==================== block 1
Figure 1. I/O nets highlighted (block 1).
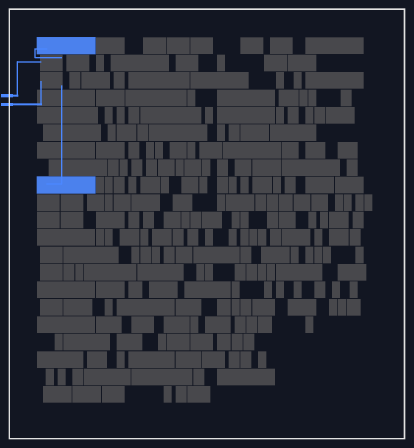
Figure 2. The metal 2 layer (block 1).
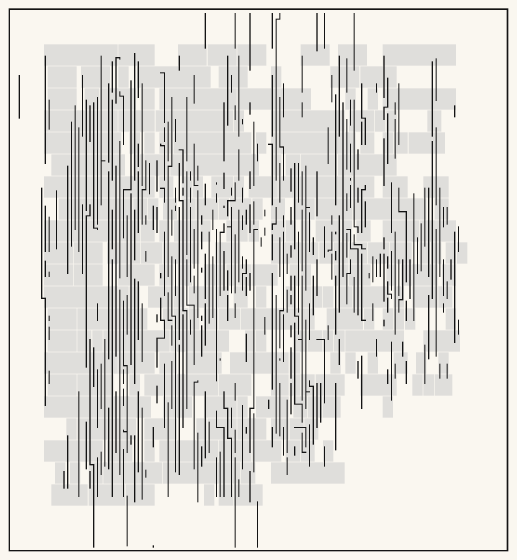
--- src/rtl/dvi_pkg.sv ---
// Shared DVI definitions: TMDS symbol width, the four control-period
// symbols and a popcount helper used by the TMDS channel encoder.
package dvi_pkg;

  localparam int TMDS_SYM_W = 10;

  // Control symbols, indexed by {c1,c0}; bit 0 is transmitted first.
  localparam logic [TMDS_SYM_W-1:0] CTRL_00 = 10'b1101010100;
  localparam logic [TMDS_SYM_W-1:0] CTRL_01 = 10'b0010101011;
  localparam logic [TMDS_SYM_W-1:0] CTRL_10 = 10'b0101010100;
  localparam logic [TMDS_SYM_W-1:0] CTRL_11 = 10'b1010101011;

  typedef enum logic [1:0] {
    CODE_00 = 2'b00,
    CODE_01 = 2'b01,
    CODE_10 = 2'b10,
    CODE_11 = 2'b11
  } ctrl_code_e;

  function automatic logic [3:0] popcount8(input logic [7:0] v);
    logic [3:0] n;
    n = '0;
    for (int i = 0; i < 8; i++) begin
      n = n + {3'b000, v[i]};
    end
    return n;
  endfunction

  function automatic logic [TMDS_SYM_W-1:0] ctrl_symbol(input logic [1:0] c);
    logic [TMDS_SYM_W-1:0] s;
    case (ctrl_code_e'(c))
      CODE_00: s = CTRL_00;
      CODE_01: s = CTRL_01;
      CODE_10: s = CTRL_10;
      default: s = CTRL_11;
    endcase
    return s;
  endfunction

endpackage

--- src/rtl/tmds_encoder_if.sv ---
// Pixel-side bus of one TMDS lane: colour component and blanking controls in,
// 10-bit TMDS symbol out.
interface tmds_encoder_if;
  import dvi_pkg::*;

  // No handshake: the encoder accepts one pixel on every pix_clk edge and
  // never stalls; tmds carries a valid symbol on every cycle, including reset.
  logic                  data_en;
  logic [1:0]            ctrl;
  logic [7:0]            data;
  logic [TMDS_SYM_W-1:0] tmds;

  modport master (output data_en, output ctrl, output data, input tmds);
  modport slave  (input data_en, input ctrl, input data, output tmds);

endinterface

--- src/rtl/tmds_encoder.sv ---
// DVI 1.0 TMDS channel encoder, one instance per colour lane.
// Stage 1 registers the pixel and forms the transition-minimised word q_m;
// stage 2 applies DC balancing against the running disparity cnt.
// Optional macro TMDS_ENCODER_OUTREG_EN adds an output register (latency 3
// instead of 2).
module tmds_encoder
  import dvi_pkg::*;
#(
  parameter int CHANNEL = 0
) (
  input  logic           pix_clk,
  input  logic           resetn,
  tmds_encoder_if.slave  bus
);

  // CHANNEL only labels the lane; reject nonsense values at elaboration.
  if (CHANNEL < 0 || CHANNEL > 2) begin : g_bad_channel
    $error("tmds_encoder: CHANNEL must be in 0..2");
  end

  logic                  s1_en;
  logic [1:0]            s1_ctrl;
  logic [7:0]            s1_data;
  logic [3:0]            n1d;
  logic                  use_xnor;
  logic [8:0]            q_m;
  logic [3:0]            n1;
  logic signed [4:0]     diff;
  logic signed [4:0]     delta;
  logic signed [4:0]     cnt;
  logic signed [4:0]     cnt_nxt;
  logic [TMDS_SYM_W-1:0] sym_nxt;
  logic [TMDS_SYM_W-1:0] s2_sym;

  // Stage 1: capture the pixel and blanking controls.
  always_ff @(posedge pix_clk or negedge resetn) begin
    if (!resetn) begin
      s1_en   <= 1'b0;
      s1_ctrl <= 2'b00;
      s1_data <= 8'h00;
    end else begin
      s1_en   <= bus.data_en;
      s1_ctrl <= bus.ctrl;
      s1_data <= bus.data;
    end
  end

  // Transition minimisation: XNOR chain when the byte is ones-heavy
  // (ties broken on data[0]), XOR chain otherwise; q_m[8] records which.
  always_comb begin
    logic prev;
    logic bit_q;
    n1d      = popcount8(s1_data);
    use_xnor = (n1d > 4'd4) || ((n1d == 4'd4) && !s1_data[0]);
    q_m      = '0;
    q_m[0]   = s1_data[0];
    prev     = s1_data[0];
    for (int i = 1; i < 8; i++) begin
      bit_q  = use_xnor ? ~(prev ^ s1_data[i]) : (prev ^ s1_data[i]);
      q_m[i] = bit_q;
      prev   = bit_q;
    end
    q_m[8] = ~use_xnor;
  end

  // DC balance: pick inversion from the sign of cnt versus the word's own
  // imbalance. All sums stay within -10..+10, so 5-bit two's complement
  // arithmetic is exact.
  always_comb begin
    n1      = popcount8(q_m[7:0]);
    diff    = $signed({n1, 1'b0}) - 5'sd8;   // n1 - n0
    sym_nxt = CTRL_00;
    delta   = '0;
    if ((cnt == 5'sd0) || (n1 == 4'd4)) begin
      sym_nxt = {~q_m[8], q_m[8], (q_m[8] ? q_m[7:0] : ~q_m[7:0])};
      delta   = q_m[8] ? diff : -diff;
    end else if (((cnt > 5'sd0) && (n1 > 4'd4)) ||
                 ((cnt < 5'sd0) && (n1 < 4'd4))) begin
      sym_nxt = {1'b1, q_m[8], ~q_m[7:0]};
      delta   = (q_m[8] ? 5'sd2 : 5'sd0) - diff;
    end else begin
      sym_nxt = {1'b0, q_m[8], q_m[7:0]};
      delta   = diff - (q_m[8] ? 5'sd0 : 5'sd2);
    end
    cnt_nxt = cnt + delta;
    // Blanking: emit the control symbol and restart disparity tracking.
    if (!s1_en) begin
      sym_nxt = ctrl_symbol(s1_ctrl);
      cnt_nxt = '0;
    end
  end

  // Stage 2: register the symbol and the running disparity.
  always_ff @(posedge pix_clk or negedge resetn) begin
    if (!resetn) begin
      s2_sym <= CTRL_00;
      cnt    <= '0;
    end else begin
      s2_sym <= sym_nxt;
      cnt    <= cnt_nxt;
    end
  end

`ifdef TMDS_ENCODER_OUTREG_EN
  logic [TMDS_SYM_W-1:0] out_sym;

  // Extra retiming register in front of the serialiser.
  always_ff @(posedge pix_clk or negedge resetn) begin
    if (!resetn) begin
      out_sym <= CTRL_00;
    end else begin
      out_sym <= s2_sym;
    end
  end

  assign bus.tmds = out_sym;
`else
  assign bus.tmds = s2_sym;
`endif

endmodule
--- src/flat_wrapper.sv ---
// flat-port wrapper written by rule: the top's interface ports become plain ports
module tmds_encoder_flat import dvi_pkg::*;
#(
  parameter int CHANNEL = 0
)
  (pix_clk, resetn, bus_data_en, bus_ctrl, bus_data, bus_tmds);
  tmds_encoder_if bus_i ();
  input  logic pix_clk;
  input  logic resetn;
  input wire logic [$bits(bus_i.data_en)-1:0] bus_data_en;
  input wire logic [$bits(bus_i.ctrl)-1:0] bus_ctrl;
  input wire logic [$bits(bus_i.data)-1:0] bus_data;
  output wire logic [$bits(bus_i.tmds)-1:0] bus_tmds;
  assign bus_i.data_en = bus_data_en;
  assign bus_i.ctrl = bus_ctrl;
  assign bus_i.data = bus_data;
  assign bus_tmds = bus_i.tmds;
  tmds_encoder #(.CHANNEL(CHANNEL)) u_core (.pix_clk(pix_clk), .resetn(resetn), .bus(bus_i));
endmodule
--- config.mk ---
export PLATFORM = sky130hd
export DESIGN_NAME = tmds_encoder_flat
export DESIGN_NICKNAME = d
export VERILOG_FILES = /design/src/rtl/dvi_pkg.sv /design/src/rtl/tmds_encoder_if.sv /design/src/rtl/tmds_encoder.sv /design/src/flat_wrapper.sv
export SDC_FILE = /design/constraint.sdc
export NUM_CORES = 1
export LEC_CHECK = 0
export ABC_AREA = 1
export CAP_MARGIN = 5
export CORE_ASPECT_RATIO = 1.1
export CORE_MARGIN = 4
export CORE_UTILIZATION = 63
export CTS_BUF_LIST = sky130_fd_sc_hd__clkbuf_2 sky130_fd_sc_hd__clkbuf_4 sky130_fd_sc_hd__clkbuf_8
export DETAILED_ROUTE_END_ITERATION = 10
export GPL_TIMING_DRIVEN = 0
export HOLD_SLACK_MARGIN = 0.12
export PLACE_DENSITY = 0.88
export SETUP_SLACK_MARGIN = 0.5
export SLEW_MARGIN = 40
export SYNTH_ARGS = -nofsm -noshare
export SYNTH_HDL_FRONTEND = slang
export SYNTH_SLANG_ARGS = --single-unit
--- constraint.sdc ---
create_clock -name pix_clk -period 21.9 [get_ports pix_clk]
set_input_delay 3.285 -clock pix_clk [delete_from_list [all_inputs] [get_ports pix_clk]]
set_output_delay 3.285 -clock pix_clk [all_outputs]
set_load 0.02 [all_outputs]
==> run_results.csv <==
group,metric,value,unit
grt,met2_usage,0.434,
finish,layout_top_cells_excl_fill_tap,"38 x inv_1, 30 x nand2_1, 21 x ha_1, 21 x clkdlybuf4s50_1, 20 x dfrtp_1",
place,buffer_ports.inserted,22,
timing,layout_min_cycle_time,8.67,ns
worst_setup_path,worst_setup_path_start_kind,"register",
synthesis,ys_dominant_reg_cell,"dfrtp_1",
finish,nFillCells,200,
worst_setup_path,reg2regPathDepth,34,
finish,final_layout_top_logic_cell,"inv_1",
cts,ctsHoldBuffers,0,
synthesis,post-synth-top-area-cell,"dfrtp_1",
timing,finalHoldViolations,0,
synthesis,synth.yosys.seq_area_share,0.320,
detailed_routing,routed_via_density,5.70,
grt,globalRoute.busiestLayer,"met2",
synthesis,ys_ff,25,
finish,antenna_diode_count,0,
synthesis,async_set_or_reset_register_ratio_after_synthesis,1.00,
cts,clock_tree_from_tritoncts,"yes",
worst_setup_path,cp.required,22.17,ns
detailed_routing,finalWirelength,3.97,mm
detailed_routing,drt_first_iter_violations,58,
worst_setup_path,rrSetupSlack,13.23,ns
worst_setup_path,critical_path_buf_inv_count,6,
worst_setup_path,crit_path_end_kind,"register",
synthesis,synthDistinctLibCells,32,
hold_path,worst_hold_path_type,"register to register",
synthesis,yosys_cells,219,
synthesis,synth_warnings,0,
run,drv_cap,0,
cts,postCtsResizedCells,0,
finish,final_area,2260,um^2
detailed_routing,post-route-drc-count,0,
finish,areaGrowthSynthToFinish,14.6,%
outcome,outcome,"finished clean",
detailed_routing,dr.max_layer_used,"met4",
place,dp_worst_setup_slack,13.35,ns
worst_setup_path,most_common_cell_type_on_the_critical_path,"fa_1",
grt,grt_use_met3,0.0368,
worst_setup_path,critical_setup_path_class,"register to register",
floorplan,top_level_ports,23,
place,gp_routability_congestion,0.867,
synthesis,synthCells,219,
synthesis,yosys.cell_count.top_type,"inv_1",
timing,fin_crit_sh,0.396,
cts,cts-buffers-inserted,3,
synthesis,post_synth.cell_area_avg,9.03,um^2
synthesis,ys_top_cells_by_area,"dfrtp_1 25%, ha_1 13%, fa_1 9.1%, inv_1 7.2%, dfstp_2 6.6%",
timing,smallest_hold_slack,0.598,ns
cts,clock_tree.root_cell,"clkbuf_4",
hold_path,worst_hold_path.num_cells,2,
worst_setup_path,critPathTopFamily,"adder cells",
worst_setup_path,crit-reg2reg-launch,"u_core.s1_data[0]",
cts,cts-htree-levels,1,
grt,grt_pass1_wl,7.04,mm
detailed_routing,wl_per_cell,14.2,um
About Figure 1:
[blue] bus_ctrl | direction: input | edge: west | end cells: 2 | buffers: 2 | wire: 42.5 um

About Figure 2:
share of all routed wire: 56%
main direction: vertical
nets with wire on the layer: 253
wire length on this layer: 2,240 um
longest straight run: 29.2 um

## final cells by class
class | count | share of cell area
Timing Repair Buffer | 22 | 0.0950
Multi-Input combinational cell | 150 | 0.518
Clock inverter | 1 | 0.00331
Clock buffer | 3 | 0.00994
Tap cell | 34 | 0.0188
Inverter | 42 | 0.0707
Sequential cell | 25 | 0.279
Buffer | 2 | 0.00552
## stage by stage
stage          instances   util
2_1_floorplan        219      -
3_3_place_gp         275  0.741
3_5_place_dp         275  0.740
4_1_cts              279  0.749
5_1_grt              279  0.749
6_report             279  0.749

==================== block 2
Figure 3. The metal 2 layer (block 2).
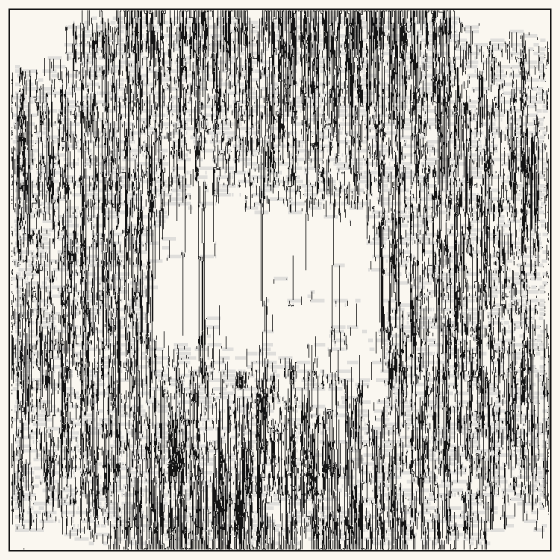
Figure 4. Metal 3 (block 2).
The bar under the picture is 100 um long.
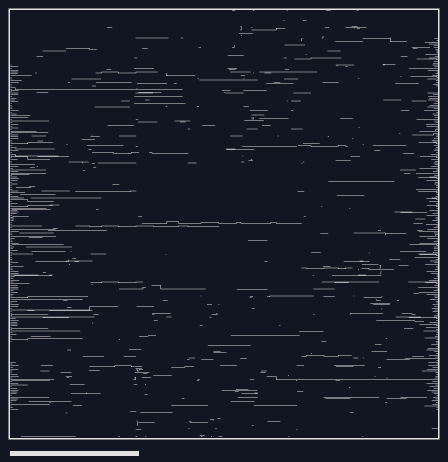
===== src/rtl/sampler_pkg.sv =====
// Shared definitions for the rejection sampler: FSM state type, the
// Galois LFSR tap mask and the chunk-count helper used to size the
// candidate staging register.
package sampler_pkg;

    typedef enum logic [2:0] {
        IDLE,
        DRIVE,
        CHECK,
        HOLD,
        FAIL
    } state_t;

    // x^32 + x^22 + x^2 + x + 1 as a right-shifting Galois tap mask
    localparam logic [31:0] LFSR_POLY = 32'h8020_0003;

    // Number of 32-bit LFSR words needed to fill a vec_w-bit candidate
    function automatic int unsigned chunks(input int unsigned vec_w);
        return (vec_w + 32'd31) / 32'd32;
    endfunction

endpackage


===== src/rtl/sampler_lfsr.sv =====
// 32-bit Galois LFSR (right-shifting) for candidate generation.
// Ports:
//   clk, rst_n : clock, async active-low reset (state <= SEED)
//   load, seed : synchronous load of seed (priority over step)
//   step       : advance one state
//   state      : current LFSR state
module sampler_lfsr
    import sampler_pkg::*;
#(
    parameter logic [31:0] SEED = 32'hACE1_2357
) (
    input  logic        clk,
    input  logic        rst_n,
    input  logic        load,
    input  logic [31:0] seed,
    input  logic        step,
    output logic [31:0] state
);

    always_ff @(posedge clk or negedge rst_n) begin
        if (!rst_n) begin
            state <= SEED;
        end else if (load) begin
            state <= seed;
        end else if (step) begin
            state <= {1'b0, state[31:1]} ^ (state[0] ? LFSR_POLY : '0);
        end
    end

endmodule


===== src/rtl/rejection_sampler.sv =====
// Rejection sampler: builds VEC_W-bit random candidates from a 32-bit
// LFSR, presents each to an external constraint checker, and either
// hands an accepted candidate to the consumer or gives up after an
// attempt limit.
// Ports:
//   clk, rst_n     : clock, async active-low reset
//   start          : begin a run (honoured only in IDLE)
//   seed_load      : load seed_in into the LFSR (honoured only in IDLE;
//                    zero seed is replaced by 1)
//   seed_in        : seed value
//   max_attempts   : attempt limit, 0 = unlimited (captured at start)
//   cand_o         : candidate presented to the checker
//   sat_i          : checker verdict, sampled at the end of CHECK
//   sample_o       : accepted sample, valid with sample_valid
//   sample_valid   : high while holding an accepted sample
//   sample_ready   : consumer accepts the sample
//   busy           : run in progress
//   fail_o         : one-cycle pulse when the attempt limit is reached
//   attempts_o     : attempts in the current or last run (saturating)
module rejection_sampler
    import sampler_pkg::*;
#(
    parameter int unsigned VEC_W = 368,
    parameter logic [31:0] SEED  = 32'hACE1_2357
) (
    input  logic             clk,
    input  logic             rst_n,
    input  logic             start,
    input  logic             seed_load,
    input  logic [31:0]      seed_in,
    input  logic [15:0]      max_attempts,
    output logic [VEC_W-1:0] cand_o,
    input  logic             sat_i,
    output logic [VEC_W-1:0] sample_o,
    output logic             sample_valid,
    input  logic             sample_ready,
    output logic             busy,
    output logic             fail_o,
    output logic [15:0]      attempts_o
);

    localparam int unsigned N_CHUNKS = chunks(VEC_W);
    localparam int unsigned STAGE_W  = N_CHUNKS * 32;
    localparam int unsigned CNT_W    = (N_CHUNKS > 1) ? $clog2(N_CHUNKS) : 1;

    state_t             state, state_nx;
    logic [CNT_W-1:0]   chunk_cnt;
    logic [STAGE_W-1:0] staging;
    logic [STAGE_W-1:0] staging_shifted;
    logic [15:0]        max_r;
    logic [15:0]        attempts_inc;
    logic [31:0]        lfsr_state;
    logic [31:0]        lfsr_seed;
    logic               lfsr_load;
    logic               lfsr_step;
    logic               last_chunk;
    logic               limit_hit;

    assign lfsr_load = seed_load && (state == IDLE);
    assign lfsr_seed = (seed_in == '0) ? 32'h1 : seed_in;
    assign lfsr_step = (state == DRIVE);

    sampler_lfsr #(.SEED(SEED)) u_lfsr (
        .clk   (clk),
        .rst_n (rst_n),
        .load  (lfsr_load),
        .seed  (lfsr_seed),
        .step  (lfsr_step),
        .state (lfsr_state)
    );

    // New word enters at the top so the first word of a run ends up in
    // the least-significant chunk after N_CHUNKS shifts.
    assign staging_shifted = STAGE_W'({lfsr_state, staging} >> 32);
    assign last_chunk      = (chunk_cnt == CNT_W'(N_CHUNKS - 1));
    assign attempts_inc    = (attempts_o == 16'hFFFF) ? attempts_o : attempts_o + 16'd1;
    assign limit_hit       = (max_r != '0) && (attempts_inc == max_r);

    assign sample_valid = (state == HOLD);
    assign fail_o       = (state == FAIL);
    assign busy         = (state != IDLE);

    always_ff @(posedge clk or negedge rst_n) begin
        if (!rst_n) begin
            state      <= IDLE;
            chunk_cnt  <= '0;
            staging    <= '0;
            cand_o     <= '0;
            sample_o   <= '0;
            attempts_o <= '0;
            max_r      <= '0;
        end else begin
            state <= state_nx;
            unique case (state)
                IDLE: begin
                    if (start) begin
                        attempts_o <= '0;
                        max_r      <= max_attempts;
                        chunk_cnt  <= '0;
                    end
                end
                DRIVE: begin
                    staging <= staging_shifted;
                    if (last_chunk) begin
                        chunk_cnt <= '0;
                        cand_o    <= staging_shifted[VEC_W-1:0];
                    end else begin
                        chunk_cnt <= chunk_cnt + CNT_W'(1);
                    end
                end
                CHECK: begin
                    attempts_o <= attempts_inc;
                    if (sat_i) begin
                        sample_o <= cand_o;
                    end
                end
                default: ;
            endcase
        end
    end

    always_comb begin
        state_nx = state;
        unique case (state)
            IDLE:    if (start) state_nx = DRIVE;
            DRIVE:   if (last_chunk) state_nx = CHECK;
            CHECK: begin
                if (sat_i)          state_nx = HOLD;
                else if (limit_hit) state_nx = FAIL;
                else                state_nx = DRIVE;
            end
            HOLD:    if (sample_ready) state_nx = IDLE;
            FAIL:    state_nx = IDLE;
            default: state_nx = IDLE;
        endcase
    end

endmodule


===== config.mk =====
export PLATFORM = sky130hd
export DESIGN_NAME = rejection_sampler
export DESIGN_NICKNAME = d
export VERILOG_FILES = /design/src/rtl/sampler_pkg.sv /design/src/rtl/sampler_lfsr.sv /design/src/rtl/rejection_sampler.sv
export SDC_FILE = /design/constraint.sdc
export NUM_CORES = 2
export LEC_CHECK = 0
export ABC_AREA = 1
export CORE_UTILIZATION = 40
export CTS_CLUSTER_DIAMETER = 50
export CTS_CLUSTER_SIZE = 8
export DETAILED_ROUTE_END_ITERATION = 8
export MAX_ROUTING_LAYER = met4
export SYNTH_ARGS = -nofsm -noshare
export SYNTH_HDL_FRONTEND = slang
export SYNTH_SLANG_ARGS = --single-unit

===== constraint.sdc =====
create_clock -name clk -period 2.4 [get_ports clk]
set_input_delay 0.48 -clock clk [delete_from_list [all_inputs] [get_ports clk]]
set_output_delay 0.48 -clock clk [all_outputs]
set_load 0.02 [all_outputs]

==> run_results.csv <==
group,metric,value,unit
outcome,outcome,"finished clean",
cts,postCtsResizedCells,84,
synthesis,adder_share,0.000572,
finish,flip_flop_and_latch_area,29000,um^2
place,dp_worst_setup_slack,0.242,ns
cts,postCtsSetupBuffers,0,
finish,sh_seq_area,0.493,
worst_setup_path,critPathTopFamily,"buffers and inverters",
finish,num-nonclk-inverters,414,
worst_setup_path,critical-path-max-stage-delay,0.68,ns
pwr,power.total,77700,uW
timing,max_slew.worst_pin.slew,0.666,ns
cts,clock.latency.late_pin,0.76,ns
pwr,comb_cell_power,25200,uW
finish,areaGrowthSynthToFinish,34.4,%
grt,grt_pass1_wl,212,mm
synthesis,ys_ff,1159,
synthesis,xor_and_xnor_area_share_after_synthesis,0.00180,
timing,fmax,425,MHz
timing,finalHoldViolations,0,
finish,final_area,58800,um^2
detailed_routing,routed_via_density,4.92,
synthesis,synthMuxAreaShare,0.00849,
grt,grt_util_all_layers,0.261,
worst_setup_path,crit_fanout,3,
grt,globalRoute.totalOverflow,0,
finish,largest_cell_class,"sequential cells",
synthesis,async_set_or_reset_register_ratio_after_synthesis,1.00,
grt,initial_antenna_violation_count,6,
cts,clock_sinks,1159,
pwr,switching_part_of_the_total_power,0.372,
cts,cts-buffers-inserted,169,
finish,nFillCells,9703,
place,gp_routability_congestion,0.931,
finish,comb_area_share,0.208,
floorplan,fp.dieW,333,um
floorplan,core_area,108000,um^2
floorplan,initial_core_util,0.406,
synthesis,ys_top_cells_by_area,"dfrtp_1 65%, nand2_1 16%, o21ai_0 8.2%, inv_1 3.5%, clkbuf_1 1.5%",
synthesis,syn-num-nets,4710,
detailed_routing,detail-route-antenna-nets,0,
worst_setup_path,crit_path_start,"cand_o[263]",
synthesis,ys_sh_simple,0.177,
detailed_routing,post-route-drc-count,0,
worst_setup_path,cp.depth,1,
worst_setup_path,r2r_end,"state[0]",
pwr,total_switching_power,28900,uW
finish,buffers,919,
worst_setup_path,worst_setup_path_start_kind,"register",
finish,post-route-util,0.546,
synthesis,synthTopLogicFamily,"simple AND/OR/NAND/NOR gates",
grt,via_count_of_the_first_global_routing_pass,33700,
synthesis,ys_dominant_reg_cell,"dfrtp_1",
synthesis,yosys_cells,4654,
finish,final_cells,6947,
worst_setup_path,cp.required,1.92,ns
synthesis,synthCells,4654,
place,buffer_ports.inserted,808,
detailed_routing,drt_pre_antenna_iters,6,
finish,flops,1159,
worst_setup_path,reg2regPathDepth,16,
About Figure 3:
main direction: vertical
share of all routed wire: 49%
nets with wire on the layer: 4,524

About Figure 4:
wire length on this layer: 7,330 um
nets with wire on the layer: 593
main direction: horizontal
Global Route met3 Usage: 0.0451
total wire length after detailed routing: 141 mm
via count of the routed design: 34.1k

==> cell usage after synthesis, drive strengths merged (3+ instances only) <==
cell type	n
mux2	33
a21oi	6
buf	72
a22o	5
nand3	48
nand2	1917
nor2	31
o221ai	11
o21ai	718
inv	413
o22ai	7
xor2	6
dfrtp	1143
dfstp	16
clkbuf	179
nor3	3
o211ai	18
xnor2	3
nand4	17
==> per-layer routing <==
metal	vias up	GRT usage	wire (um)
met3	206	0.0451	7330
li1	16200	-	-
met5	-	-	0
met1	16700	0.333	60400
met2	1047	0.419	68600
met4	0	0.0908	4400

==================== block 3
Figure 5. I/O nets highlighted (block 3).
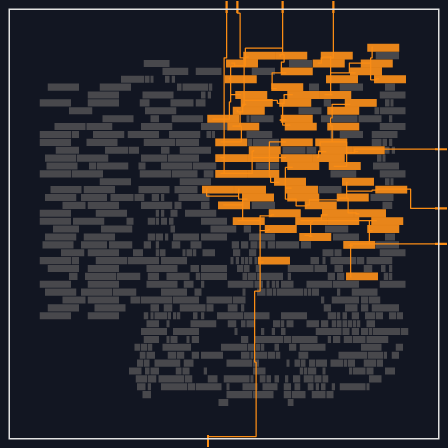
Figure 6. Metal 3 (block 3).
The bar under the picture is 50 um long.
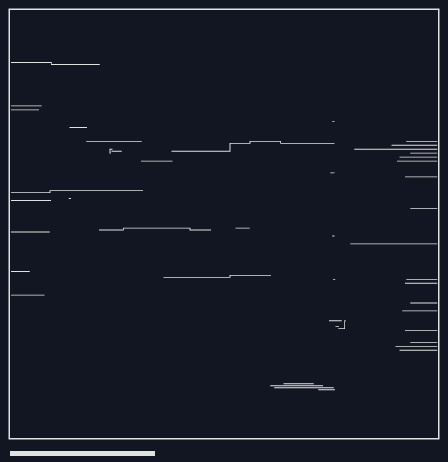
--- config.mk ---
export PLATFORM = sky130hd
export DESIGN_NAME = spi_burst_ctrl
export DESIGN_NICKNAME = d
export VERILOG_FILES = /design/src/rtl/spi_burst_ctrl_pkg.sv /design/src/rtl/spi_byte_fifo.sv /design/src/rtl/spi_burst_ctrl.sv
export SDC_FILE = /design/constraint.sdc
export NUM_CORES = 1
export LEC_CHECK = 0
export CAP_MARGIN = 20
export CORE_MARGIN = 10
export CORE_UTILIZATION = 45
export DETAILED_ROUTE_END_ITERATION = 6
export DONT_BUFFER_PORTS = 1
export PLACE_DENSITY_LB_ADDON = 0.1
export SYNTH_ARGS = -nofsm -noshare
export SYNTH_HDL_FRONTEND = slang
export SYNTH_SLANG_ARGS = --single-unit
--- constraint.sdc ---
create_clock -name CLK_M -period 2.29 [get_ports CLK_M]
set_input_delay 0.458 -clock CLK_M [delete_from_list [all_inputs] [get_ports CLK_M]]
set_output_delay 0.458 -clock CLK_M [all_outputs]
set_load 0.02 [all_outputs]
--- src/rtl/spi_burst_ctrl_pkg.sv ---
// Shared definitions for the SPI burst sequencer.
//  - default geometry of the TX/RX byte FIFOs and the burst length field
//  - minimum chip-select idle time after a burst
//  - FSM state encoding (3-bit)
package spi_burst_ctrl_pkg;

  localparam int DEF_DEPTH  = 8;  // TX and RX FIFO depth, power of 2
  localparam int DEF_AW     = 3;  // log2(DEF_DEPTH)
  localparam int DEF_LENW   = 4;  // burst_len width
  localparam int DEF_CS_GAP = 2;  // idle cycles with m_transmit=0 after a burst

  typedef enum logic [2:0] {
    ST_IDLE   = 3'd0,
    ST_ARM    = 3'd1,
    ST_SEND   = 3'd2,
    ST_GAP    = 3'd3,
    ST_FINISH = 3'd4
  } state_e;

endpackage

--- src/rtl/spi_byte_fifo.sv ---
// Show-ahead byte FIFO used for both the TX and RX queues of spi_burst_ctrl.
// Ports:
//  clk, rst     clock and asynchronous active-high reset
//  push, din    write din when there is room (or when a pop frees a slot this cycle)
//  pop          drop the head word; ignored while empty
//  dout         current head word (valid while !empty)
//  full, empty  occupancy flags
//  count        exact occupancy 0..DEPTH
module spi_byte_fifo #(
  parameter int DEPTH = 8,
  parameter int AW    = 3
) (
  input  logic          clk,
  input  logic          rst,
  input  logic          push,
  input  logic [7:0]    din,
  input  logic          pop,
  output logic [7:0]    dout,
  output logic          full,
  output logic          empty,
  output logic [AW:0]   count
);

  logic [7:0]    mem_q [DEPTH];
  logic [AW-1:0] wr_ptr_q;
  logic [AW-1:0] rd_ptr_q;
  logic [AW:0]   count_q;
  logic          do_push;
  logic          do_pop;

  assign empty = (count_q == '0);
  assign full  = (count_q == (AW+1)'(DEPTH));
  assign count = count_q;
  assign dout  = mem_q[rd_ptr_q];

  // A pop in the same cycle frees the slot a full-FIFO push needs; callers that
  // must not use that slot (TX side) gate push with !full themselves.
  assign do_pop  = pop && !empty;
  assign do_push = push && (!full || do_pop);

  // NOTE: the storage array has no reset; only pointers and count define validity,
  // which keeps the array mappable to plain RAM/flops without a reset tree.
  always_ff @(posedge clk) begin
    if (do_push) begin
      mem_q[wr_ptr_q] <= din;
    end
  end

  // Pointers wrap naturally modulo DEPTH because DEPTH is a power of 2.
  always_ff @(posedge clk or posedge rst) begin
    if (rst) begin
      wr_ptr_q <= '0;
      rd_ptr_q <= '0;
      count_q  <= '0;
    end else begin
      if (do_push) wr_ptr_q <= wr_ptr_q + AW'(1);
      if (do_pop)  rd_ptr_q <= rd_ptr_q + AW'(1);
      case ({do_push, do_pop})
        2'b10:   count_q <= count_q + (AW+1)'(1);
        2'b01:   count_q <= count_q - (AW+1)'(1);
        default: count_q <= count_q;
      endcase
    end
  end

endmodule

--- src/rtl/spi_burst_ctrl.sv ---
// Burst sequencer in front of an SPI master. The host queues TX bytes, then
// starts a burst of burst_len bytes; the block holds m_transmit for the whole
// burst, presents bytes one at a time on m_d_valid/m_data with one idle cycle
// between bytes, and captures each returned byte into an RX FIFO.
// Ports:
//  CLK_M, reset                     clock, asynchronous active-high reset
//  wr_en, wr_data, tx_full, tx_count  host side of the TX FIFO
//  start, burst_len, start_err      burst request and rejection pulse
//  busy, burst_done                 status (busy in every state but IDLE)
//  rd_en, rd_data, rx_empty         host side of the RX FIFO (rd_data registered)
//  rx_overflow                      sticky: a returned byte was dropped
//  m_transmit, m_d_valid, m_data    to the SPI master
//  m_done, m_rx                     from the SPI master
module spi_burst_ctrl
  import spi_burst_ctrl_pkg::*;
#(
  parameter int DEPTH  = DEF_DEPTH,
  parameter int AW     = DEF_AW,
  parameter int LENW   = DEF_LENW,
  parameter int CS_GAP = DEF_CS_GAP
) (
  input  logic            CLK_M,
  input  logic            reset,
  input  logic            wr_en,
  input  logic [7:0]      wr_data,
  output logic            tx_full,
  output logic [AW:0]     tx_count,
  input  logic            start,
  input  logic [LENW-1:0] burst_len,
  output logic            start_err,
  output logic            busy,
  output logic            burst_done,
  input  logic            rd_en,
  output logic [7:0]      rd_data,
  output logic            rx_empty,
  output logic            rx_overflow,
  output logic            m_transmit,
  output logic            m_d_valid,
  output logic [7:0]      m_data,
  input  logic            m_done,
  input  logic [7:0]      m_rx
);

  localparam int GW = $clog2(CS_GAP + 1);
  localparam int CW = (AW + 1 > LENW) ? AW + 1 : LENW;

  state_e          state_q, state_d;
  logic [LENW-1:0] rem_q, rem_d;
  logic [GW-1:0]   gap_q, gap_d;
  logic            start_err_q, start_err_d;
  logic            burst_done_q, burst_done_d;
  logic [7:0]      m_data_q;
  logic [7:0]      rd_data_q;
  logic            rx_overflow_q;

  logic            load_byte;
  logic            capture;
  logic            len_ok;
  logic            tx_push, tx_pop, tx_empty;
  logic [7:0]      tx_head;
  logic            rx_pop, rx_full;
  logic [7:0]      rx_head;
  logic [AW:0]     unused_rx_count;  // host only needs rx_empty

  assign tx_push = wr_en && !tx_full;
  assign tx_pop  = load_byte && !tx_empty;
  assign rx_pop  = rd_en && !rx_empty;

  spi_byte_fifo #(.DEPTH(DEPTH), .AW(AW)) u_tx_fifo (
    .clk   (CLK_M),
    .rst   (reset),
    .push  (tx_push),
    .din   (wr_data),
    .pop   (tx_pop),
    .dout  (tx_head),
    .full  (tx_full),
    .empty (tx_empty),
    .count (tx_count)
  );

  spi_byte_fifo #(.DEPTH(DEPTH), .AW(AW)) u_rx_fifo (
    .clk   (CLK_M),
    .rst   (reset),
    .push  (capture),
    .din   (m_rx),
    .pop   (rx_pop),
    .dout  (rx_head),
    .full  (rx_full),
    .empty (rx_empty),
    .count (unused_rx_count)
  );

  // Start is accepted only when the whole burst is already queued.
  assign len_ok = (burst_len != '0) && (CW'(tx_count) >= CW'(burst_len));

  // NOTE: every signal written here gets a default first, so no path leaves a
  // value unassigned and no latch is inferred; combinational logic uses '='.
  always_comb begin
    state_d      = state_q;
    rem_d        = rem_q;
    gap_d        = gap_q;
    start_err_d  = 1'b0;
    burst_done_d = 1'b0;
    load_byte    = 1'b0;
    capture      = 1'b0;
    m_transmit   = 1'b0;
    m_d_valid    = 1'b0;
    case (state_q)
      ST_IDLE: begin
        if (start) begin
          if (len_ok) begin
            rem_d   = burst_len;
            state_d = ST_ARM;
          end else begin
            start_err_d = 1'b1;
          end
        end
      end
      ST_ARM: begin
        m_transmit = 1'b1;
        load_byte  = 1'b1;
        state_d    = ST_SEND;
      end
      ST_SEND: begin
        m_transmit = 1'b1;
        m_d_valid  = 1'b1;
        if (m_done) begin
          capture = 1'b1;
          rem_d   = rem_q - LENW'(1);
          if (rem_q > LENW'(1)) begin
            state_d = ST_GAP;
          end else begin
            state_d      = ST_FINISH;
            gap_d        = GW'(CS_GAP);
            burst_done_d = 1'b1;
          end
        end
      end
      ST_GAP: begin
        m_transmit = 1'b1;
        load_byte  = 1'b1;
        state_d    = ST_SEND;
      end
      ST_FINISH: begin
        // gap_q counts the remaining idle cycles including this one.
        if (gap_q <= GW'(1)) state_d = ST_IDLE;
        else                 gap_d   = gap_q - GW'(1);
      end
      default: state_d = ST_IDLE;
    endcase
  end

  // NOTE: sequential state uses non-blocking assignments so every register
  // samples pre-edge values regardless of statement order.
  always_ff @(posedge CLK_M or posedge reset) begin
    if (reset) begin
      state_q       <= ST_IDLE;
      rem_q         <= '0;
      gap_q         <= '0;
      start_err_q   <= 1'b0;
      burst_done_q  <= 1'b0;
      m_data_q      <= '0;
      rd_data_q     <= '0;
      rx_overflow_q <= 1'b0;
    end else begin
      state_q      <= state_d;
      rem_q        <= rem_d;
      gap_q        <= gap_d;
      start_err_q  <= start_err_d;
      burst_done_q <= burst_done_d;
      if (tx_pop) m_data_q  <= tx_head;
      if (rx_pop) rd_data_q <= rx_head;
      // A host pop in the same cycle makes room, so only a truly full RX drops.
      if (capture && rx_full && !rx_pop) rx_overflow_q <= 1'b1;
    end
  end

  assign busy        = (state_q != ST_IDLE);
  assign start_err   = start_err_q;
  assign burst_done  = burst_done_q;
  assign m_data      = m_data_q;
  assign rd_data     = rd_data_q;
  assign rx_overflow = rx_overflow_q;

endmodule

==> run_results.csv <==
group,metric,value,unit
worst_setup_path,critical_setup_path_class,"register to register",
floorplan,floorplan.die.height,148,um
synthesis,synthDistinctLibCells,49,
worst_setup_path,rrSetupSlack,0.10,ns
pwr,pwr-share-seq,0.429,
timing,total_of_endpoints_with_negative_setup_slack_in_the_final_report,0,
pwr,comb_cell_power,3770,uW
timing,slew-limit-headroom,0.583,
synthesis,synthTopLogicFamily,"multiplexers",
grt,initial_antenna_violation_count,0,
pwr,clock_power_share,0.240,
run,drv_cap,0,
synthesis,yosys-stat-area,7330,um^2
pwr,power.leakage,0.00315,uW
place,gp_routability_congestion,0.774,
cts,clock.latency.late_pin,0.42,ns
cts,clock_sinks,176,
detailed_routing,wl_per_cell,18.9,um
pwr,dominant_power_group,"sequential cells",
floorplan,fp.dieW,148,um
grt,via_count_of_the_first_global_routing_pass,4138,
synthesis,syn-cell-area,7330,um^2
synthesis,synth_warnings,0,
pwr,vdd_drop_max,0.736,mV
synthesis,yosys.cell_count.top_type,"edfxtp_1",
finish,area_share_nonclk_buffers,0.0471,
finish,buffers,52,
detailed_routing,drt_first_iter_violations,219,
synthesis,post-synth-top-area-cell,"edfxtp_1",
worst_setup_path,crit_path_end_kind,"register",
run,total_number_of_warnings_across_the_stage_logs,29,
outcome,outcome,"finished clean",
worst_setup_path,crit-reg2reg-launch,"u_tx_fifo.count[0]",
synthesis,ys_sh_aoi,0.0416,
pwr,switching_part_of_the_total_power,0.337,
floorplan,chip_area,21800,um^2
worst_setup_path,worst_setup_path_start_kind,"register",
worst_setup_path,crit_chain,"nor4_4, nor3b_2, ha_4, ha_1, a21o_1, a21oi_1, or4_1, nand3_1",
detailed_routing,wl_met1,5.80,mm
synthesis,synthMuxAreaShare,0.129,
timing,max_slew.worst_pin.slew,0.626,ns
detailed_routing,post-route-drc-count,0,
grt,met2_usage,0.233,
worst_setup_path,critPathTopFamily,"simple AND/OR/NAND/NOR gates",
pwr,clock_network_power,2740,uW
place,dpl.hpwl,9.55,mm
detailed_routing,dr.max_layer_used,"met4",
cts,clock_tree.root_cell,"clkbuf_16",
pwr,comb_power_share,0.331,
finish,sh_seq_area,0.587,
finish,n_clock_buffer,18,
synthesis,enable_flop_cells,128,
synthesis,yosys_cells,447,
synthesis,ys_ff,176,
synthesis,ys_top_cells_by_area,"edfxtp_1 52%, dfrtp_1 16%, mux4_2 9.8%, ha_1 2.9%, mux2i_1 2.6%",
worst_setup_path,crit_path_start,"u_tx_fifo.count[0]",
floorplan,placementRows,46,
timing,fin_crit_sh,0.954,
synthesis,xor_and_xnor_area_share_after_synthesis,0.0167,
grt,globalRoute.busiestLayer,"met2",
Notes on Figure 5 above:
[orange] wr_data | direction: input | edge: 4 north, 3 east, 1 south | end cells: 64 | buffers: 0 | wire: 795 um
boundary pin count: 54
count of buffers from port buffering: 0

Notes on Figure 6 above:
longest straight run: 32.0 um
wire length on this layer: 617 um
share of all routed wire: 4.5%
total wire length after detailed routing: 13.8 mm
via count of the routed design: 3,841
Global Route met3 Usage: 0.0382

[metrics by stage]
step	cell area, um^2	setup slack [ns]	TNS [ns]	power [uW]	hold slack, ns
finish	8600	0.104	0	11400	0.124
global route	8600	-0.00897	-0.00897	12100	0.0980
CTS	8530	0.000141	0	11400	0.108
detailed placement	7930	-0.0890	-0.0890	8630	0.397
global placement	7930	0.0363	0	8510	0.394
floorplan	7390	-0.00120	-0.00120	7470	0.457
[repair_timing]
item	in CTS	in global routing
setup endpoints to repair	1	3
endpoints found under the hold margin	20	0
pin swaps	0	4
resized	4	8
hold buffers	1	0
buffers inserted	0	5

==================== block 4
File: src/rtl/id_regfile_scoreboard.sv
// ---------------------------------------------------------------------------
// id_regfile_scoreboard
//
// Instruction-decode side register file with a pending-write scoreboard.
// It consumes the MEM/WB write-back bundle, serves two combinational read
// ports to ID and keeps one saturating counter per register. Each counter
// tracks how many register-writing instructions are still in flight to that
// register, so the hazard logic can stall on busy operands.
//
// Optional feature macro: REGFILE_WRITE_BYPASS_EN
//   defined   : a write-back in progress is visible on the read ports in the
//               same cycle, and busy is dropped for a register whose last
//               outstanding write is completing right now.
//   undefined : reads return the stored value only.
//
// Ports:
//   clk                 rising-edge clock
//   reset               asynchronous, active-high; clears registers,
//                       counters and err_sticky
//   RegWrite            write-back enable
//   RegWriteDst         write-back destination index
//   MEM_WB_Forward_Data write-back data
//   rd_addr_a/b         read port indices (rs / rt)
//   rd_data_a/b         read port data (combinational)
//   busy_a/b            register at rd_addr_a/b has outstanding writes
//   issue_valid/dst     register-writing instruction leaves ID
//   kill_valid/dst      previously issued instruction is squashed
//   err_sticky          scoreboard overflow/underflow seen since reset
// ---------------------------------------------------------------------------
module id_regfile_scoreboard #(
    parameter int DATA_W = 32,
    parameter int ADDR_W = 5,
    parameter int CNT_W  = 2
) (
    input  logic              clk,
    input  logic              reset,
    input  logic              RegWrite,
    input  logic [ADDR_W-1:0] RegWriteDst,
    input  logic [DATA_W-1:0] MEM_WB_Forward_Data,
    input  logic [ADDR_W-1:0] rd_addr_a,
    input  logic [ADDR_W-1:0] rd_addr_b,
    output logic [DATA_W-1:0] rd_data_a,
    output logic [DATA_W-1:0] rd_data_b,
    output logic              busy_a,
    output logic              busy_b,
    input  logic              issue_valid,
    input  logic [ADDR_W-1:0] issue_dst,
    input  logic              kill_valid,
    input  logic [ADDR_W-1:0] kill_dst,
    output logic              err_sticky
);

    localparam int NREG  = 2**ADDR_W;
    localparam int SUM_W = CNT_W + 2;     // room for cnt+1 and cnt-2 signed
    localparam int CMAX  = 2**CNT_W - 1;

    logic [DATA_W-1:0]       regs     [NREG];
    logic [CNT_W-1:0]        cnt      [NREG];
    logic [CNT_W-1:0]        cnt_next [NREG];
    logic signed [SUM_W-1:0] cnt_raw  [NREG];
    logic                    cnt_err;

    // Unclamped signed count after applying one issue and up to two decrements.
    function automatic logic signed [SUM_W-1:0] cnt_sum(
        input logic [CNT_W-1:0] c,
        input logic             inc,
        input logic             dec_wb,
        input logic             dec_kill
    );
        logic signed [SUM_W-1:0] s;
        s = signed'({2'b00, c});
        s = s + signed'(SUM_W'(inc));
        s = s - signed'(SUM_W'(dec_wb)) - signed'(SUM_W'(dec_kill));
        return s;
    endfunction

    function automatic logic cnt_oor(input logic signed [SUM_W-1:0] s);
        return (s < 0) || (s > signed'(SUM_W'(CMAX)));
    endfunction

    function automatic logic [CNT_W-1:0] cnt_sat(input logic signed [SUM_W-1:0] s);
        if (s < 0)
            return '0;
        else if (s > signed'(SUM_W'(CMAX)))
            return CNT_W'(CMAX);
        else
            return s[CNT_W-1:0];
    endfunction

    // Index 0 is never counted: its counter is pinned at zero.
    always_comb begin
        cnt_err     = 1'b0;
        cnt_raw[0]  = '0;
        cnt_next[0] = '0;
        for (int i = 1; i < NREG; i++) begin
            cnt_raw[i]  = cnt_sum(cnt[i],
                                  issue_valid && (issue_dst == ADDR_W'(i)),
                                  RegWrite    && (RegWriteDst == ADDR_W'(i)),
                                  kill_valid  && (kill_dst == ADDR_W'(i)));
            cnt_next[i] = cnt_sat(cnt_raw[i]);
            if (cnt_oor(cnt_raw[i]))
                cnt_err = 1'b1;
        end
    end

    always_ff @(posedge clk or posedge reset) begin
        if (reset) begin
            for (int i = 0; i < NREG; i++)
                cnt[i] <= '0;
            err_sticky <= 1'b0;
        end else begin
            for (int i = 0; i < NREG; i++)
                cnt[i] <= cnt_next[i];
            if (cnt_err)
                err_sticky <= 1'b1;
        end
    end

    // Register file; index 0 is never written so it stays at its reset value.
    always_ff @(posedge clk or posedge reset) begin
        if (reset) begin
            for (int i = 0; i < NREG; i++)
                regs[i] <= '0;
        end else if (RegWrite && (RegWriteDst != '0)) begin
            regs[RegWriteDst] <= MEM_WB_Forward_Data;
        end
    end

`ifdef REGFILE_WRITE_BYPASS_EN
    logic wb_hit_a;
    logic wb_hit_b;

    assign wb_hit_a = RegWrite && (RegWriteDst != '0) && (RegWriteDst == rd_addr_a);
    assign wb_hit_b = RegWrite && (RegWriteDst != '0) && (RegWriteDst == rd_addr_b);

    assign rd_data_a = (rd_addr_a == '0) ? '0 :
                       wb_hit_a ? MEM_WB_Forward_Data : regs[rd_addr_a];
    assign rd_data_b = (rd_addr_b == '0) ? '0 :
                       wb_hit_b ? MEM_WB_Forward_Data : regs[rd_addr_b];

    // The last outstanding write completing now no longer needs a stall.
    assign busy_a = (rd_addr_a != '0) && (cnt[rd_addr_a] != '0) &&
                    !(wb_hit_a && (cnt[rd_addr_a] == CNT_W'(1)));
    assign busy_b = (rd_addr_b != '0) && (cnt[rd_addr_b] != '0) &&
                    !(wb_hit_b && (cnt[rd_addr_b] == CNT_W'(1)));
`else
    assign rd_data_a = (rd_addr_a == '0) ? '0 : regs[rd_addr_a];
    assign rd_data_b = (rd_addr_b == '0) ? '0 : regs[rd_addr_b];

    // Pre-edge count: a write-back this cycle is covered by forwarding.
    assign busy_a = (rd_addr_a != '0) && (cnt[rd_addr_a] != '0);
    assign busy_b = (rd_addr_b != '0) && (cnt[rd_addr_b] != '0);
`endif

endmodule

File: config.mk
export PLATFORM = sky130hd
export DESIGN_NAME = id_regfile_scoreboard
export DESIGN_NICKNAME = d
export VERILOG_FILES = /design/src/rtl/id_regfile_scoreboard.sv
export SDC_FILE = /design/constraint.sdc
export NUM_CORES = 2
export LEC_CHECK = 0
export CORE_MARGIN = 4
export CORE_UTILIZATION = 60
export CTS_CLUSTER_DIAMETER = 50
export DETAILED_ROUTE_END_ITERATION = 16
export GPL_TIMING_DRIVEN = 0
export PLACE_DENSITY_LB_ADDON = 0.2
export SYNTH_ARGS = -nofsm -noshare
export SYNTH_HDL_FRONTEND = slang
export SYNTH_SLANG_ARGS = --single-unit
File: constraint.sdc
create_clock -name clk -period 91.7 [get_ports clk]
set_clock_uncertainty 0.1 [all_clocks]
set_input_delay 27.51 -clock clk [delete_from_list [all_inputs] [get_ports clk]]
set_output_delay 27.51 -clock clk [all_outputs]
set_load 0.05 [all_outputs]
Figure 7. I/O nets highlighted (block 4).
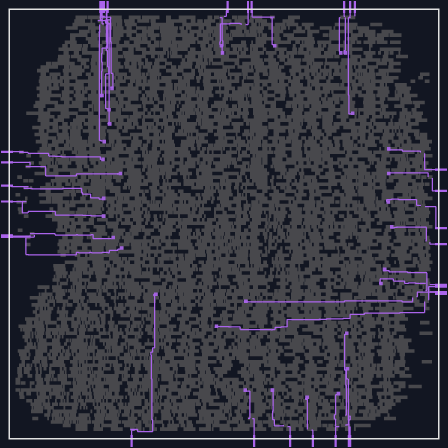
[purple] rd_data_b | direction: output | edge: 11 north, 8 east, 7 south, 6 west | end cells: 32 | buffers: 32 | wire: 2,350 um
count of buffers from port buffering: 118
boundary pin count: 129

Figure 8. Cell placement (block 4).
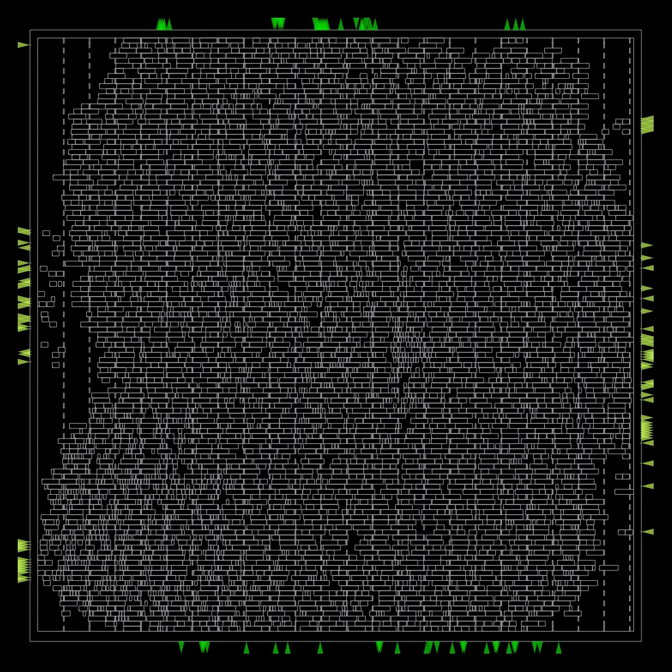
sequential share of cell area: 0.392
core area: 102,000 um^2
final design utilization: 0.682
number of placement rows: 117
Seq Cell Count: 1,087

==> run_results.csv <==
group,metric,value,unit
grt,via_count_of_the_first_global_routing_pass,43600,
detailed_routing,met2_wirelength,90.1,mm
outcome,violated_checks,"max-capacitance violations, max-slew violations",
synthesis,post-synth-top-area-cell,"dfrtp_1",
timing,maxSlewViolCount,39,
grt,met2_usage,0.561,
cts,clk_pin_slew,0.05,ns
place,dpl.hpwl,145,mm
grt,globalRoute.totalOverflow,0,
detailed_routing,wl_met1,75.9,mm
place,dp_worst_setup_slack,30.93,ns
timing,layout_min_cycle_time,61.28,ns
finish,final_layout_top_logic_cell,"dfrtp_1",
cts,ctsHoldBuffers,0,
detailed_routing,post-route-drc-count,0,
cts,cts-buffers-inserted,138,
floorplan,initial_core_util,0.604,
pwr,power.leakage,0.0313,uW
outcome,outcome,"complete, but fails checks",
timing,finalHoldViolations,0,
synthesis,synthDistinctLibCells,44,
finish,nFillCells,7151,
run,drv_cap,5,
synthesis,syn-num-nets,4743,
finish,clk_share,0.0692,
synthesis,top_cells_by_count,"1,087 x dfrtp_1, 897 x mux2_2, 549 x mux4_2",
place,post-place-cells,5960,
synthesis,synthTopLogicFamily,"multiplexers",
worst_setup_path,crit_path_start,"rd_addr_a[2]",
detailed_routing,detailroute.wirelength.met3,27.1,mm
synthesis,synthCells,4464,
synthesis,syn-cell-area,61400,um^2
cell families (layout without fill, tap and decap cells):
group	Yosys count	count (layout)
multiplexers	1574	1574
AND/OR/NAND/NOR	737	737
flip-flops	1087	1087
other	0	7
AND-OR/OR-AND	163	163
buffers and inverters	686	1064
adder cells (fa/ha/maj)	217	217
sequential cells by signal, summed over array words and instances (netlist names):
| name | cells |
|---|---|
| regs | 1024 |
| cnt | 62 |
| err_sticky | 1 |
power by group:
part | internal (uW) | switching [uW]
registers | 579 | 75.3
clock network | 351 | 221
logic | 194 | 182

==================== block 5
**config.mk**
```make
export PLATFORM = sky130hd
export DESIGN_NAME = uart_tx_fifo
export DESIGN_NICKNAME = d
export VERILOG_FILES = /design/src/rtl/uart_pkg.sv /design/src/rtl/uart_fifo.sv /design/src/rtl/uart_tx_fifo.sv
export SDC_FILE = /design/constraint.sdc
export NUM_CORES = 1
export LEC_CHECK = 0
export CORE_ASPECT_RATIO = 0.7
export CORE_MARGIN = 3
export CORE_UTILIZATION = 60
export DETAILED_ROUTE_END_ITERATION = 8
export GPL_ROUTABILITY_DRIVEN = 0
export PLACE_DENSITY = 0.78
export SYNTH_ARGS = -nofsm -noshare
export SYNTH_HDL_FRONTEND = slang
export SYNTH_SLANG_ARGS = --single-unit
```
**constraint.sdc**
```tcl
create_clock -name clock -period 3.5 [get_ports clock]
set_input_delay 1.05 -clock clock [delete_from_list [all_inputs] [get_ports clock]]
set_output_delay 1.05 -clock clock [all_outputs]
set_load 0.1 [all_outputs]
```
**src/rtl/uart_pkg.sv**
```systemverilog
// Shared UART definitions: transmitter FSM encoding, oversampling ratio and TSR bit positions.
package uart_pkg;

  localparam int OVERSAMPLE = 16;

  typedef enum logic [2:0] {
    IDLE,
    START,
    DATA,
    PARITY,
    STOP
  } tx_state_t;

  // TSR bit positions, laid out alongside the receiver's LSR indices
  localparam int TSR_FIFO_EMPTY = 0;
  localparam int TSR_OVERFLOW   = 1;
  localparam int TSR_BUSY       = 2;
  localparam int TSR_IDLE       = 3;

endpackage

```
**src/rtl/uart_fifo.sv**
```systemverilog
// Generic synchronous FIFO with registered pointers and a head-of-queue combinational read.
// Write is dropped when full (full sampled before any same-cycle pop); read is ignored when empty.
module uart_fifo #(
  parameter int DW = 8,
  parameter int AW = 4
) (
  input  logic          clock,
  input  logic          reset,
  input  logic          wr_en,
  input  logic [DW-1:0] wr_data,
  input  logic          rd_en,
  output logic [DW-1:0] rd_data,
  output logic          full,
  output logic          empty
);

  localparam int DEPTH = 2 ** AW;
  localparam int CW    = AW + 1;

  logic [DW-1:0] mem [DEPTH];
  logic [AW-1:0] wr_ptr;
  logic [AW-1:0] rd_ptr;
  logic [CW-1:0] count;
  logic          push;
  logic          pop;

  assign full    = (count == CW'(DEPTH));
  assign empty   = (count == '0);
  assign push    = wr_en && !full;
  assign pop     = rd_en && !empty;
  assign rd_data = mem[rd_ptr];

  always_ff @(posedge clock) begin
    if (push) begin
      mem[wr_ptr] <= wr_data;
    end
  end

  always_ff @(posedge clock or negedge reset) begin
    if (!reset) begin
      wr_ptr <= '0;
      rd_ptr <= '0;
      count  <= '0;
    end else begin
      if (push) wr_ptr <= wr_ptr + AW'(1);
      if (pop)  rd_ptr <= rd_ptr + AW'(1);
      case ({push, pop})
        2'b10:   count <= count + CW'(1);
        2'b01:   count <= count - CW'(1);
        default: count <= count;
      endcase
    end
  end

endmodule

```
**src/rtl/uart_tx_fifo.sv**
```systemverilog
// Buffered UART transmitter: FIFO-fed, back-to-back frames with optional parity, tx registered (one clock behind FSM).
// No per-byte handshake; writes while full are dropped and latch the sticky overflow flag in TSR.
module uart_tx_fifo
  import uart_pkg::*;
#(
  parameter int DBIT       = 8,
  parameter int PARITY_EN  = 1,
  parameter int PARITY_ODD = 0,
  parameter int SB_TICK    = 16,
  parameter int FIFO_AW    = 4
) (
  input  logic            clock,
  input  logic            reset,
  input  logic            b_tick,
  input  logic            wr_en,
  input  logic [DBIT-1:0] wr_data,
  input  logic            clear_flags,
  output logic            tx,
  output logic            tx_done_tick,
  output logic            fifo_full,
  output logic [3:0]      TSR
);

  localparam int SW = (SB_TICK > OVERSAMPLE) ? $clog2(SB_TICK) : $clog2(OVERSAMPLE);
  localparam int NW = (DBIT > 1) ? $clog2(DBIT) : 1;

  tx_state_t       state_q, state_d;
  logic [SW-1:0]   s_q, s_d;
  logic [NW-1:0]   n_q, n_d;
  logic [DBIT-1:0] b_q, b_d;
  logic            p_q, p_d;
  logic            tx_q, tx_d;
  logic            done_q;
  logic            ovf_q;
  logic            pop;
  logic            stop_end;
  logic            bit_end;
  logic            fifo_empty;
  logic [DBIT-1:0] fifo_head;

  uart_fifo #(.DW(DBIT), .AW(FIFO_AW)) u_fifo (
    .clock   (clock),
    .reset   (reset),
    .wr_en   (wr_en),
    .wr_data (wr_data),
    .rd_en   (pop),
    .rd_data (fifo_head),
    .full    (fifo_full),
    .empty   (fifo_empty)
  );

  assign bit_end = b_tick && (s_q == SW'(OVERSAMPLE - 1));

  always_comb begin
    state_d  = state_q;
    s_d      = s_q;
    n_d      = n_q;
    b_d      = b_q;
    p_d      = p_q;
    tx_d     = 1'b1;
    pop      = 1'b0;
    stop_end = 1'b0;
    case (state_q)
      IDLE: begin
        pop = !fifo_empty;
      end
      START: begin
        tx_d = 1'b0;
        if (bit_end) begin
          s_d     = '0;
          n_d     = '0;
          state_d = DATA;
        end else if (b_tick) begin
          s_d = s_q + SW'(1);
        end
      end
      DATA: begin
        tx_d = b_q[0];
        if (bit_end) begin
          s_d = '0;
          b_d = b_q >> 1;
          if (n_q == NW'(DBIT - 1)) begin
            state_d = (PARITY_EN != 0) ? PARITY : STOP;
          end else begin
            n_d = n_q + NW'(1);
          end
        end else if (b_tick) begin
          s_d = s_q + SW'(1);
        end
      end
      PARITY: begin
        tx_d = p_q;
        if (bit_end) begin
          s_d     = '0;
          state_d = STOP;
        end else if (b_tick) begin
          s_d = s_q + SW'(1);
        end
      end
      STOP: begin
        if (b_tick && (s_q == SW'(SB_TICK - 1))) begin
          stop_end = 1'b1;
          s_d      = '0;
          state_d  = IDLE;
          pop      = !fifo_empty;
        end else if (b_tick) begin
          s_d = s_q + SW'(1);
        end
      end
      default: state_d = IDLE;
    endcase
    // Loading a new byte is shared by the IDLE start and the back-to-back STOP restart
    if (pop) begin
      b_d     = fifo_head;
      p_d     = (^fifo_head) ^ 1'(PARITY_ODD);
      s_d     = '0;
      state_d = START;
    end
  end

  always_ff @(posedge clock or negedge reset) begin
    if (!reset) begin
      state_q <= IDLE;
      s_q     <= '0;
      n_q     <= '0;
      b_q     <= '0;
      p_q     <= 1'b0;
      tx_q    <= 1'b1;
      done_q  <= 1'b0;
      ovf_q   <= 1'b0;
    end else begin
      state_q <= state_d;
      s_q     <= s_d;
      n_q     <= n_d;
      b_q     <= b_d;
      p_q     <= p_d;
      tx_q    <= tx_d;
      done_q  <= stop_end;
      if (wr_en && fifo_full) begin
        ovf_q <= 1'b1;
      end else if (clear_flags) begin
        ovf_q <= 1'b0;
      end
    end
  end

  assign tx           = tx_q;
  assign tx_done_tick = done_q;

  assign TSR[TSR_FIFO_EMPTY] = fifo_empty;
  assign TSR[TSR_OVERFLOW]   = ovf_q;
  assign TSR[TSR_BUSY]       = (state_q != IDLE);
  assign TSR[TSR_IDLE]       = (state_q == IDLE) && fifo_empty;

endmodule

```
Figure 9. Cell classes on the final placement (block 5).
Fill, decap, tap and diode cells in grey.
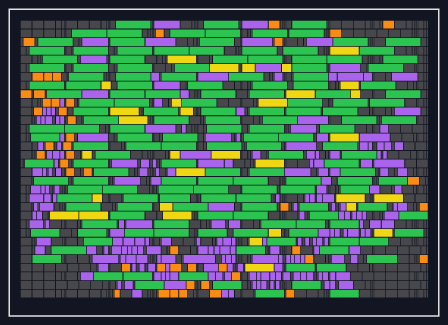
[yellow] clock drivers and dummy loads | cells: 32
[orange] remaining buffers and delay cells | cells: 46
[green] registers | cells: 163
[purple] remaining logic cells | cells: 229
sequential share of cell area: 0.598
post-route cell area: 7890 um^2
final design utilization: 0.709
number of placement rows: 32
core area: 11,100 um^2

Figure 10. Cell placement (block 5).
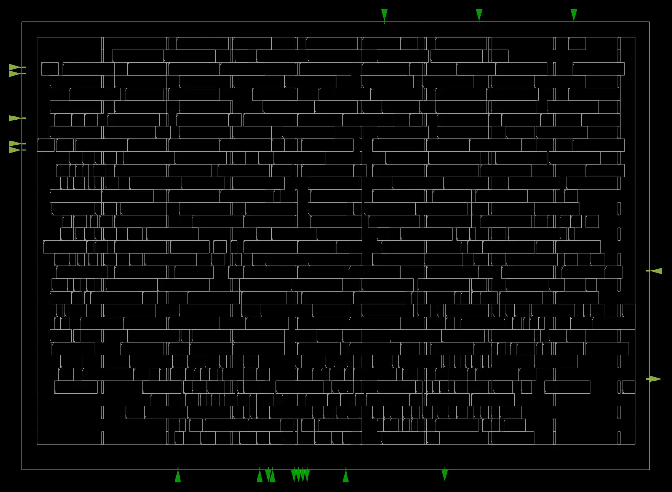
Seq Cell Count: 163
count of non-filler cells in the finished layout: 623

==> worst max-delay path by stage <==
| stage | cells past startpoint | slack (ns) | endpoint | start |
|---|---|---|---|---|
| final | 9 | 0.38 | u_fifo.count[4] | b_tick |
| after global routing | 9 | 0.19 | u_fifo.count[3] | b_tick |
| after CTS | 9 | 0.38 | u_fifo.count[4] | b_tick |
| after global placement | 9 | 0.03 | u_fifo.count[4] | b_tick |
| after detailed placement | 9 | -0.07 | u_fifo.count[4] | b_tick |
| after floorplan | 10 | 0.12 | u_fifo.count[4] | b_tick |
==> run_results.csv <==
group,metric,value,unit
finish,buffers,46,
pwr,switching_part_of_the_total_power,0.343,
detailed_routing,detail-route-antenna-nets,0,
finish,area_share_nonclk_buffers,0.0469,
worst_setup_path,critPathTopFamily,"buffers and inverters",
cts,clock.latency.late_pin,0.42,ns
finish,areaGrowthSynthToFinish,14.4,%
worst_setup_path,critical-path-max-stage-delay,0.50,ns
synthesis,async_set_or_reset_register_ratio_after_synthesis,0.215,
grt,via_count_of_the_first_global_routing_pass,3749,
grt,grt_use_met3,0.0601,
synthesis,xor_and_xnor_area_share_after_synthesis,0.0279,
detailed_routing,detailroute.wirelength.met3,898,um
synthesis,yosys.area.top_type_share,0.557,
hold_path,worst_hold_path.num_cells,2,
cts,postCtsResizedCells,0,
pwr,comb_power_share,0.323,
worst_setup_path,reg2regPathDepth,9,
synthesis,ys_top_cells_by_area,"edfxtp_1 56%, dfrtp_1 12%, mux4_2 6.9%, mux4_1 4.2%, ha_1 2.0%",
synthesis,post_synth.cell_area_avg,16.6,um^2
synthesis,syn-cell-area,6900,um^2
synthesis,ys_sh_simple,0.0647,
grt,grt_util_all_layers,0.223,
pwr,vdd_drop_max,0.625,mV
timing,slew-limit-headroom,0.459,
cts,clock_tree_from_tritoncts,"yes",
detailed_routing,dr.max_layer_used,"met4",
finish,layout_top_cells_excl_fill_tap,"128 x edfxtp_1, 34 x buf_4, 33 x nor2_1, 33 x dfrtp_1, 25 x nand2_1",
grt,initial_antenna_violation_count,0,
timing,total_of_endpoints_with_negative_setup_slack_in_the_final_report,0,
hold_path,worst_hold_path_type,"register to register",
finish,final_layout_top_logic_cell,"edfxtp_1",
timing,fin_skew,0.0102,ns
detailed_routing,met2_wirelength,6.21,mm
worst_setup_path,crit_chain,"clkdlybuf4s50_1, nand4_2, a2111oi_4, buf_4, ha_1, xor2_1, a222oi_1, nor2_1, xor2_1",
place,dpl.hpwl,8.50,mm
floorplan,floorplan.die.height,95.7,um
synthesis,synthDistinctLibCells,44,
run,drv_cap,0,
grt,grt_pass1_wl,20.9,mm
hold_path,min_delay_worst_endpoint,"b_q[4]",
worst_setup_path,cp.required,3.81,ns
cts,ctsLongestPathBuffers,2,
detailed_routing,post-route-drc-count,0,
grt,grt_start_max_net_pins,36,
cts,postCtsSetupBuffers,0,
worst_setup_path,r2r_end,"p_q",
place,post-place-cells,591,
timing,setup_tns,0,ns
cts,clk_pin_slew,0.07,ns
pwr,dominant_power_group,"sequential cells",
floorplan,fp.dieW,134,um
finish,num-nonclk-inverters,10,
pwr,power_per_cell_area,838,nW/um^2
finish,multi_input_comb_area,1990,um^2
detailed_routing,drt_pre_antenna_iters,5,
pwr,pwr-share-seq,0.405,
synthesis,yosys-stat-area,6900,um^2
outcome,outcome,"finished clean",
synthesis,yosys.cell_count.top_type,"edfxtp_1",
floorplan,chip_area,12800,um^2
timing,finalHoldViolations,0,
run,total_number_of_warnings_across_the_stage_logs,30,

==================== block 6
===== src/rtl/alu_writeback_stage_if.sv =====
`default_nettype none
// ============================================================================
//  Module      : alu_writeback_stage_if
//  Description : Bus bundle between the ALU result producer, the writeback
//                stage and the register file (result input, writeback head,
//                forwarding query, architectural flags).
//  Revision    : 1.0 - initial release
// ============================================================================
interface alu_writeback_stage_if #(
   parameter int DATA_WIDTH = 32,
   parameter int ADDR_WIDTH = 5
);
   // Result input side
   logic                  in_valid;
   logic                  in_ready;
   logic [DATA_WIDTH-1:0] aluOut;
   logic                  zero;
   logic [ADDR_WIDTH-1:0] rdAddr;
   logic                  regWrite;
   logic                  flagWrite;
   logic                  flush;
   // Writeback head
   logic                  wb_valid;
   logic                  wb_ready;
   logic [DATA_WIDTH-1:0] wb_data;
   logic [ADDR_WIDTH-1:0] wb_addr;
   logic                  wb_regWrite;
   // Forwarding lookup
   logic [ADDR_WIDTH-1:0] fwdAddr;
   logic                  fwdHit;
   logic [DATA_WIDTH-1:0] fwdData;
   // Architectural state
   logic                  flagZero;
   logic                  flagNeg;
   logic [31:0]           retireCount;

   // Environment side: drives results, ready and queries
   modport master (
      output in_valid, aluOut, zero, rdAddr, regWrite, flagWrite, flush,
             wb_ready, fwdAddr,
      input  in_ready, wb_valid, wb_data, wb_addr, wb_regWrite, fwdHit,
             fwdData, flagZero, flagNeg, retireCount
   );

   // Stage side
   modport slave (
      input  in_valid, aluOut, zero, rdAddr, regWrite, flagWrite, flush,
             wb_ready, fwdAddr,
      output in_ready, wb_valid, wb_data, wb_addr, wb_regWrite, fwdHit,
             fwdData, flagZero, flagNeg, retireCount
   );
endinterface
`default_nettype wire


===== src/rtl/alu_writeback_stage.sv =====
`default_nettype none
// ============================================================================
//  Module      : alu_writeback_stage
//  Description : Execute-to-writeback stage. Two-entry result FIFO with a
//                registered in_ready, valid/ready writeback head, newest-wins
//                forwarding lookup and retirement-time condition flags.
//  Revision    : 1.0 - initial release
// ============================================================================
module alu_writeback_stage #(
   parameter int DATA_WIDTH = 32,
   parameter int ADDR_WIDTH = 5
) (
   input  wire logic                 clk,
   input  wire logic                 rst_n,
   alu_writeback_stage_if.slave      bus
);
   // Entry storage, indexed by the 1-bit head/tail pointers
   logic [DATA_WIDTH-1:0] data_q [2];
   logic [ADDR_WIDTH-1:0] addr_q [2];
   logic [1:0]            zero_q;
   logic [1:0]            regw_q;
   logic [1:0]            flagw_q;

   logic                  head_q;
   logic                  tail_q;
   logic [1:0]            count_q;
   logic [1:0]            count_d;
   logic                  in_ready_q;
   logic                  in_ready_d;
   logic                  flag_zero_q;
   logic                  flag_neg_q;
   logic [31:0]           retire_cnt_q;

   logic                  enq;
   logic                  deq;
   logic                  head_valid;
   logic                  newest;
   logic                  fwd_hit;
   logic [DATA_WIDTH-1:0] fwd_data;

   assign head_valid = (count_q != 2'd0);
   assign enq        = bus.in_valid & in_ready_q;
   assign deq        = head_valid & bus.wb_ready;
   assign newest     = ~tail_q;

   // Next occupancy; in_ready is a register derived from it so wb_ready never
   // reaches in_ready combinationally.
   always_comb begin
      count_d = count_q;
      if (bus.flush) begin
         count_d = 2'd0;
      end else if (enq && !deq) begin
         count_d = count_q + 2'd1;
      end else if (deq && !enq) begin
         count_d = count_q - 2'd1;
      end
      in_ready_d = (count_d != 2'd2);
   end

   // Buffer, pointers, flags and retire counter; flush overrides enq/deq
   always_ff @(posedge clk or negedge rst_n) begin
      if (!rst_n) begin
         data_q[0]    <= '0;
         data_q[1]    <= '0;
         addr_q[0]    <= '0;
         addr_q[1]    <= '0;
         zero_q       <= '0;
         regw_q       <= '0;
         flagw_q      <= '0;
         head_q       <= 1'b0;
         tail_q       <= 1'b0;
         count_q      <= 2'd0;
         in_ready_q   <= 1'b1;
         flag_zero_q  <= 1'b0;
         flag_neg_q   <= 1'b0;
         retire_cnt_q <= '0;
      end else begin
         count_q    <= count_d;
         in_ready_q <= in_ready_d;
         if (bus.flush) begin
            head_q <= 1'b0;
            tail_q <= 1'b0;
         end else begin
            if (enq) begin
               data_q[tail_q]  <= bus.aluOut;
               addr_q[tail_q]  <= bus.rdAddr;
               zero_q[tail_q]  <= bus.zero;
               regw_q[tail_q]  <= bus.regWrite;
               flagw_q[tail_q] <= bus.flagWrite;
               tail_q          <= ~tail_q;
            end
            if (deq) begin
               head_q       <= ~head_q;
               retire_cnt_q <= retire_cnt_q + 32'd1;
               if (flagw_q[head_q]) begin
                  flag_zero_q <= zero_q[head_q];
                  flag_neg_q  <= data_q[head_q][DATA_WIDTH-1];
               end
            end
         end
      end
   end

   // Forwarding search: newest entry first, older entry only when both valid
   always_comb begin
      fwd_hit  = 1'b0;
      fwd_data = '0;
      if (bus.fwdAddr != '0) begin
         if (head_valid && regw_q[newest] && (addr_q[newest] == bus.fwdAddr)) begin
            fwd_hit  = 1'b1;
            fwd_data = data_q[newest];
         end else if ((count_q == 2'd2) && regw_q[head_q] &&
                      (addr_q[head_q] == bus.fwdAddr)) begin
            fwd_hit  = 1'b1;
            fwd_data = data_q[head_q];
         end
      end
   end

   // Head outputs read as zero whenever the buffer is empty
   assign bus.in_ready    = in_ready_q;
   assign bus.wb_valid    = head_valid;
   assign bus.wb_data     = head_valid ? data_q[head_q] : '0;
   assign bus.wb_addr     = head_valid ? addr_q[head_q] : '0;
   assign bus.wb_regWrite = head_valid & regw_q[head_q] & (addr_q[head_q] != '0);
   assign bus.fwdHit      = fwd_hit;
   assign bus.fwdData     = fwd_data;
   assign bus.flagZero    = flag_zero_q;
   assign bus.flagNeg     = flag_neg_q;
   assign bus.retireCount = retire_cnt_q;

endmodule
`default_nettype wire


===== src/flat_wrapper.sv =====
// flat-port wrapper written by rule: the top's interface ports become plain ports
module alu_writeback_stage_flat 
#(
   parameter int DATA_WIDTH = 32,
   parameter int ADDR_WIDTH = 5
)
  (clk, rst_n, bus_in_valid, bus_aluOut, bus_zero, bus_rdAddr, bus_regWrite, bus_flagWrite, bus_flush, bus_wb_ready, bus_fwdAddr, bus_in_ready, bus_wb_valid, bus_wb_data, bus_wb_addr, bus_wb_regWrite, bus_fwdHit, bus_fwdData, bus_flagZero, bus_flagNeg, bus_retireCount);
  alu_writeback_stage_if #(.DATA_WIDTH(DATA_WIDTH), .ADDR_WIDTH(ADDR_WIDTH)) bus_i ();
  input  wire logic clk;
  input  wire logic rst_n;
  input wire logic [$bits(bus_i.in_valid)-1:0] bus_in_valid;
  input wire logic [$bits(bus_i.aluOut)-1:0] bus_aluOut;
  input wire logic [$bits(bus_i.zero)-1:0] bus_zero;
  input wire logic [$bits(bus_i.rdAddr)-1:0] bus_rdAddr;
  input wire logic [$bits(bus_i.regWrite)-1:0] bus_regWrite;
  input wire logic [$bits(bus_i.flagWrite)-1:0] bus_flagWrite;
  input wire logic [$bits(bus_i.flush)-1:0] bus_flush;
  input wire logic [$bits(bus_i.wb_ready)-1:0] bus_wb_ready;
  input wire logic [$bits(bus_i.fwdAddr)-1:0] bus_fwdAddr;
  output wire logic [$bits(bus_i.in_ready)-1:0] bus_in_ready;
  output wire logic [$bits(bus_i.wb_valid)-1:0] bus_wb_valid;
  output wire logic [$bits(bus_i.wb_data)-1:0] bus_wb_data;
  output wire logic [$bits(bus_i.wb_addr)-1:0] bus_wb_addr;
  output wire logic [$bits(bus_i.wb_regWrite)-1:0] bus_wb_regWrite;
  output wire logic [$bits(bus_i.fwdHit)-1:0] bus_fwdHit;
  output wire logic [$bits(bus_i.fwdData)-1:0] bus_fwdData;
  output wire logic [$bits(bus_i.flagZero)-1:0] bus_flagZero;
  output wire logic [$bits(bus_i.flagNeg)-1:0] bus_flagNeg;
  output wire logic [$bits(bus_i.retireCount)-1:0] bus_retireCount;
  assign bus_i.in_valid = bus_in_valid;
  assign bus_i.aluOut = bus_aluOut;
  assign bus_i.zero = bus_zero;
  assign bus_i.rdAddr = bus_rdAddr;
  assign bus_i.regWrite = bus_regWrite;
  assign bus_i.flagWrite = bus_flagWrite;
  assign bus_i.flush = bus_flush;
  assign bus_i.wb_ready = bus_wb_ready;
  assign bus_i.fwdAddr = bus_fwdAddr;
  assign bus_in_ready = bus_i.in_ready;
  assign bus_wb_valid = bus_i.wb_valid;
  assign bus_wb_data = bus_i.wb_data;
  assign bus_wb_addr = bus_i.wb_addr;
  assign bus_wb_regWrite = bus_i.wb_regWrite;
  assign bus_fwdHit = bus_i.fwdHit;
  assign bus_fwdData = bus_i.fwdData;
  assign bus_flagZero = bus_i.flagZero;
  assign bus_flagNeg = bus_i.flagNeg;
  assign bus_retireCount = bus_i.retireCount;
  alu_writeback_stage #(.DATA_WIDTH(DATA_WIDTH), .ADDR_WIDTH(ADDR_WIDTH)) u_core (.clk(clk), .rst_n(rst_n), .bus(bus_i));
endmodule

===== config.mk =====
export PLATFORM = sky130hd
export DESIGN_NAME = alu_writeback_stage_flat
export DESIGN_NICKNAME = d
export VERILOG_FILES = /design/src/rtl/alu_writeback_stage_if.sv /design/src/rtl/alu_writeback_stage.sv /design/src/flat_wrapper.sv
export SDC_FILE = /design/constraint.sdc
export NUM_CORES = 1
export LEC_CHECK = 0
export ABC_AREA = 1
export CAP_MARGIN = 20
export CELL_PAD_IN_SITES_DETAIL_PLACEMENT = 0
export CELL_PAD_IN_SITES_GLOBAL_PLACEMENT = 1
export CORE_MARGIN = 1
export CORE_UTILIZATION = 37
export CTS_BUF_LIST = sky130_fd_sc_hd__clkbuf_4
export CTS_CLUSTER_DIAMETER = 60
export CTS_CLUSTER_SIZE = 16
export DETAILED_ROUTE_END_ITERATION = 8
export GPL_ROUTABILITY_DRIVEN = 0
export MAX_ROUTING_LAYER = met4
export PLACE_DENSITY = 0.82
export REMOVE_ABC_BUFFERS = 1
export SETUP_SLACK_MARGIN = 0.02
export SLEW_MARGIN = 10
export SYNTH_ARGS = -nofsm -noshare
export SYNTH_HDL_FRONTEND = slang
export SYNTH_SLANG_ARGS = --single-unit

===== constraint.sdc =====
create_clock -name clk -period 2.39 [get_ports clk]
set_clock_uncertainty 0.1 [all_clocks]
set_input_delay 0.3585 -clock clk [delete_from_list [all_inputs] [get_ports clk]]
set_output_delay 0.3585 -clock clk [all_outputs]
set_load 0.005 [all_outputs]

Figure 11. Cell placement (block 6).
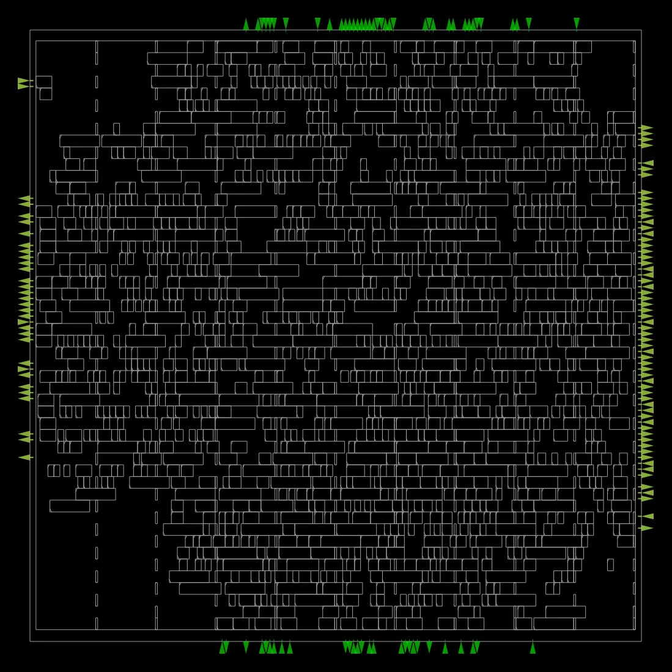
count of non-filler cells in the finished layout: 1,559
Taps Inserted: 260
final design utilization: 0.560
Filler cells: 1,853
number of placement rows: 50

Figure 12. I/O nets highlighted (block 6).
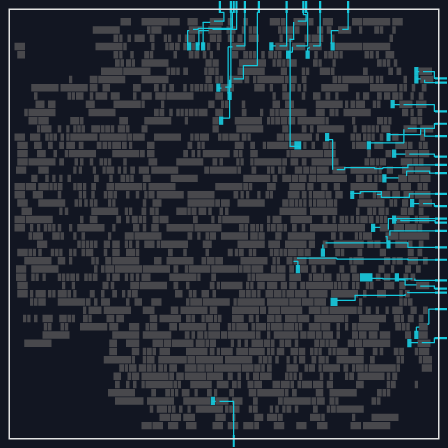
[cyan] bus_wb_data | direction: output | edge: 20 east, 11 north, 1 south | end cells: 32 | buffers: 32 | wire: 734 um

==> run_results.csv <==
group,metric,value,unit
worst_setup_path,critical_path_arrival,2.39,ns
place,dp_worst_setup_slack,-0.423,ns
worst_setup_path,critical_path.endpoint,"bus_fwdData[20]",
pwr,clock_power_share,0.139,
timing,setup_tns,-13.98,ns
timing,total_of_endpoints_with_negative_setup_slack_in_the_final_report,36,
synthesis,synth.yosys.seq_area_share,0.415,
synthesis,ys_sh_aoi,0.112,
synthesis,yosys.cell_count.top_type,"nand2_1",
place,dpl.hpwl,15.4,mm
synthesis,synthCells,1060,
grt,grt_pass1_wl,35.9,mm
worst_setup_path,critical-path-max-stage-delay,0.50,ns
timing,slew-limit-headroom,0.647,
finish,largest_register_ff_count,64,
worst_setup_path,crit_path_end_kind,"primary output",
worst_setup_path,cp.depth,13,
grt,grt.met1_usage,0.312,
synthesis,post-synth-top-area-cell,"dfrtp_1",
pwr,pwr.group.sequential,3230,uW
worst_setup_path,crit_path_start,"u_core.head_q",
detailed_routing,finalWirelength,22.9,mm
worst_setup_path,crit-reg2reg-launch,"u_core.count_q[0]",
pwr,power.leakage,0.00560,uW
finish,num-nets-final,1339,
grt,grt_util_all_layers,0.239,
outcome,violated_checks,"negative setup slack",
finish,final_layout_top_logic_cell,"nand2_1",
timing,smallest_hold_slack,0.184,ns
outcome,outcome,"complete, but fails checks",
pwr,comb_power_share,0.507,
worst_setup_path,r2r_end,"u_core.bus.retireCount[13]",
synthesis,top_cells_by_count,"373 x nand2_1, 145 x o21ai_0, 120 x inv_1",
grt,globalRoute.busiestLayer,"met2",
pwr,total_switching_power,3750,uW
synthesis,yosys-stat-area,7170,um^2
pwr,power_per_cell_area,864,nW/um^2
detailed_routing,drt_first_iter_violations,388,
detailed_routing,drt_pre_antenna_iters,5,
run,drv_cap,0,
pwr,switching_part_of_the_total_power,0.412,
detailed_routing,wl_met1,10.5,mm
cts,clock_sinks,119,
worst_setup_path,worst_setup_path_start_kind,"register",
synthesis,synth_warnings,0,
timing,fmax,351,MHz
timing,max_slew.worst_pin.slew,0.526,ns
detailed_routing,detail-route-antenna-nets,0,
detailed_routing,route.vias.total,7534,
timing,timing.final.ws_setup,-0.455,ns
cts,ctsHoldBuffers,1,
finish,layout_top_cells_excl_fill_tap,"325 x nand2_1, 117 x inv_1, 116 x dfrtp_1, 114 x o21ai_0, 83 x clkdlybuf4s50_1",
timing,finalHoldViolations,0,
grt,initial_antenna_violation_count,2,
synthesis,ys_dominant_reg_cell,"dfrtp_1",
detailed_routing,detailroute.wirelength.met3,1.31,mm
floorplan,floorplan.die.height,141,um
grt,met2_usage,0.379,
run,total_number_of_warnings_across_the_stage_logs,28,
detailed_routing,met2_wirelength,10.6,mm
per-stage QoR:
stage          std cells   util
2_1_floorplan       1006      -
3_3_place_gp        1489  0.499
3_5_place_dp        1489  0.499
4_1_cts             1552  0.536
5_1_grt             1559  0.560
6_report            1559  0.560
area by class of cell:
type	instances	area, um^2	share of cell area
clock buffer	22	165	0.0157
inverter	123	472	0.0448
clock inverter	8	58.8	0.00558
multi-input combinational	764	3940	0.374
sequential	119	2980	0.283
timing repair buffer	261	2590	0.246
tap	260	325	0.0309
antenna	2	5.00	0.000475

==================== block 7
Figure 13. Cell placement (block 7).
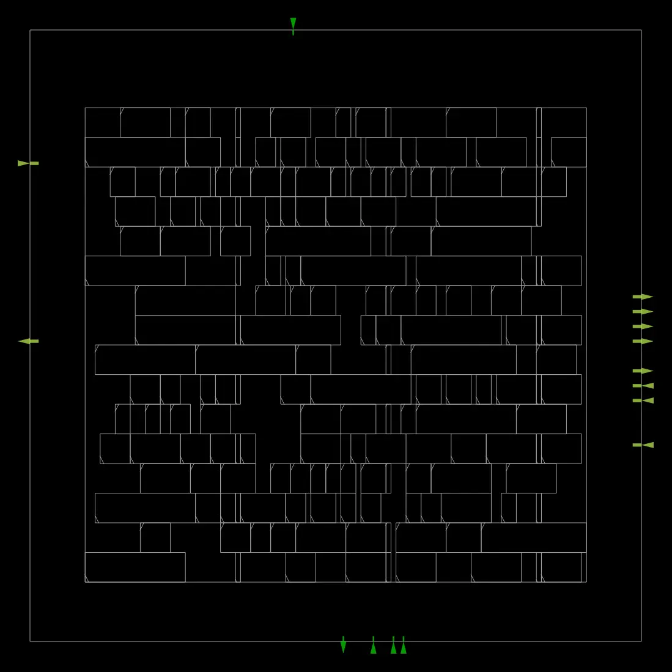
Figure 14. The metal 2 layer (block 7).
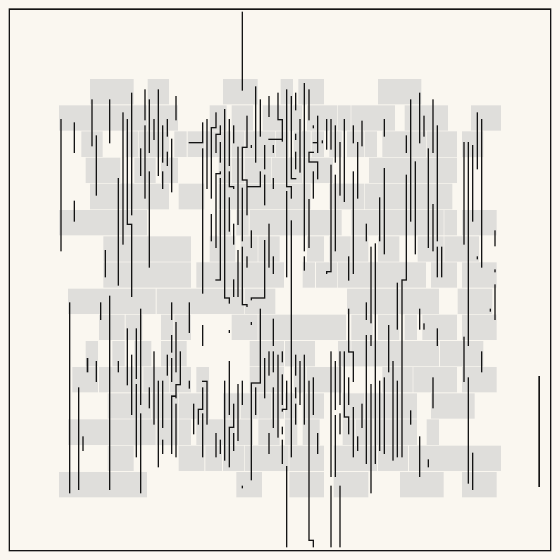
File: src/rtl/rcc_dom_rst_seq.sv
// rcc_dom_rst_seq: reset/clock-enable sequencer for the D1 and D2 power domains.
// Each domain gates its clock, holds reset, releases reset, then re-enables its clock.

module rcc_dom_fsm #(
    parameter int RST_DURATION = 10,
    parameter int CLK_ON_AFTER = 8,
    parameter int CNT_W        = 4
) (
    input  logic clk,
    input  logic rst_n,
    input  logic req,
    input  logic pwr_rdy,
    input  logic flag_clr,
    output logic dom_rst_n,
    output logic clk_en,
    output logic rst_flag,
    output logic in_run,
    output logic run_nxt
);
    // state   | meaning
    // GATE    | clock stopped, reset not yet asserted (one cycle)
    // ASSERT  | reset low; leaves once held RST_DURATION cycles, request low, supply good
    // RELEASE | reset high, clock still gated for CLK_ON_AFTER cycles
    // RUN     | reset high, clock enabled

    typedef enum logic [1:0] {
        ST_GATE,
        ST_ASSERT,
        ST_RELEASE,
        ST_RUN
    } state_t;

    localparam logic [CNT_W-1:0] RST_LAST = CNT_W'(RST_DURATION - 1);
    localparam logic [CNT_W-1:0] ON_LAST  = CNT_W'(CLK_ON_AFTER - 1);

    state_t           state, state_nxt;
    logic [CNT_W-1:0] cnt, cnt_nxt;
    logic             flag_set;

    always_comb begin
        state_nxt = state;
        cnt_nxt   = cnt;
        case (state)
            ST_RUN: begin
                if (req) state_nxt = ST_GATE;
            end
            ST_GATE: begin
                state_nxt = ST_ASSERT;
                cnt_nxt   = '0;
            end
            ST_ASSERT: begin
                // counter saturates at RST_LAST while waiting for supply or request drop
                if (req) begin
                    cnt_nxt = '0;
                end else if (cnt == RST_LAST) begin
                    if (pwr_rdy) begin
                        state_nxt = ST_RELEASE;
                        cnt_nxt   = '0;
                    end
                end else begin
                    cnt_nxt = cnt + CNT_W'(1);
                end
            end
            ST_RELEASE: begin
                if (req || !pwr_rdy) begin
                    state_nxt = ST_ASSERT;
                    cnt_nxt   = '0;
                end else if (cnt == ON_LAST) begin
                    state_nxt = ST_RUN;
                    cnt_nxt   = '0;
                end else begin
                    cnt_nxt = cnt + CNT_W'(1);
                end
            end
            default: begin
                state_nxt = ST_ASSERT;
                cnt_nxt   = '0;
            end
        endcase
    end

    assign flag_set = (state_nxt == ST_ASSERT) && (state != ST_ASSERT);
    assign in_run   = (state == ST_RUN);
    assign run_nxt  = (state_nxt == ST_RUN);

    // outputs are flops loaded from the next state so the clock gates see clean levels
    always_ff @(posedge clk or negedge rst_n) begin
        if (!rst_n) begin
            state     <= ST_ASSERT;
            cnt       <= '0;
            dom_rst_n <= 1'b0;
            clk_en    <= 1'b0;
            rst_flag  <= 1'b1;
        end else begin
            state     <= state_nxt;
            cnt       <= cnt_nxt;
            dom_rst_n <= (state_nxt != ST_ASSERT);
            clk_en    <= (state_nxt == ST_RUN);
            if (flag_set) begin
                rst_flag <= 1'b1;
            end else if (flag_clr) begin
                rst_flag <= 1'b0;
            end
        end
    end
endmodule

module rcc_dom_rst_seq #(
    parameter int D1_RST_DURATION             = 10,
    parameter int D2_RST_DURATION             = 10,
    parameter int CLK_ON_AFTER_D1_RST_RELEASE = 8,
    parameter int CLK_ON_AFTER_D2_RST_RELEASE = 8
) (
    input  logic clk,
    input  logic rst_n,
    input  logic sys_rst_req,
    input  logic d1_rst_req,
    input  logic d2_rst_req,
    input  logic d1_pwr_rdy,
    input  logic d2_pwr_rdy,
    input  logic flag_clr,
    output logic d1_rst_n,
    output logic d2_rst_n,
    output logic d1_clk_en,
    output logic d2_clk_en,
    output logic d1_rst_flag,
    output logic d2_rst_flag,
    output logic busy
);
    localparam int MAX_RST = (D1_RST_DURATION > D2_RST_DURATION) ?
                             D1_RST_DURATION : D2_RST_DURATION;
    localparam int MAX_ON  = (CLK_ON_AFTER_D1_RST_RELEASE > CLK_ON_AFTER_D2_RST_RELEASE) ?
                             CLK_ON_AFTER_D1_RST_RELEASE : CLK_ON_AFTER_D2_RST_RELEASE;
    localparam int MAX_P   = (MAX_RST > MAX_ON) ? MAX_RST : MAX_ON;
    localparam int CNT_W   = (MAX_P < 1) ? 1 : $clog2(MAX_P + 1);

    logic d1_req, d2_req;
    logic d1_in_run, d2_in_run;
    logic d1_run_nxt, d2_run_nxt;

    // D2 is held in reset whenever D1 is anywhere but RUN
    assign d1_req = sys_rst_req | d1_rst_req;
    assign d2_req = sys_rst_req | d2_rst_req | ~d1_in_run;

    rcc_dom_fsm #(
        .RST_DURATION (D1_RST_DURATION),
        .CLK_ON_AFTER (CLK_ON_AFTER_D1_RST_RELEASE),
        .CNT_W        (CNT_W)
    ) u_d1 (
        .clk       (clk),
        .rst_n     (rst_n),
        .req       (d1_req),
        .pwr_rdy   (d1_pwr_rdy),
        .flag_clr  (flag_clr),
        .dom_rst_n (d1_rst_n),
        .clk_en    (d1_clk_en),
        .rst_flag  (d1_rst_flag),
        .in_run    (d1_in_run),
        .run_nxt   (d1_run_nxt)
    );

    rcc_dom_fsm #(
        .RST_DURATION (D2_RST_DURATION),
        .CLK_ON_AFTER (CLK_ON_AFTER_D2_RST_RELEASE),
        .CNT_W        (CNT_W)
    ) u_d2 (
        .clk       (clk),
        .rst_n     (rst_n),
        .req       (d2_req),
        .pwr_rdy   (d2_pwr_rdy),
        .flag_clr  (flag_clr),
        .dom_rst_n (d2_rst_n),
        .clk_en    (d2_clk_en),
        .rst_flag  (d2_rst_flag),
        .in_run    (d2_in_run),
        .run_nxt   (d2_run_nxt)
    );

    always_ff @(posedge clk or negedge rst_n) begin
        if (!rst_n) begin
            busy <= 1'b1;
        end else begin
            busy <= !(d1_run_nxt && d2_run_nxt);
        end
    end

    // d2_in_run is kept for symmetry with D1; only the D1 decode feeds a request
    logic unused_d2_in_run;
    assign unused_d2_in_run = d2_in_run;
endmodule

File: config.mk
export PLATFORM = sky130hd
export DESIGN_NAME = rcc_dom_rst_seq
export DESIGN_NICKNAME = d
export VERILOG_FILES = /design/src/rtl/rcc_dom_rst_seq.sv
export SDC_FILE = /design/constraint.sdc
export NUM_CORES = 1
export LEC_CHECK = 0
export CAP_MARGIN = 10
export CORE_MARGIN = 5
export CORE_UTILIZATION = 59
export CTS_CLUSTER_SIZE = 8
export DETAILED_ROUTE_END_ITERATION = 16
export GPL_TIMING_DRIVEN = 0
export HOLD_SLACK_MARGIN = 0.1
export PLACE_DENSITY_LB_ADDON = 0.12
export REMOVE_ABC_BUFFERS = 1
export SLEW_MARGIN = 20
export SYNTH_ARGS = -nofsm -noshare
export SYNTH_HDL_FRONTEND = slang
export SYNTH_SLANG_ARGS = --single-unit
File: constraint.sdc
create_clock -name clk -period 3.85 [get_ports clk]
set_clock_uncertainty 0.15 [all_clocks]
set_input_delay 0.77 -clock clk [delete_from_list [all_inputs] [get_ports clk]]
set_output_delay 0.77 -clock clk [all_outputs]
set_load 0.03 [all_outputs]
==> run_results.csv <==
group,metric,value,unit
timing,maxSlewViolCount,0,
pwr,clock_network_power,105,uW
place,dp_worst_setup_slack,1.17,ns
worst_setup_path,crit_path_end_kind,"primary output",
synthesis,xor_and_xnor_area_share_after_synthesis,0,
finish,n_clock_buffer,3,
finish,final_cells,175,
detailed_routing,dr.max_layer_used,"met4",
outcome,outcome,"finished clean",
worst_setup_path,reg2regPathDepth,7,
pwr,power.internal,332,uW
synthesis,synth_warnings,0,
synthesis,ys_sh_aoi,0.221,
timing,finalHoldViolations,0,
finish,final_area,1460,um^2
pwr,pwr.group.sequential,241,uW
worst_setup_path,r2r_end,"u_d1.clk_en",
place,dpl.hpwl,1.98,mm
finish,layout_top_cells_excl_fill_tap,"15 x inv_1, 14 x clkdlybuf4s50_1, 14 x dfrtp_1, 13 x ha_1, 11 x nand2_1",
floorplan,chip_area,3150,um^2
detailed_routing,detailroute.wirelength.met3,125,um
grt,globalRoute.totalOverflow,0,
place,gp_routability_congestion,0.812,
worst_setup_path,cpMaxStageDelayCell,"clkdlybuf4s50_1",
synthesis,yosys.cell_count.top_type,"inv_1",
detailed_routing,routed_via_density,6.02,
cts,clock.latency.late_pin,0.31,ns
synthesis,syn-cell-area,1250,um^2
run,drv_cap,0,
cts,cts-buffers-inserted,3,
cts,clock_sinks,19,
cts,clock_tree.root_cell,"clkbuf_4",
detailed_routing,finalWirelength,2.63,mm
timing,setup_tns,0,ns
synthesis,yosys.area.top_type_share,0.279,
grt,grt_pass1_wl,4.25,mm
synthesis,enable_flop_cells,0,
cts,postCtsSetupBuffers,0,
detailed_routing,wl_per_cell,15.0,um
cts,postCtsResizedCells,0,
grt,globalRoute.busiestLayer,"met2",
finish,num-nonclk-inverters,15,
pwr,comb_power_share,0.315,
pwr,pwr-share-seq,0.477,
worst_setup_path,cp.depth,1,
finish,multi_input_comb_area,716,um^2
floorplan,initial_core_util,0.626,
worst_setup_path,critical-path-max-stage-delay,0.67,ns
timing,fin_crit_sh,0.634,
floorplan,top_level_ports,15,
finish,logic_gates,96,
finish,antenna_diode_count,0,
finish,largest_cell_class,"multi-input combinational cells",
detailed_routing,post-route-drc-count,0,
pwr,power_per_cell_area,348,nW/um^2
timing,max_slew.worst_pin.slew,0.810,ns
finish,post-route-util,0.727,
About Figure 13:
core area: 2000 um^2
number of placement rows: 16

About Figure 14:
nets with wire on the layer: 139
longest straight run: 24.5 um
share of all routed wire: 47%

-- worst register-to-register path, cell delays in order, from the launching register on --
cell	delay [ns]
dfstp_2	0.61
inv_1	0.09
ha_1	0.24
a21oi_1	0.13
a31oi_1	0.07
a2111oi_2	0.47
a21oi_2	0.10
and2_1	0.17
-- registers in the layout (all words and copies together), names as in the netlist --
name,flops
u_d1.state,2
u_d2.state,2
busy,1
u_d2.dom_rst_n,1
u_d2.clk_en,1
u_d2.cnt,4
u_d1.dom_rst_n,1
u_d2.rst_flag,1
u_d1.cnt,4
u_d1.rst_flag,1
u_d1.clk_en,1

==================== block 8
Figure 15. Cell classes on the final placement (block 8).
Fill, decap, tap and diode cells in grey.
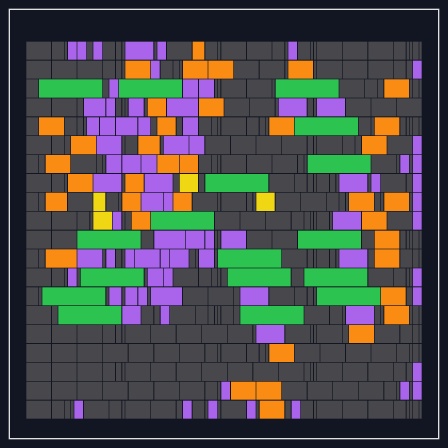
File: config.mk
export PLATFORM = sky130hd
export DESIGN_NAME = exception_sequencer
export DESIGN_NICKNAME = d
export VERILOG_FILES = /design/src/rtl/exception_sequencer.sv
export SDC_FILE = /design/constraint.sdc
export NUM_CORES = 1
export LEC_CHECK = 0
export ABC_CLOCK_PERIOD_IN_PS = 2300
export CORE_MARGIN = 2
export CORE_UTILIZATION = 30
export CTS_CLUSTER_SIZE = 16
export DETAILED_ROUTE_END_ITERATION = 6
export SYNTH_ARGS = -nofsm -noshare
export SYNTH_HDL_FRONTEND = slang
export SYNTH_SLANG_ARGS = --single-unit
File: constraint.sdc
create_clock -name clk -period 2.3 [get_ports clk]
set_input_delay 0.575 -clock clk [delete_from_list [all_inputs] [get_ports clk]]
set_output_delay 0.575 -clock clk [all_outputs]
set_load 0.005 [all_outputs]
File: src/rtl/exception_sequencer.sv
`default_nettype none
// +----------------------------------------------------------------------------+
// | exception_sequencer: latches one exception cause, saves EPC, fetches the    |
// | handler byte from the vector slot and loads it into PC.  Rev 1.0            |
// +----------------------------------------------------------------------------+
module exception_sequencer #(
  parameter int unsigned MEM_WAIT = 2
) (
  input  logic        clk,
  input  logic        reset,
  input  logic        exc_opcode,
  input  logic        exc_overflow,
  input  logic        exc_divzero,
  input  logic [7:0]  mem_byte,
  output logic [2:0]  addr_sel,
  output logic        mem_read,
  output logic        epc_write,
  output logic        pc_write,
  output logic [31:0] handler_pc,
  output logic [1:0]  cause,
  output logic        busy,
  output logic        done
);

  typedef enum logic [2:0] {
    S_IDLE     = 3'd0,
    S_SAVE_EPC = 3'd1,
    S_FETCH    = 3'd2,
    S_LOAD_PC  = 3'd3,
    S_DONE     = 3'd4
  } state_t;

  localparam logic [3:0] C_WAIT_INIT = 4'(MEM_WAIT - 1);

  state_t     state_q, state_d;
  logic [1:0] cause_q, cause_d;
  logic [3:0] cnt_q, cnt_d;
  logic [7:0] handler_q, handler_d;

  always_ff @(posedge clk or posedge reset) begin
    if (reset) begin
      state_q   <= S_IDLE;
      cause_q   <= 2'd0;
      cnt_q     <= 4'd0;
      handler_q <= 8'd0;
    end else begin
      state_q   <= state_d;
      cause_q   <= cause_d;
      cnt_q     <= cnt_d;
      handler_q <= handler_d;
    end
  end

  always_comb begin
    state_d   = state_q;
    cause_d   = cause_q;
    cnt_d     = cnt_q;
    handler_d = handler_q;
    unique case (state_q)
      S_IDLE: begin
        // Fixed priority; lower-priority simultaneous causes are dropped.
        if (exc_opcode) begin
          cause_d = 2'd1;
          state_d = S_SAVE_EPC;
        end else if (exc_overflow) begin
          cause_d = 2'd2;
          state_d = S_SAVE_EPC;
        end else if (exc_divzero) begin
          cause_d = 2'd3;
          state_d = S_SAVE_EPC;
        end
      end
      S_SAVE_EPC: begin
        cnt_d   = C_WAIT_INIT;
        state_d = S_FETCH;
      end
      S_FETCH: begin
        if (cnt_q == 4'd0) begin
          handler_d = mem_byte;
          state_d   = S_LOAD_PC;
        end else begin
          cnt_d = cnt_q - 4'd1;
        end
      end
      S_LOAD_PC: begin
        state_d = S_DONE;
      end
      S_DONE: begin
        cause_d = 2'd0;
        state_d = S_IDLE;
      end
      default: begin
        state_d = S_IDLE;
        cause_d = 2'd0;
      end
    endcase
  end

  // Moore outputs; cause is 1..3 during FETCH so the selector stays in 2..4.
  always_comb begin
    addr_sel  = 3'd0;
    mem_read  = 1'b0;
    epc_write = 1'b0;
    pc_write  = 1'b0;
    done      = 1'b0;
    busy      = (state_q != S_IDLE);
    unique case (state_q)
      S_SAVE_EPC: epc_write = 1'b1;
      S_FETCH: begin
        addr_sel = {1'b0, cause_q} + 3'd1;
        mem_read = 1'b1;
      end
      S_LOAD_PC:  pc_write = 1'b1;
      S_DONE:     done = 1'b1;
      default:    ;
    endcase
  end

  assign handler_pc = {24'd0, handler_q};
  assign cause      = cause_q;

endmodule
`default_nettype wire
==> run_results.csv <==
group,metric,value,unit
hold_path,worst_hold_path.num_cells,1,
floorplan,floorplan.die.height,61.6,um
synthesis,synth_warnings,0,
detailed_routing,drt_first_iter_violations,9,
finish,num-nets-final,152,
detailed_routing,route.vias.total,708,
worst_setup_path,critPathTopFamily,"buffers and inverters",
worst_setup_path,cp.depth,4,
worst_setup_path,crit-reg2reg-launch,"state_q[2]",
worst_setup_path,reg2regPathDepth,5,
run,total_number_of_warnings_across_the_stage_logs,27,
hold_path,worst_hold_path_type,"register to register",
pwr,power.leakage,0.000656,uW
outcome,outcome,"finished clean",
synthesis,yosys-stat-area,996,um^2
worst_setup_path,critical_setup_path_class,"register to primary output",
synthesis,enable_flop_cells,0,
pwr,vdd_drop_max,0.504,mV
timing,setup_tns,0,ns
cts,clock_sinks,17,
floorplan,taps_inserted,44,
cts,ctsHoldBuffers,0,
pwr,total_switching_power,522,uW
grt,via_count_of_the_first_global_routing_pass,645,
timing,total_of_endpoints_with_negative_setup_slack_in_the_final_report,0,
worst_setup_path,critical-path-max-stage-delay,0.49,ns
About Figure 15:
[yellow] clock drivers and dummy loads | cells: 4
[orange] remaining buffers and delay cells | cells: 37
[green] registers | cells: 17
[purple] remaining logic cells | cells: 77
sequential share of cell area: 0.317
core area: 3100 um^2
post-route cell area: 1340 um^2
final design utilization: 0.433

## metrics by stage
stage | instance area (um^2) | total power (uW) | hold WS [ns] | instances | utilization
4_1_cts | 1320 | 1550 | 0.510 | 177 | 0.427
6_report | 1340 | 1560 | 0.512 | 179 | 0.433
5_1_grt | 1340 | 1710 | 0.531 | 179 | 0.433
3_5_place_dp | 1270 | 1340 | 0.492 | 170 | 0.408
3_3_place_gp | 1270 | 1320 | 0.486 | 170 | 0.408
2_1_floorplan | 1080 | 951 | 0.472 | 119 | -

==================== block 9
Figure 16. Metal 3 (block 9).
The bar under the picture is 50 um long.
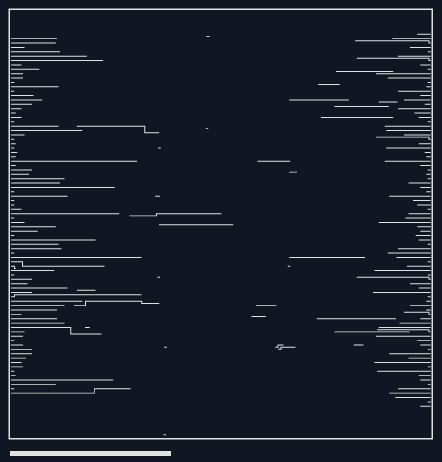
Figure 17. The metal 2 layer (block 9).
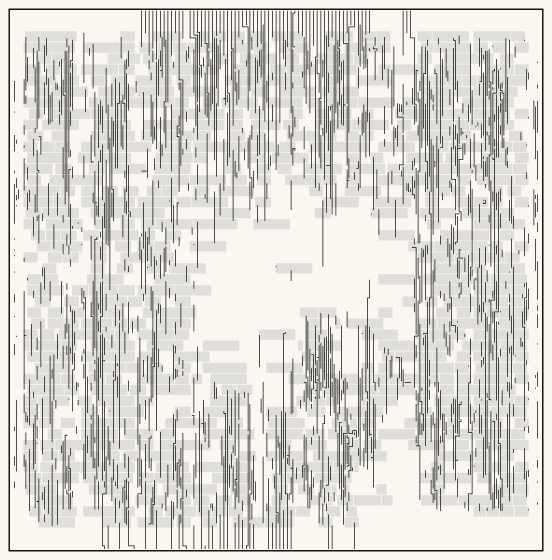
File: config.mk
export PLATFORM = sky130hd
export DESIGN_NAME = mem_port_arbiter
export DESIGN_NICKNAME = d
export VERILOG_FILES = /design/src/rtl/mem_port_arbiter_pkg.sv /design/src/rtl/mem_port_arbiter_wait_timer.sv /design/src/rtl/mem_port_arbiter.sv
export SDC_FILE = /design/constraint.sdc
export NUM_CORES = 1
export LEC_CHECK = 0
export ABC_AREA = 0
export CAP_MARGIN = 20
export CORE_AREA = 3 3 128 130
export DETAILED_ROUTE_END_ITERATION = 10
export DIE_AREA = 0 0 131 133
export PLACE_DENSITY_LB_ADDON = 0.3
export SLEW_MARGIN = 0
export SYNTH_ARGS = -nofsm -noshare
export SYNTH_HDL_FRONTEND = slang
export SYNTH_SLANG_ARGS = --single-unit
export TNS_END_PERCENT = 10
File: constraint.sdc
create_clock -name clk -period 8.1 [get_ports clk]
set_input_delay 1.62 -clock clk [delete_from_list [all_inputs] [get_ports clk]]
set_output_delay 1.62 -clock clk [all_outputs]
set_load 0.02 [all_outputs]
File: src/rtl/mem_port_arbiter_pkg.sv
// Shared types and helpers for the instruction/data memory port arbiter.
package arb_pkg;

    typedef enum logic [1:0] {
        IDLE  = 2'd0,
        DATA  = 2'd1,
        FETCH = 2'd2,
        STEP  = 2'd3
    } arb_state_t;

    function automatic logic is_misaligned(input logic [1:0] addr_lsb);
        return addr_lsb != 2'b00;
    endfunction

endpackage

File: src/rtl/mem_port_arbiter_wait_timer.sv
// Per-access wait counter; expired flags that the access has waited WAIT_MAX cycles.
module wait_timer #(
    parameter int WAIT_MAX = 15
) (
    input  logic clk,
    input  logic reset,
    input  logic clr,
    input  logic inc,
    output logic expired
);

    localparam int CW = $clog2(WAIT_MAX + 1);
    localparam logic [CW-1:0] LIMIT = CW'(WAIT_MAX);

    logic [CW-1:0] cnt_q;

    always_ff @(posedge clk or posedge reset) begin
        if (reset) begin
            cnt_q <= '0;
        end else if (clr) begin
            cnt_q <= '0;
        end else if (inc) begin
            cnt_q <= cnt_q + 1'b1;
        end
    end

    assign expired = (cnt_q == LIMIT);

endmodule

File: src/rtl/mem_port_arbiter.sv
// Serialises each pipeline step into an optional data access then one fetch on a
// shared single-port memory, holding the datapath until both have completed.
module mem_port_arbiter
    import arb_pkg::*;
#(
    parameter int ADDR_W   = 32,
    parameter int DATA_W   = 32,
    parameter int WAIT_MAX = 15
) (
    input  logic              clk,
    input  logic              reset,
    input  logic [ADDR_W-1:0] i_addr,
    input  logic              d_req,
    input  logic              d_we,
    input  logic [ADDR_W-1:0] d_addr,
    input  logic [DATA_W-1:0] d_wdata,
    output logic [DATA_W-1:0] i_rdata,
    output logic [DATA_W-1:0] d_rdata,
    output logic              hold,
    output logic              err,
    output logic              mem_req,
    output logic              mem_we,
    output logic [ADDR_W-1:0] mem_addr,
    output logic [DATA_W-1:0] mem_wdata,
    input  logic              mem_ready,
    input  logic [DATA_W-1:0] mem_rdata
);

    arb_state_t        state_q, state_d;
    logic [ADDR_W-1:0] i_addr_q, d_addr_q;
    logic [DATA_W-1:0] d_wdata_q, i_rdata_q, d_rdata_q;
    logic              d_we_q, err_q;

    logic in_access, cur_misaligned, expired, abort, issue, done, tmr_clr, tmr_inc;

    // An access that is misaligned or has timed out spends one cycle with no request.
    always_comb begin
        in_access      = (state_q == DATA) || (state_q == FETCH);
        cur_misaligned = (state_q == DATA) ? is_misaligned(d_addr_q[1:0])
                                           : is_misaligned(i_addr_q[1:0]);
        abort          = in_access && (cur_misaligned || expired);
        issue          = in_access && !abort;
        done           = abort || (issue && mem_ready);
        tmr_inc        = issue && !mem_ready;
        tmr_clr        = !in_access || done;
    end

    always_comb begin
        state_d = state_q;
        case (state_q)
            IDLE:    state_d = d_req ? DATA : FETCH;
            DATA:    if (done) state_d = FETCH;
            FETCH:   if (done) state_d = STEP;
            default: state_d = IDLE;
        endcase
    end

    wait_timer #(.WAIT_MAX(WAIT_MAX)) u_wait_timer (
        .clk     (clk),
        .reset   (reset),
        .clr     (tmr_clr),
        .inc     (tmr_inc),
        .expired (expired)
    );

    always_ff @(posedge clk or posedge reset) begin
        if (reset) begin
            state_q   <= IDLE;
            i_addr_q  <= '0;
            d_addr_q  <= '0;
            d_we_q    <= 1'b0;
            d_wdata_q <= '0;
            i_rdata_q <= '0;
            d_rdata_q <= '0;
            err_q     <= 1'b0;
        end else begin
            state_q <= state_d;
            if (state_q == IDLE) begin
                i_addr_q  <= i_addr;
                d_addr_q  <= d_addr;
                d_we_q    <= d_we;
                d_wdata_q <= d_wdata;
            end
            // A completed store leaves load data alone; a failed access always zeroes it.
            if (state_q == DATA && done && (abort || !d_we_q)) begin
                d_rdata_q <= abort ? '0 : mem_rdata;
            end
            if (state_q == FETCH && done) begin
                i_rdata_q <= abort ? '0 : mem_rdata;
            end
            if (abort) begin
                err_q <= 1'b1;
            end
        end
    end

    assign hold      = (state_q != STEP);
    assign err       = err_q;
    assign i_rdata   = i_rdata_q;
    assign d_rdata   = d_rdata_q;
    assign mem_req   = issue;
    assign mem_we    = issue && (state_q == DATA) && d_we_q;
    assign mem_addr  = (state_q == DATA) ? d_addr_q : i_addr_q;
    assign mem_wdata = d_wdata_q;

endmodule

==> run_results.csv <==
group,metric,value,unit
place,dpl.hpwl,12.6,mm
worst_setup_path,cp.required,6.48,ns
worst_setup_path,crit_fanout,40,
timing,slew-limit-headroom,0.348,
synthesis,synthDistinctLibCells,30,
worst_setup_path,critical-path-max-stage-delay,0.82,ns
finish,final_area,10300,um^2
synthesis,yosys-stat-area,6750,um^2
detailed_routing,wl_per_cell,19.3,um
cts,clk_pin_slew,0.06,ns
synthesis,post_synth.cell_area_avg,15.2,um^2
outcome,outcome,"finished clean",
cts,ctsLongestPathBuffers,2,
finish,num-nets-final,845,
cts,clock_tree.root_cell,"clkbuf_16",
cts,clock.latency.late_pin,0.42,ns
synthesis,ys_ff,168,
finish,sh_seq_area,0.409,
Notes on Figure 16 above:
wire length on this layer: 1,790 um
nets with wire on the layer: 182
main direction: horizontal
total wire length after detailed routing: 17.9 mm
via count of the routed design: 4,799
Global Route met3 Usage: 0.0840

Notes on Figure 17 above:
wire length on this layer: 8,750 um
nets with wire on the layer: 795
main direction: vertical
met2 Resource Use GR: 0.335

[layer usage]
layer / GRT usage / routed length (um) / up-vias
met4: 0.0617 / 208 / 0
met1: 0.253 / 7190 / 2401
met3: 0.0840 / 1790 / 17
li1: - / - / 2161
met2: 0.335 / 8750 / 220
met5: 0 / 0 / -
[worst register-to-register path: stages (launching register included)]
cell	delay, ns
dfrtp_1	0.46
inv_1	0.17
ha_2	0.82
nor3b_4	0.42
o21ai_4	0.16
nor3b_4	0.18
buf_4	0.36
a22o_1	0.23
[where the power goes]
part           switching [uW]  internal (uW)  total, uW
combinational            1070           1240       2310
clock                     326            617        943
sequential                247           1260       1500

==================== block 10
Figure 18. Cell placement (block 10).
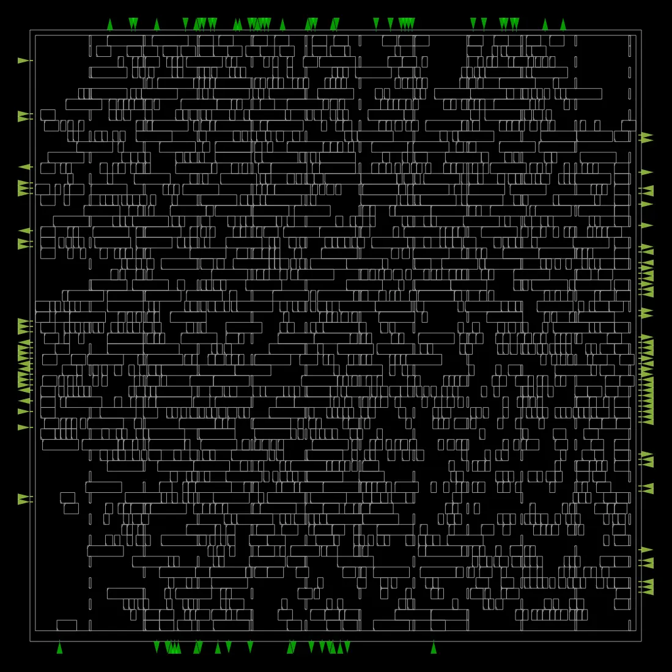
==> config.mk <==
export PLATFORM = sky130hd
export DESIGN_NAME = wb_arbiter
export DESIGN_NICKNAME = d
export VERILOG_FILES = /design/src/rtl/wb_arbiter_pkg.sv /design/src/rtl/wb_arbiter_wbq_fifo.sv /design/src/rtl/wb_arbiter.sv
export SDC_FILE = /design/constraint.sdc
export NUM_CORES = 1
export LEC_CHECK = 0
export ABC_AREA = 1
export CAP_MARGIN = 20
export CORE_UTILIZATION = 45
export DETAILED_ROUTE_END_ITERATION = 12
export HOLD_SLACK_MARGIN = 0.06
export MAX_ROUTING_LAYER = met4
export PLACE_DENSITY_LB_ADDON = 0.25
export SLEW_MARGIN = 0
export SYNTH_ARGS = -nofsm -noshare
export SYNTH_HDL_FRONTEND = slang
export SYNTH_SLANG_ARGS = --single-unit
export TNS_END_PERCENT = 30
==> constraint.sdc <==
create_clock -name clk -period 7.8 [get_ports clk]
set_clock_uncertainty 0.2 [all_clocks]
set_input_delay 2.34 -clock clk [delete_from_list [all_inputs] [get_ports clk]]
set_output_delay 2.34 -clock clk [all_outputs]
set_load 0.005 [all_outputs]
==> src/rtl/wb_arbiter_pkg.sv <==
// -----------------------------------------------------------------------------
// wb_arbiter_pkg
// Shared definitions for the write-back arbiter and its long-result queue:
// default data/address widths, the default queue depth, the write-port source
// selector and a helper for the queue counter width.
// -----------------------------------------------------------------------------
package wb_arbiter_pkg;

  localparam int WB_DSIZE  = 32;  // register data width
  localparam int WB_ASIZE  = 5;   // register address width
  localparam int WB_QDEPTH = 4;   // long-result queue depth (power of 2, >= 2)

  // Source that owns the register-file write port in the next cycle
  typedef enum logic [1:0] {
    SEL_NONE = 2'd0,  // nothing selected: wen drops, address/data hold
    SEL_ALU  = 2'd1,  // single-cycle ALU result
    SEL_POP  = 2'd2,  // queue head (written only when not killed)
    SEL_BYP  = 2'd3   // long result straight through an empty queue
  } wb_sel_e;

  // Pointer/count width: index bits plus one wrap bit
  function automatic int wbq_cnt_width(input int depth);
    return $clog2(depth) + 1;
  endfunction

endpackage

==> src/rtl/wb_arbiter_wbq_fifo.sv <==
// -----------------------------------------------------------------------------
// wbq_fifo
// Circular queue of pending long-op results {waddr, wdata, kill}. Pointers carry
// a wrap bit so full and empty are told apart without a separate counter.
// Entries whose address matches the kill address are marked dead in place; a
// dead head still has to be popped but must not be written.
// Ports:
//   clk, rst_n                 clock / asynchronous active-low reset
//   i_push, i_push_addr/data   enqueue at tail (ignored when full)
//   i_push_kill                enqueued entry starts already killed
//   i_pop                      drop head (ignored when empty)
//   i_kill_en, i_kill_addr     kill every live entry with this address
//   i_raddr1, i_raddr2         addresses checked against live entries
//   o_full, o_empty, o_count   occupancy (killed entries still count)
//   o_head_addr/data/kill      current head entry
//   o_hit1, o_hit2             a live entry targets raddr1/raddr2 (never r0)
// -----------------------------------------------------------------------------
module wbq_fifo
  import wb_arbiter_pkg::*;
#(
  parameter int DSIZE  = WB_DSIZE,
  parameter int ASIZE  = WB_ASIZE,
  parameter int QDEPTH = WB_QDEPTH,
  localparam int PW    = $clog2(QDEPTH),
  localparam int CW    = wbq_cnt_width(QDEPTH)
) (
  input  logic             clk,
  input  logic             rst_n,
  input  logic             i_push,
  input  logic [ASIZE-1:0] i_push_addr,
  input  logic [DSIZE-1:0] i_push_data,
  input  logic             i_push_kill,
  input  logic             i_pop,
  input  logic             i_kill_en,
  input  logic [ASIZE-1:0] i_kill_addr,
  input  logic [ASIZE-1:0] i_raddr1,
  input  logic [ASIZE-1:0] i_raddr2,
  output logic             o_full,
  output logic             o_empty,
  output logic [CW-1:0]    o_count,
  output logic [ASIZE-1:0] o_head_addr,
  output logic [DSIZE-1:0] o_head_data,
  output logic             o_head_kill,
  output logic             o_hit1,
  output logic             o_hit2
);

  localparam logic [CW-1:0] PTR_ONE = CW'(1);

  logic [ASIZE-1:0]  r_addr [QDEPTH];
  logic [DSIZE-1:0]  r_data [QDEPTH];
  logic [QDEPTH-1:0] r_kill;
  logic [QDEPTH-1:0] r_valid;
  logic [CW-1:0]     r_wr_ptr;
  logic [CW-1:0]     r_rd_ptr;

  logic [PW-1:0]     w_wr_idx;
  logic [PW-1:0]     w_rd_idx;
  logic              w_push;
  logic              w_pop;

  assign w_wr_idx = r_wr_ptr[PW-1:0];
  assign w_rd_idx = r_rd_ptr[PW-1:0];

  // Same index but different wrap bit means the writer has lapped the reader
  assign o_full  = (w_wr_idx == w_rd_idx) && (r_wr_ptr[CW-1] != r_rd_ptr[CW-1]);
  assign o_empty = (r_wr_ptr == r_rd_ptr);
  assign o_count = r_wr_ptr - r_rd_ptr;

  // Guard the handshake here too so a misbehaving parent cannot corrupt the ring
  assign w_push = i_push && !o_full;
  assign w_pop  = i_pop && !o_empty;

  assign o_head_addr = r_addr[w_rd_idx];
  assign o_head_data = r_data[w_rd_idx];
  assign o_head_kill = r_kill[w_rd_idx];

  // Read/write pointer registers
  always_ff @(posedge clk or negedge rst_n) begin
    if (!rst_n) begin
      r_wr_ptr <= {CW{1'b0}};
      r_rd_ptr <= {CW{1'b0}};
    end else begin
      if (w_push) begin
        r_wr_ptr <= r_wr_ptr + PTR_ONE;
      end
      if (w_pop) begin
        r_rd_ptr <= r_rd_ptr + PTR_ONE;
      end
    end
  end

  // Entry storage: push at tail, retire at head, mark address matches killed.
  // Push and pop never hit the same slot: that would need the queue to be
  // both empty (no pop) and full (no push).
  always_ff @(posedge clk or negedge rst_n) begin
    if (!rst_n) begin
      r_kill  <= {QDEPTH{1'b0}};
      r_valid <= {QDEPTH{1'b0}};
      for (int i = 0; i < QDEPTH; i++) begin
        r_addr[i] <= {ASIZE{1'b0}};
        r_data[i] <= {DSIZE{1'b0}};
      end
    end else begin
      for (int i = 0; i < QDEPTH; i++) begin
        if (w_push && (w_wr_idx == i[PW-1:0])) begin
          r_valid[i] <= 1'b1;
          r_kill[i]  <= i_push_kill;
          r_addr[i]  <= i_push_addr;
          r_data[i]  <= i_push_data;
        end else if (w_pop && (w_rd_idx == i[PW-1:0])) begin
          r_valid[i] <= 1'b0;
          r_kill[i]  <= 1'b0;
        end else if (i_kill_en && r_valid[i] && (r_addr[i] == i_kill_addr)) begin
          r_kill[i]  <= 1'b1;
        end else begin
          r_kill[i]  <= r_kill[i];
        end
      end
    end
  end

  // Pending-write address match over live (valid, not killed) entries
  always_comb begin
    o_hit1 = 1'b0;
    o_hit2 = 1'b0;
    for (int i = 0; i < QDEPTH; i++) begin
      if (r_valid[i] && !r_kill[i]) begin
        if ((i_raddr1 != {ASIZE{1'b0}}) && (r_addr[i] == i_raddr1)) begin
          o_hit1 = 1'b1;
        end else begin
          o_hit1 = o_hit1;
        end
        if ((i_raddr2 != {ASIZE{1'b0}}) && (r_addr[i] == i_raddr2)) begin
          o_hit2 = 1'b1;
        end else begin
          o_hit2 = o_hit2;
        end
      end else begin
        o_hit1 = o_hit1;
        o_hit2 = o_hit2;
      end
    end
  end

endmodule

==> src/rtl/wb_arbiter.sv <==
// -----------------------------------------------------------------------------
// wb_arbiter
// Write-back arbiter: merges single-cycle ALU results and multi-cycle long-op
// results onto one registered register-file write port. The ALU can never be
// stalled, so it always wins; long results wait in wbq_fifo, or bypass it when
// the queue is empty and the port is free. An ALU write squashes any older
// queued write to the same register (WAW), and decode gets pending-write hits.
// Ports:
//   clk, rst                       clock / asynchronous active-low reset
//   alu_valid/waddr/wdata          ALU result (r0 means no write)
//   lng_valid/waddr/wdata, lng_ready  long-op result handshake
//   raddr1, raddr2 -> pend_hit1/2  pending-write check for decode
//   q_count                        queue occupancy, killed entries included
//   wen, waddr, wdata              registered register-file write port
// -----------------------------------------------------------------------------
module wb_arbiter
  import wb_arbiter_pkg::*;
#(
  parameter int DSIZE  = WB_DSIZE,
  parameter int ASIZE  = WB_ASIZE,
  parameter int QDEPTH = WB_QDEPTH,
  localparam int CW    = wbq_cnt_width(QDEPTH)
) (
  input  logic             clk,
  input  logic             rst,
  input  logic             alu_valid,
  input  logic [ASIZE-1:0] alu_waddr,
  input  logic [DSIZE-1:0] alu_wdata,
  input  logic             lng_valid,
  output logic             lng_ready,
  input  logic [ASIZE-1:0] lng_waddr,
  input  logic [DSIZE-1:0] lng_wdata,
  input  logic [ASIZE-1:0] raddr1,
  input  logic [ASIZE-1:0] raddr2,
  output logic             pend_hit1,
  output logic             pend_hit2,
  output logic [CW-1:0]    q_count,
  output logic             wen,
  output logic [ASIZE-1:0] waddr,
  output logic [DSIZE-1:0] wdata
);

  logic             r_wen;
  logic [ASIZE-1:0] r_waddr;
  logic [DSIZE-1:0] r_wdata;

  logic             w_alu_wr;
  logic             w_lng_acc;
  logic             w_lng_nz;
  logic             w_lng_kill;
  logic             w_push;
  logic             w_pop;
  wb_sel_e          w_sel;

  logic             w_q_full;
  logic             w_q_empty;
  logic [ASIZE-1:0] w_head_addr;
  logic [DSIZE-1:0] w_head_data;
  logic             w_head_kill;
  logic             w_q_hit1;
  logic             w_q_hit2;

  logic             w_nxt_wen;
  logic [ASIZE-1:0] w_nxt_waddr;
  logic [DSIZE-1:0] w_nxt_wdata;

  // Ready depends only on the full flag, not on a same-cycle pop, so there is
  // no combinational path from the arbitration decision back to the producer.
  assign lng_ready  = !w_q_full;
  assign w_alu_wr   = alu_valid && (alu_waddr != {ASIZE{1'b0}});
  assign w_lng_acc  = lng_valid && lng_ready;
  assign w_lng_nz   = w_lng_acc && (lng_waddr != {ASIZE{1'b0}});
  assign w_lng_kill = w_alu_wr && (lng_waddr == alu_waddr);

  // Source selection for next cycle's write port
  always_comb begin
    w_sel = SEL_NONE;
    if (w_alu_wr) begin
      w_sel = SEL_ALU;
    end else if (!w_q_empty) begin
      w_sel = SEL_POP;
    end else if (w_lng_nz) begin
      w_sel = SEL_BYP;
    end else begin
      w_sel = SEL_NONE;
    end
  end

  assign w_pop  = (w_sel == SEL_POP);
  // Any accepted non-r0 long result that is not bypassing goes to the tail
  assign w_push = w_lng_nz && (w_sel != SEL_BYP);

  wbq_fifo #(
    .DSIZE  (DSIZE),
    .ASIZE  (ASIZE),
    .QDEPTH (QDEPTH)
  ) u_wbq_fifo (
    .clk         (clk),
    .rst_n       (rst),
    .i_push      (w_push),
    .i_push_addr (lng_waddr),
    .i_push_data (lng_wdata),
    .i_push_kill (w_lng_kill),
    .i_pop       (w_pop),
    .i_kill_en   (w_alu_wr),
    .i_kill_addr (alu_waddr),
    .i_raddr1    (raddr1),
    .i_raddr2    (raddr2),
    .o_full      (w_q_full),
    .o_empty     (w_q_empty),
    .o_count     (q_count),
    .o_head_addr (w_head_addr),
    .o_head_data (w_head_data),
    .o_head_kill (w_head_kill),
    .o_hit1      (w_q_hit1),
    .o_hit2      (w_q_hit2)
  );

  // Pending hits: live queue entries plus a live long result accepted right now
  always_comb begin
    pend_hit1 = w_q_hit1;
    pend_hit2 = w_q_hit2;
    if (w_lng_nz && !w_lng_kill) begin
      if ((raddr1 != {ASIZE{1'b0}}) && (lng_waddr == raddr1)) begin
        pend_hit1 = 1'b1;
      end else begin
        pend_hit1 = w_q_hit1;
      end
      if ((raddr2 != {ASIZE{1'b0}}) && (lng_waddr == raddr2)) begin
        pend_hit2 = 1'b1;
      end else begin
        pend_hit2 = w_q_hit2;
      end
    end else begin
      pend_hit1 = w_q_hit1;
      pend_hit2 = w_q_hit2;
    end
  end

  // Next write-port value; address/data hold whenever nothing is written
  always_comb begin
    w_nxt_wen   = 1'b0;
    w_nxt_waddr = r_waddr;
    w_nxt_wdata = r_wdata;
    case (w_sel)
      SEL_ALU: begin
        w_nxt_wen   = 1'b1;
        w_nxt_waddr = alu_waddr;
        w_nxt_wdata = alu_wdata;
      end
      SEL_POP: begin
        // A killed head still costs its pop cycle but is never written
        if (!w_head_kill) begin
          w_nxt_wen   = 1'b1;
          w_nxt_waddr = w_head_addr;
          w_nxt_wdata = w_head_data;
        end else begin
          w_nxt_wen   = 1'b0;
        end
      end
      SEL_BYP: begin
        w_nxt_wen   = 1'b1;
        w_nxt_waddr = lng_waddr;
        w_nxt_wdata = lng_wdata;
      end
      SEL_NONE: begin
        w_nxt_wen   = 1'b0;
      end
      default: begin
        w_nxt_wen   = 1'b0;
      end
    endcase
  end

  // Registered register-file write port
  always_ff @(posedge clk or negedge rst) begin
    if (!rst) begin
      r_wen   <= 1'b0;
      r_waddr <= {ASIZE{1'b0}};
      r_wdata <= {DSIZE{1'b0}};
    end else begin
      r_wen   <= w_nxt_wen;
      r_waddr <= w_nxt_waddr;
      r_wdata <= w_nxt_wdata;
    end
  end

  assign wen   = r_wen;
  assign waddr = r_waddr;
  assign wdata = r_wdata;

endmodule

==> run_results.csv <==
group,metric,value,unit
synthesis,post-synth-top-area-cell,"dfrtp_1",
outcome,outcome,"finished clean",
finish,final_layout_top_logic_cell,"nand2_1",
synthesis,syn-cell-area,10700,um^2
floorplan,fp.dieW,156,um
synthesis,syn-num-nets,1553,
finish,drive_gt1_frac,0.0393,
finish,largest_cell_class,"sequential cells",
hold_path,worst_hold_path.num_cells,2,
worst_setup_path,cp.required,5.26,ns
run,total_number_of_warnings_across_the_stage_logs,35,
hold_path,worst_hold_startpoint,"u_wbq_fifo.r_data[64]",
pwr,dominant_power_group,"combinational logic",
synthesis,synthDistinctLibCells,31,
finish,layout_top_cells_excl_fill_tap,"432 x nand2_1, 236 x nor2_1, 198 x dfrtp_1, 130 x clkdlybuf4s50_1, 126 x o21ai_0",
synthesis,ys_top_cells_by_area,"dfrtp_1 47%, nand2_1 15%, nor2_1 8.3%, o21ai_0 5.9%, o21ai_1 5.3%",
timing,finalHoldViolations,0,
floorplan,floorplan.die.height,156,um
worst_setup_path,critical_setup_path_class,"input pin to primary output",
finish,final_area,12600,um^2
synthesis,yosys_cells,1454,
pwr,switching_part_of_the_total_power,0.438,
pwr,vdd_drop_max,0.209,mV
finish,flip_flop_and_latch_area,5010,um^2
synthesis,yosys.area.top_type_share,0.466,
finish,num-nets-final,1614,
pwr,total_switching_power,2290,uW
pwr,power.total,5240,uW
place,post-place-cells,1815,
synthesis,ys_sh_simple,0.266,
synthesis,synth_warnings,0,
timing,rsz0062_at_grt,"no",
place,dp_worst_setup_slack,0.721,ns
detailed_routing,routed_via_density,5.14,
detailed_routing,drt_pre_antenna_iters,7,
detailed_routing,route.vias.total,9496,
synthesis,ys_sh_aoi,0.144,
place,buffer_ports.inserted,131,
worst_setup_path,crit_path_end_kind,"primary output",
finish,nFillCells,2336,
synthesis,post_synth.cell_area_avg,7.38,um^2
timing,total_of_endpoints_with_negative_setup_slack_in_the_final_report,0,
synthesis,xor_and_xnor_area_share_after_synthesis,0.0269,
floorplan,top_level_ports,132,
place,dpl-instance-area,12000,um^2
pwr,power.leakage,0.00617,uW
timing,slew-limit-headroom,0.346,
grt,initial_antenna_violation_count,0,
detailed_routing,met2_wirelength,14.0,mm
cts,cts-buffers-inserted,17,
finish,buffers,136,
worst_setup_path,crit_fanout,8,
finish,n_clock_buffer,18,
detailed_routing,finalWirelength,29.6,mm
worst_setup_path,critical_path.endpoint,"pend_hit1",
timing,max_slew.worst_pin.slew,0.980,ns
pwr,clock_network_power,889,uW
place,gp_routability_congestion,1.03,
cts,postCtsResizedCells,0,
grt,grt_start_max_net_pins,106,
synthesis,yosys.cell_count.top_type,"nand2_1",
finish,logic_gates,1067,
floorplan,chip_area,24500,um^2
synthesis,synthCells,1454,
## Picture notes: Figure 18
number of placement rows: 56
sequential share of cell area: 0.398
Seq Cell Count: 200
count of non-filler cells in the finished layout: 1,847
core area: 23,400 um^2

[sequential cells by signal (all words and copies together) (netlist names)]
| register | count |
|---|---|
| u_wbq_fifo.r_wr_ptr | 3 |
| u_wbq_fifo.r_valid | 4 |
| u_wbq_fifo.r_addr | 20 |
| wdata | 32 |
| waddr | 5 |
| u_wbq_fifo.r_rd_ptr | 3 |
| wen | 1 |
| u_wbq_fifo.r_data | 128 |
| u_wbq_fifo.r_kill | 4 |
[metal layers]
layer | up-vias | track usage
met3 | 32 | 0.0407
met5 | - | -
met4 | 0 | 0.0635
met1 | 4453 | 0.343
li1 | 4739 | -
met2 | 272 | 0.417


==> screenshots <==
Cell placement.
(a)
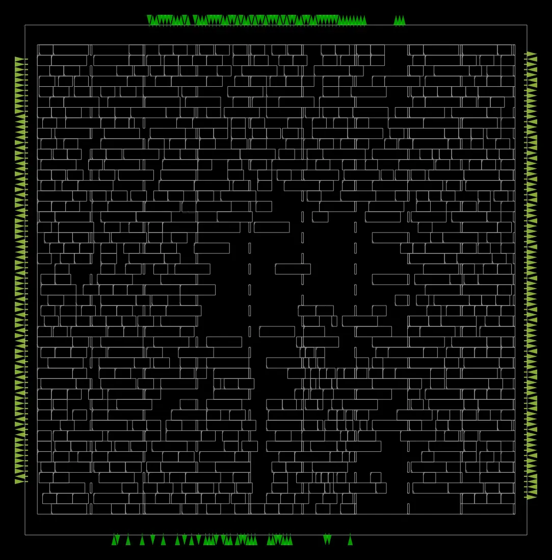
(b)
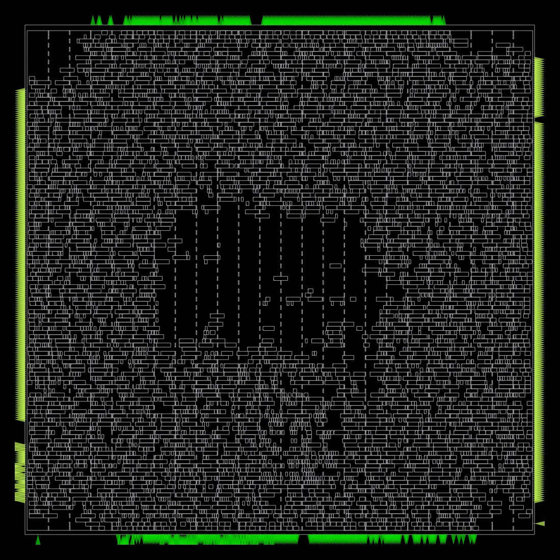
(c)
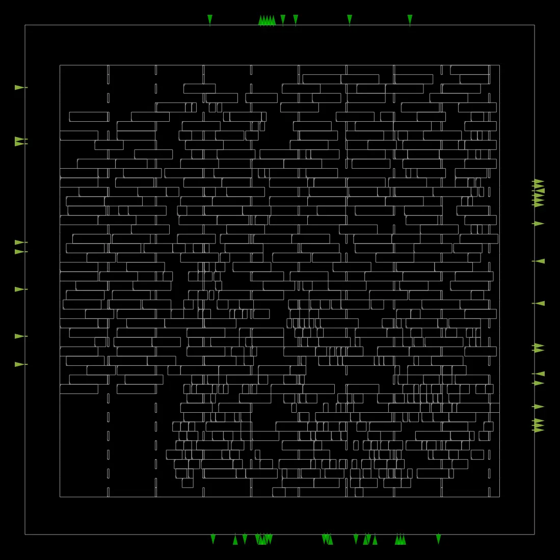
(d)
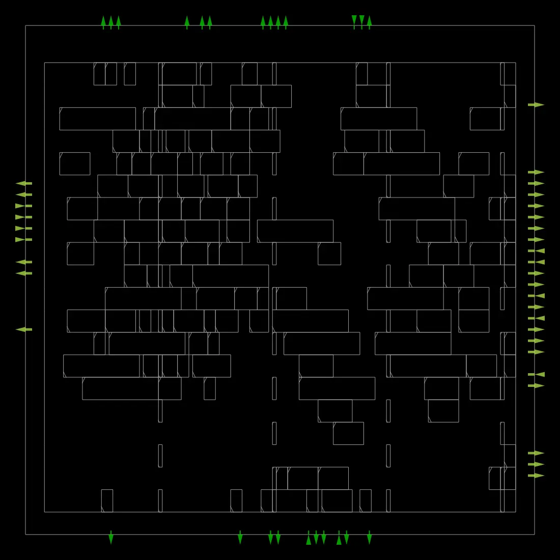
| from | picture |
|---|---|
| block 9 | (a) |
| block 3 | (c) |
| block 8 | (d) |
| block 2 | (b) |
- most sequential cells: (b)
- fewest cells: (d)


==> layout pictures side by side <==
Metal 3.
shot_01.png
The bar under the picture is 50 um long.
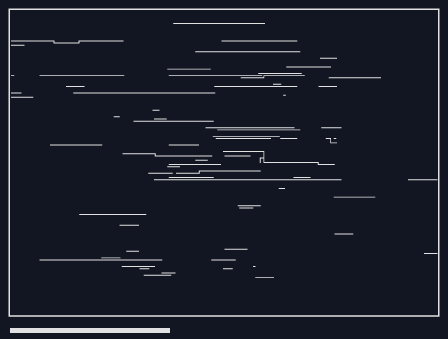
shot_02.png
The bar under the picture is 50 um long.
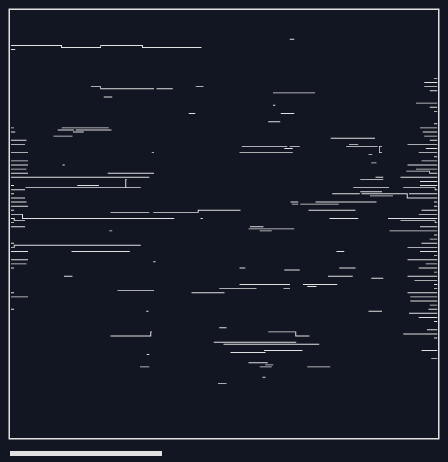
shot_03.png
The bar under the picture is 20 um long.
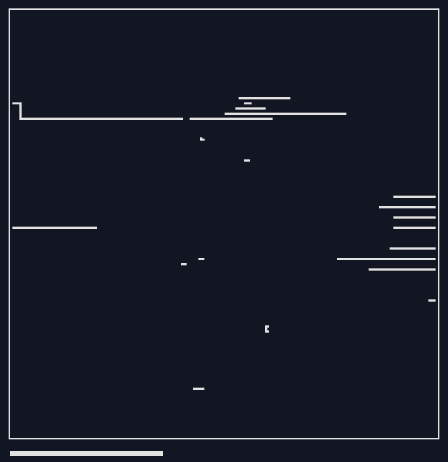
shot_04.png
The bar under the picture is 50 um long.
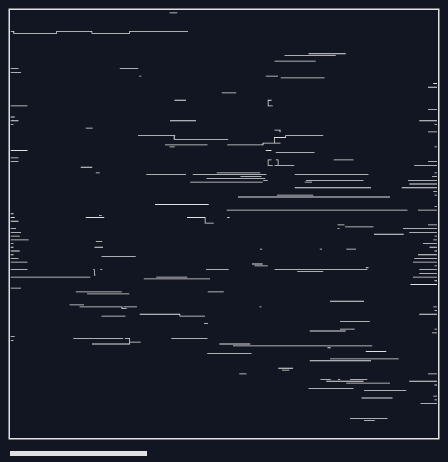
shot_05.png
The bar under the picture is 20 um long.
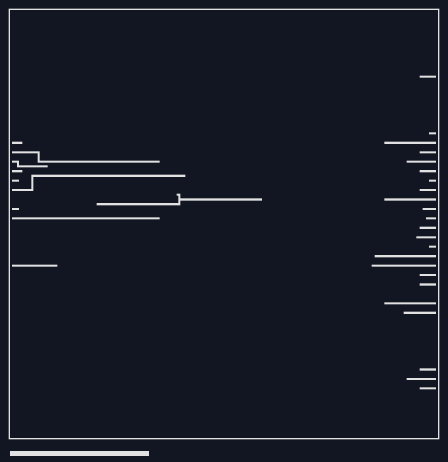
shot_06.png
The bar under the picture is 20 um long.
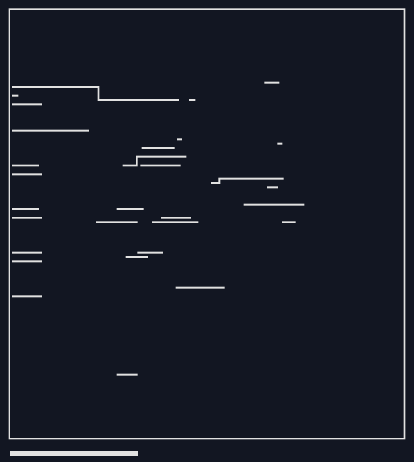
Of these, smallest die: shot_03.png
Of these, largest die: shot_04.png
block 6 -> shot_02.png
block 5 -> shot_01.png
block 1 -> shot_06.png
block 10 -> shot_04.png
block 8 -> shot_05.png
block 7 -> shot_03.png

Key to shot_01.png:
longest straight run: 58.4 um
share of all routed wire: 6.9%
main direction: horizontal

Power figures rest on the tool's default switching activity, not on a simulated workload.
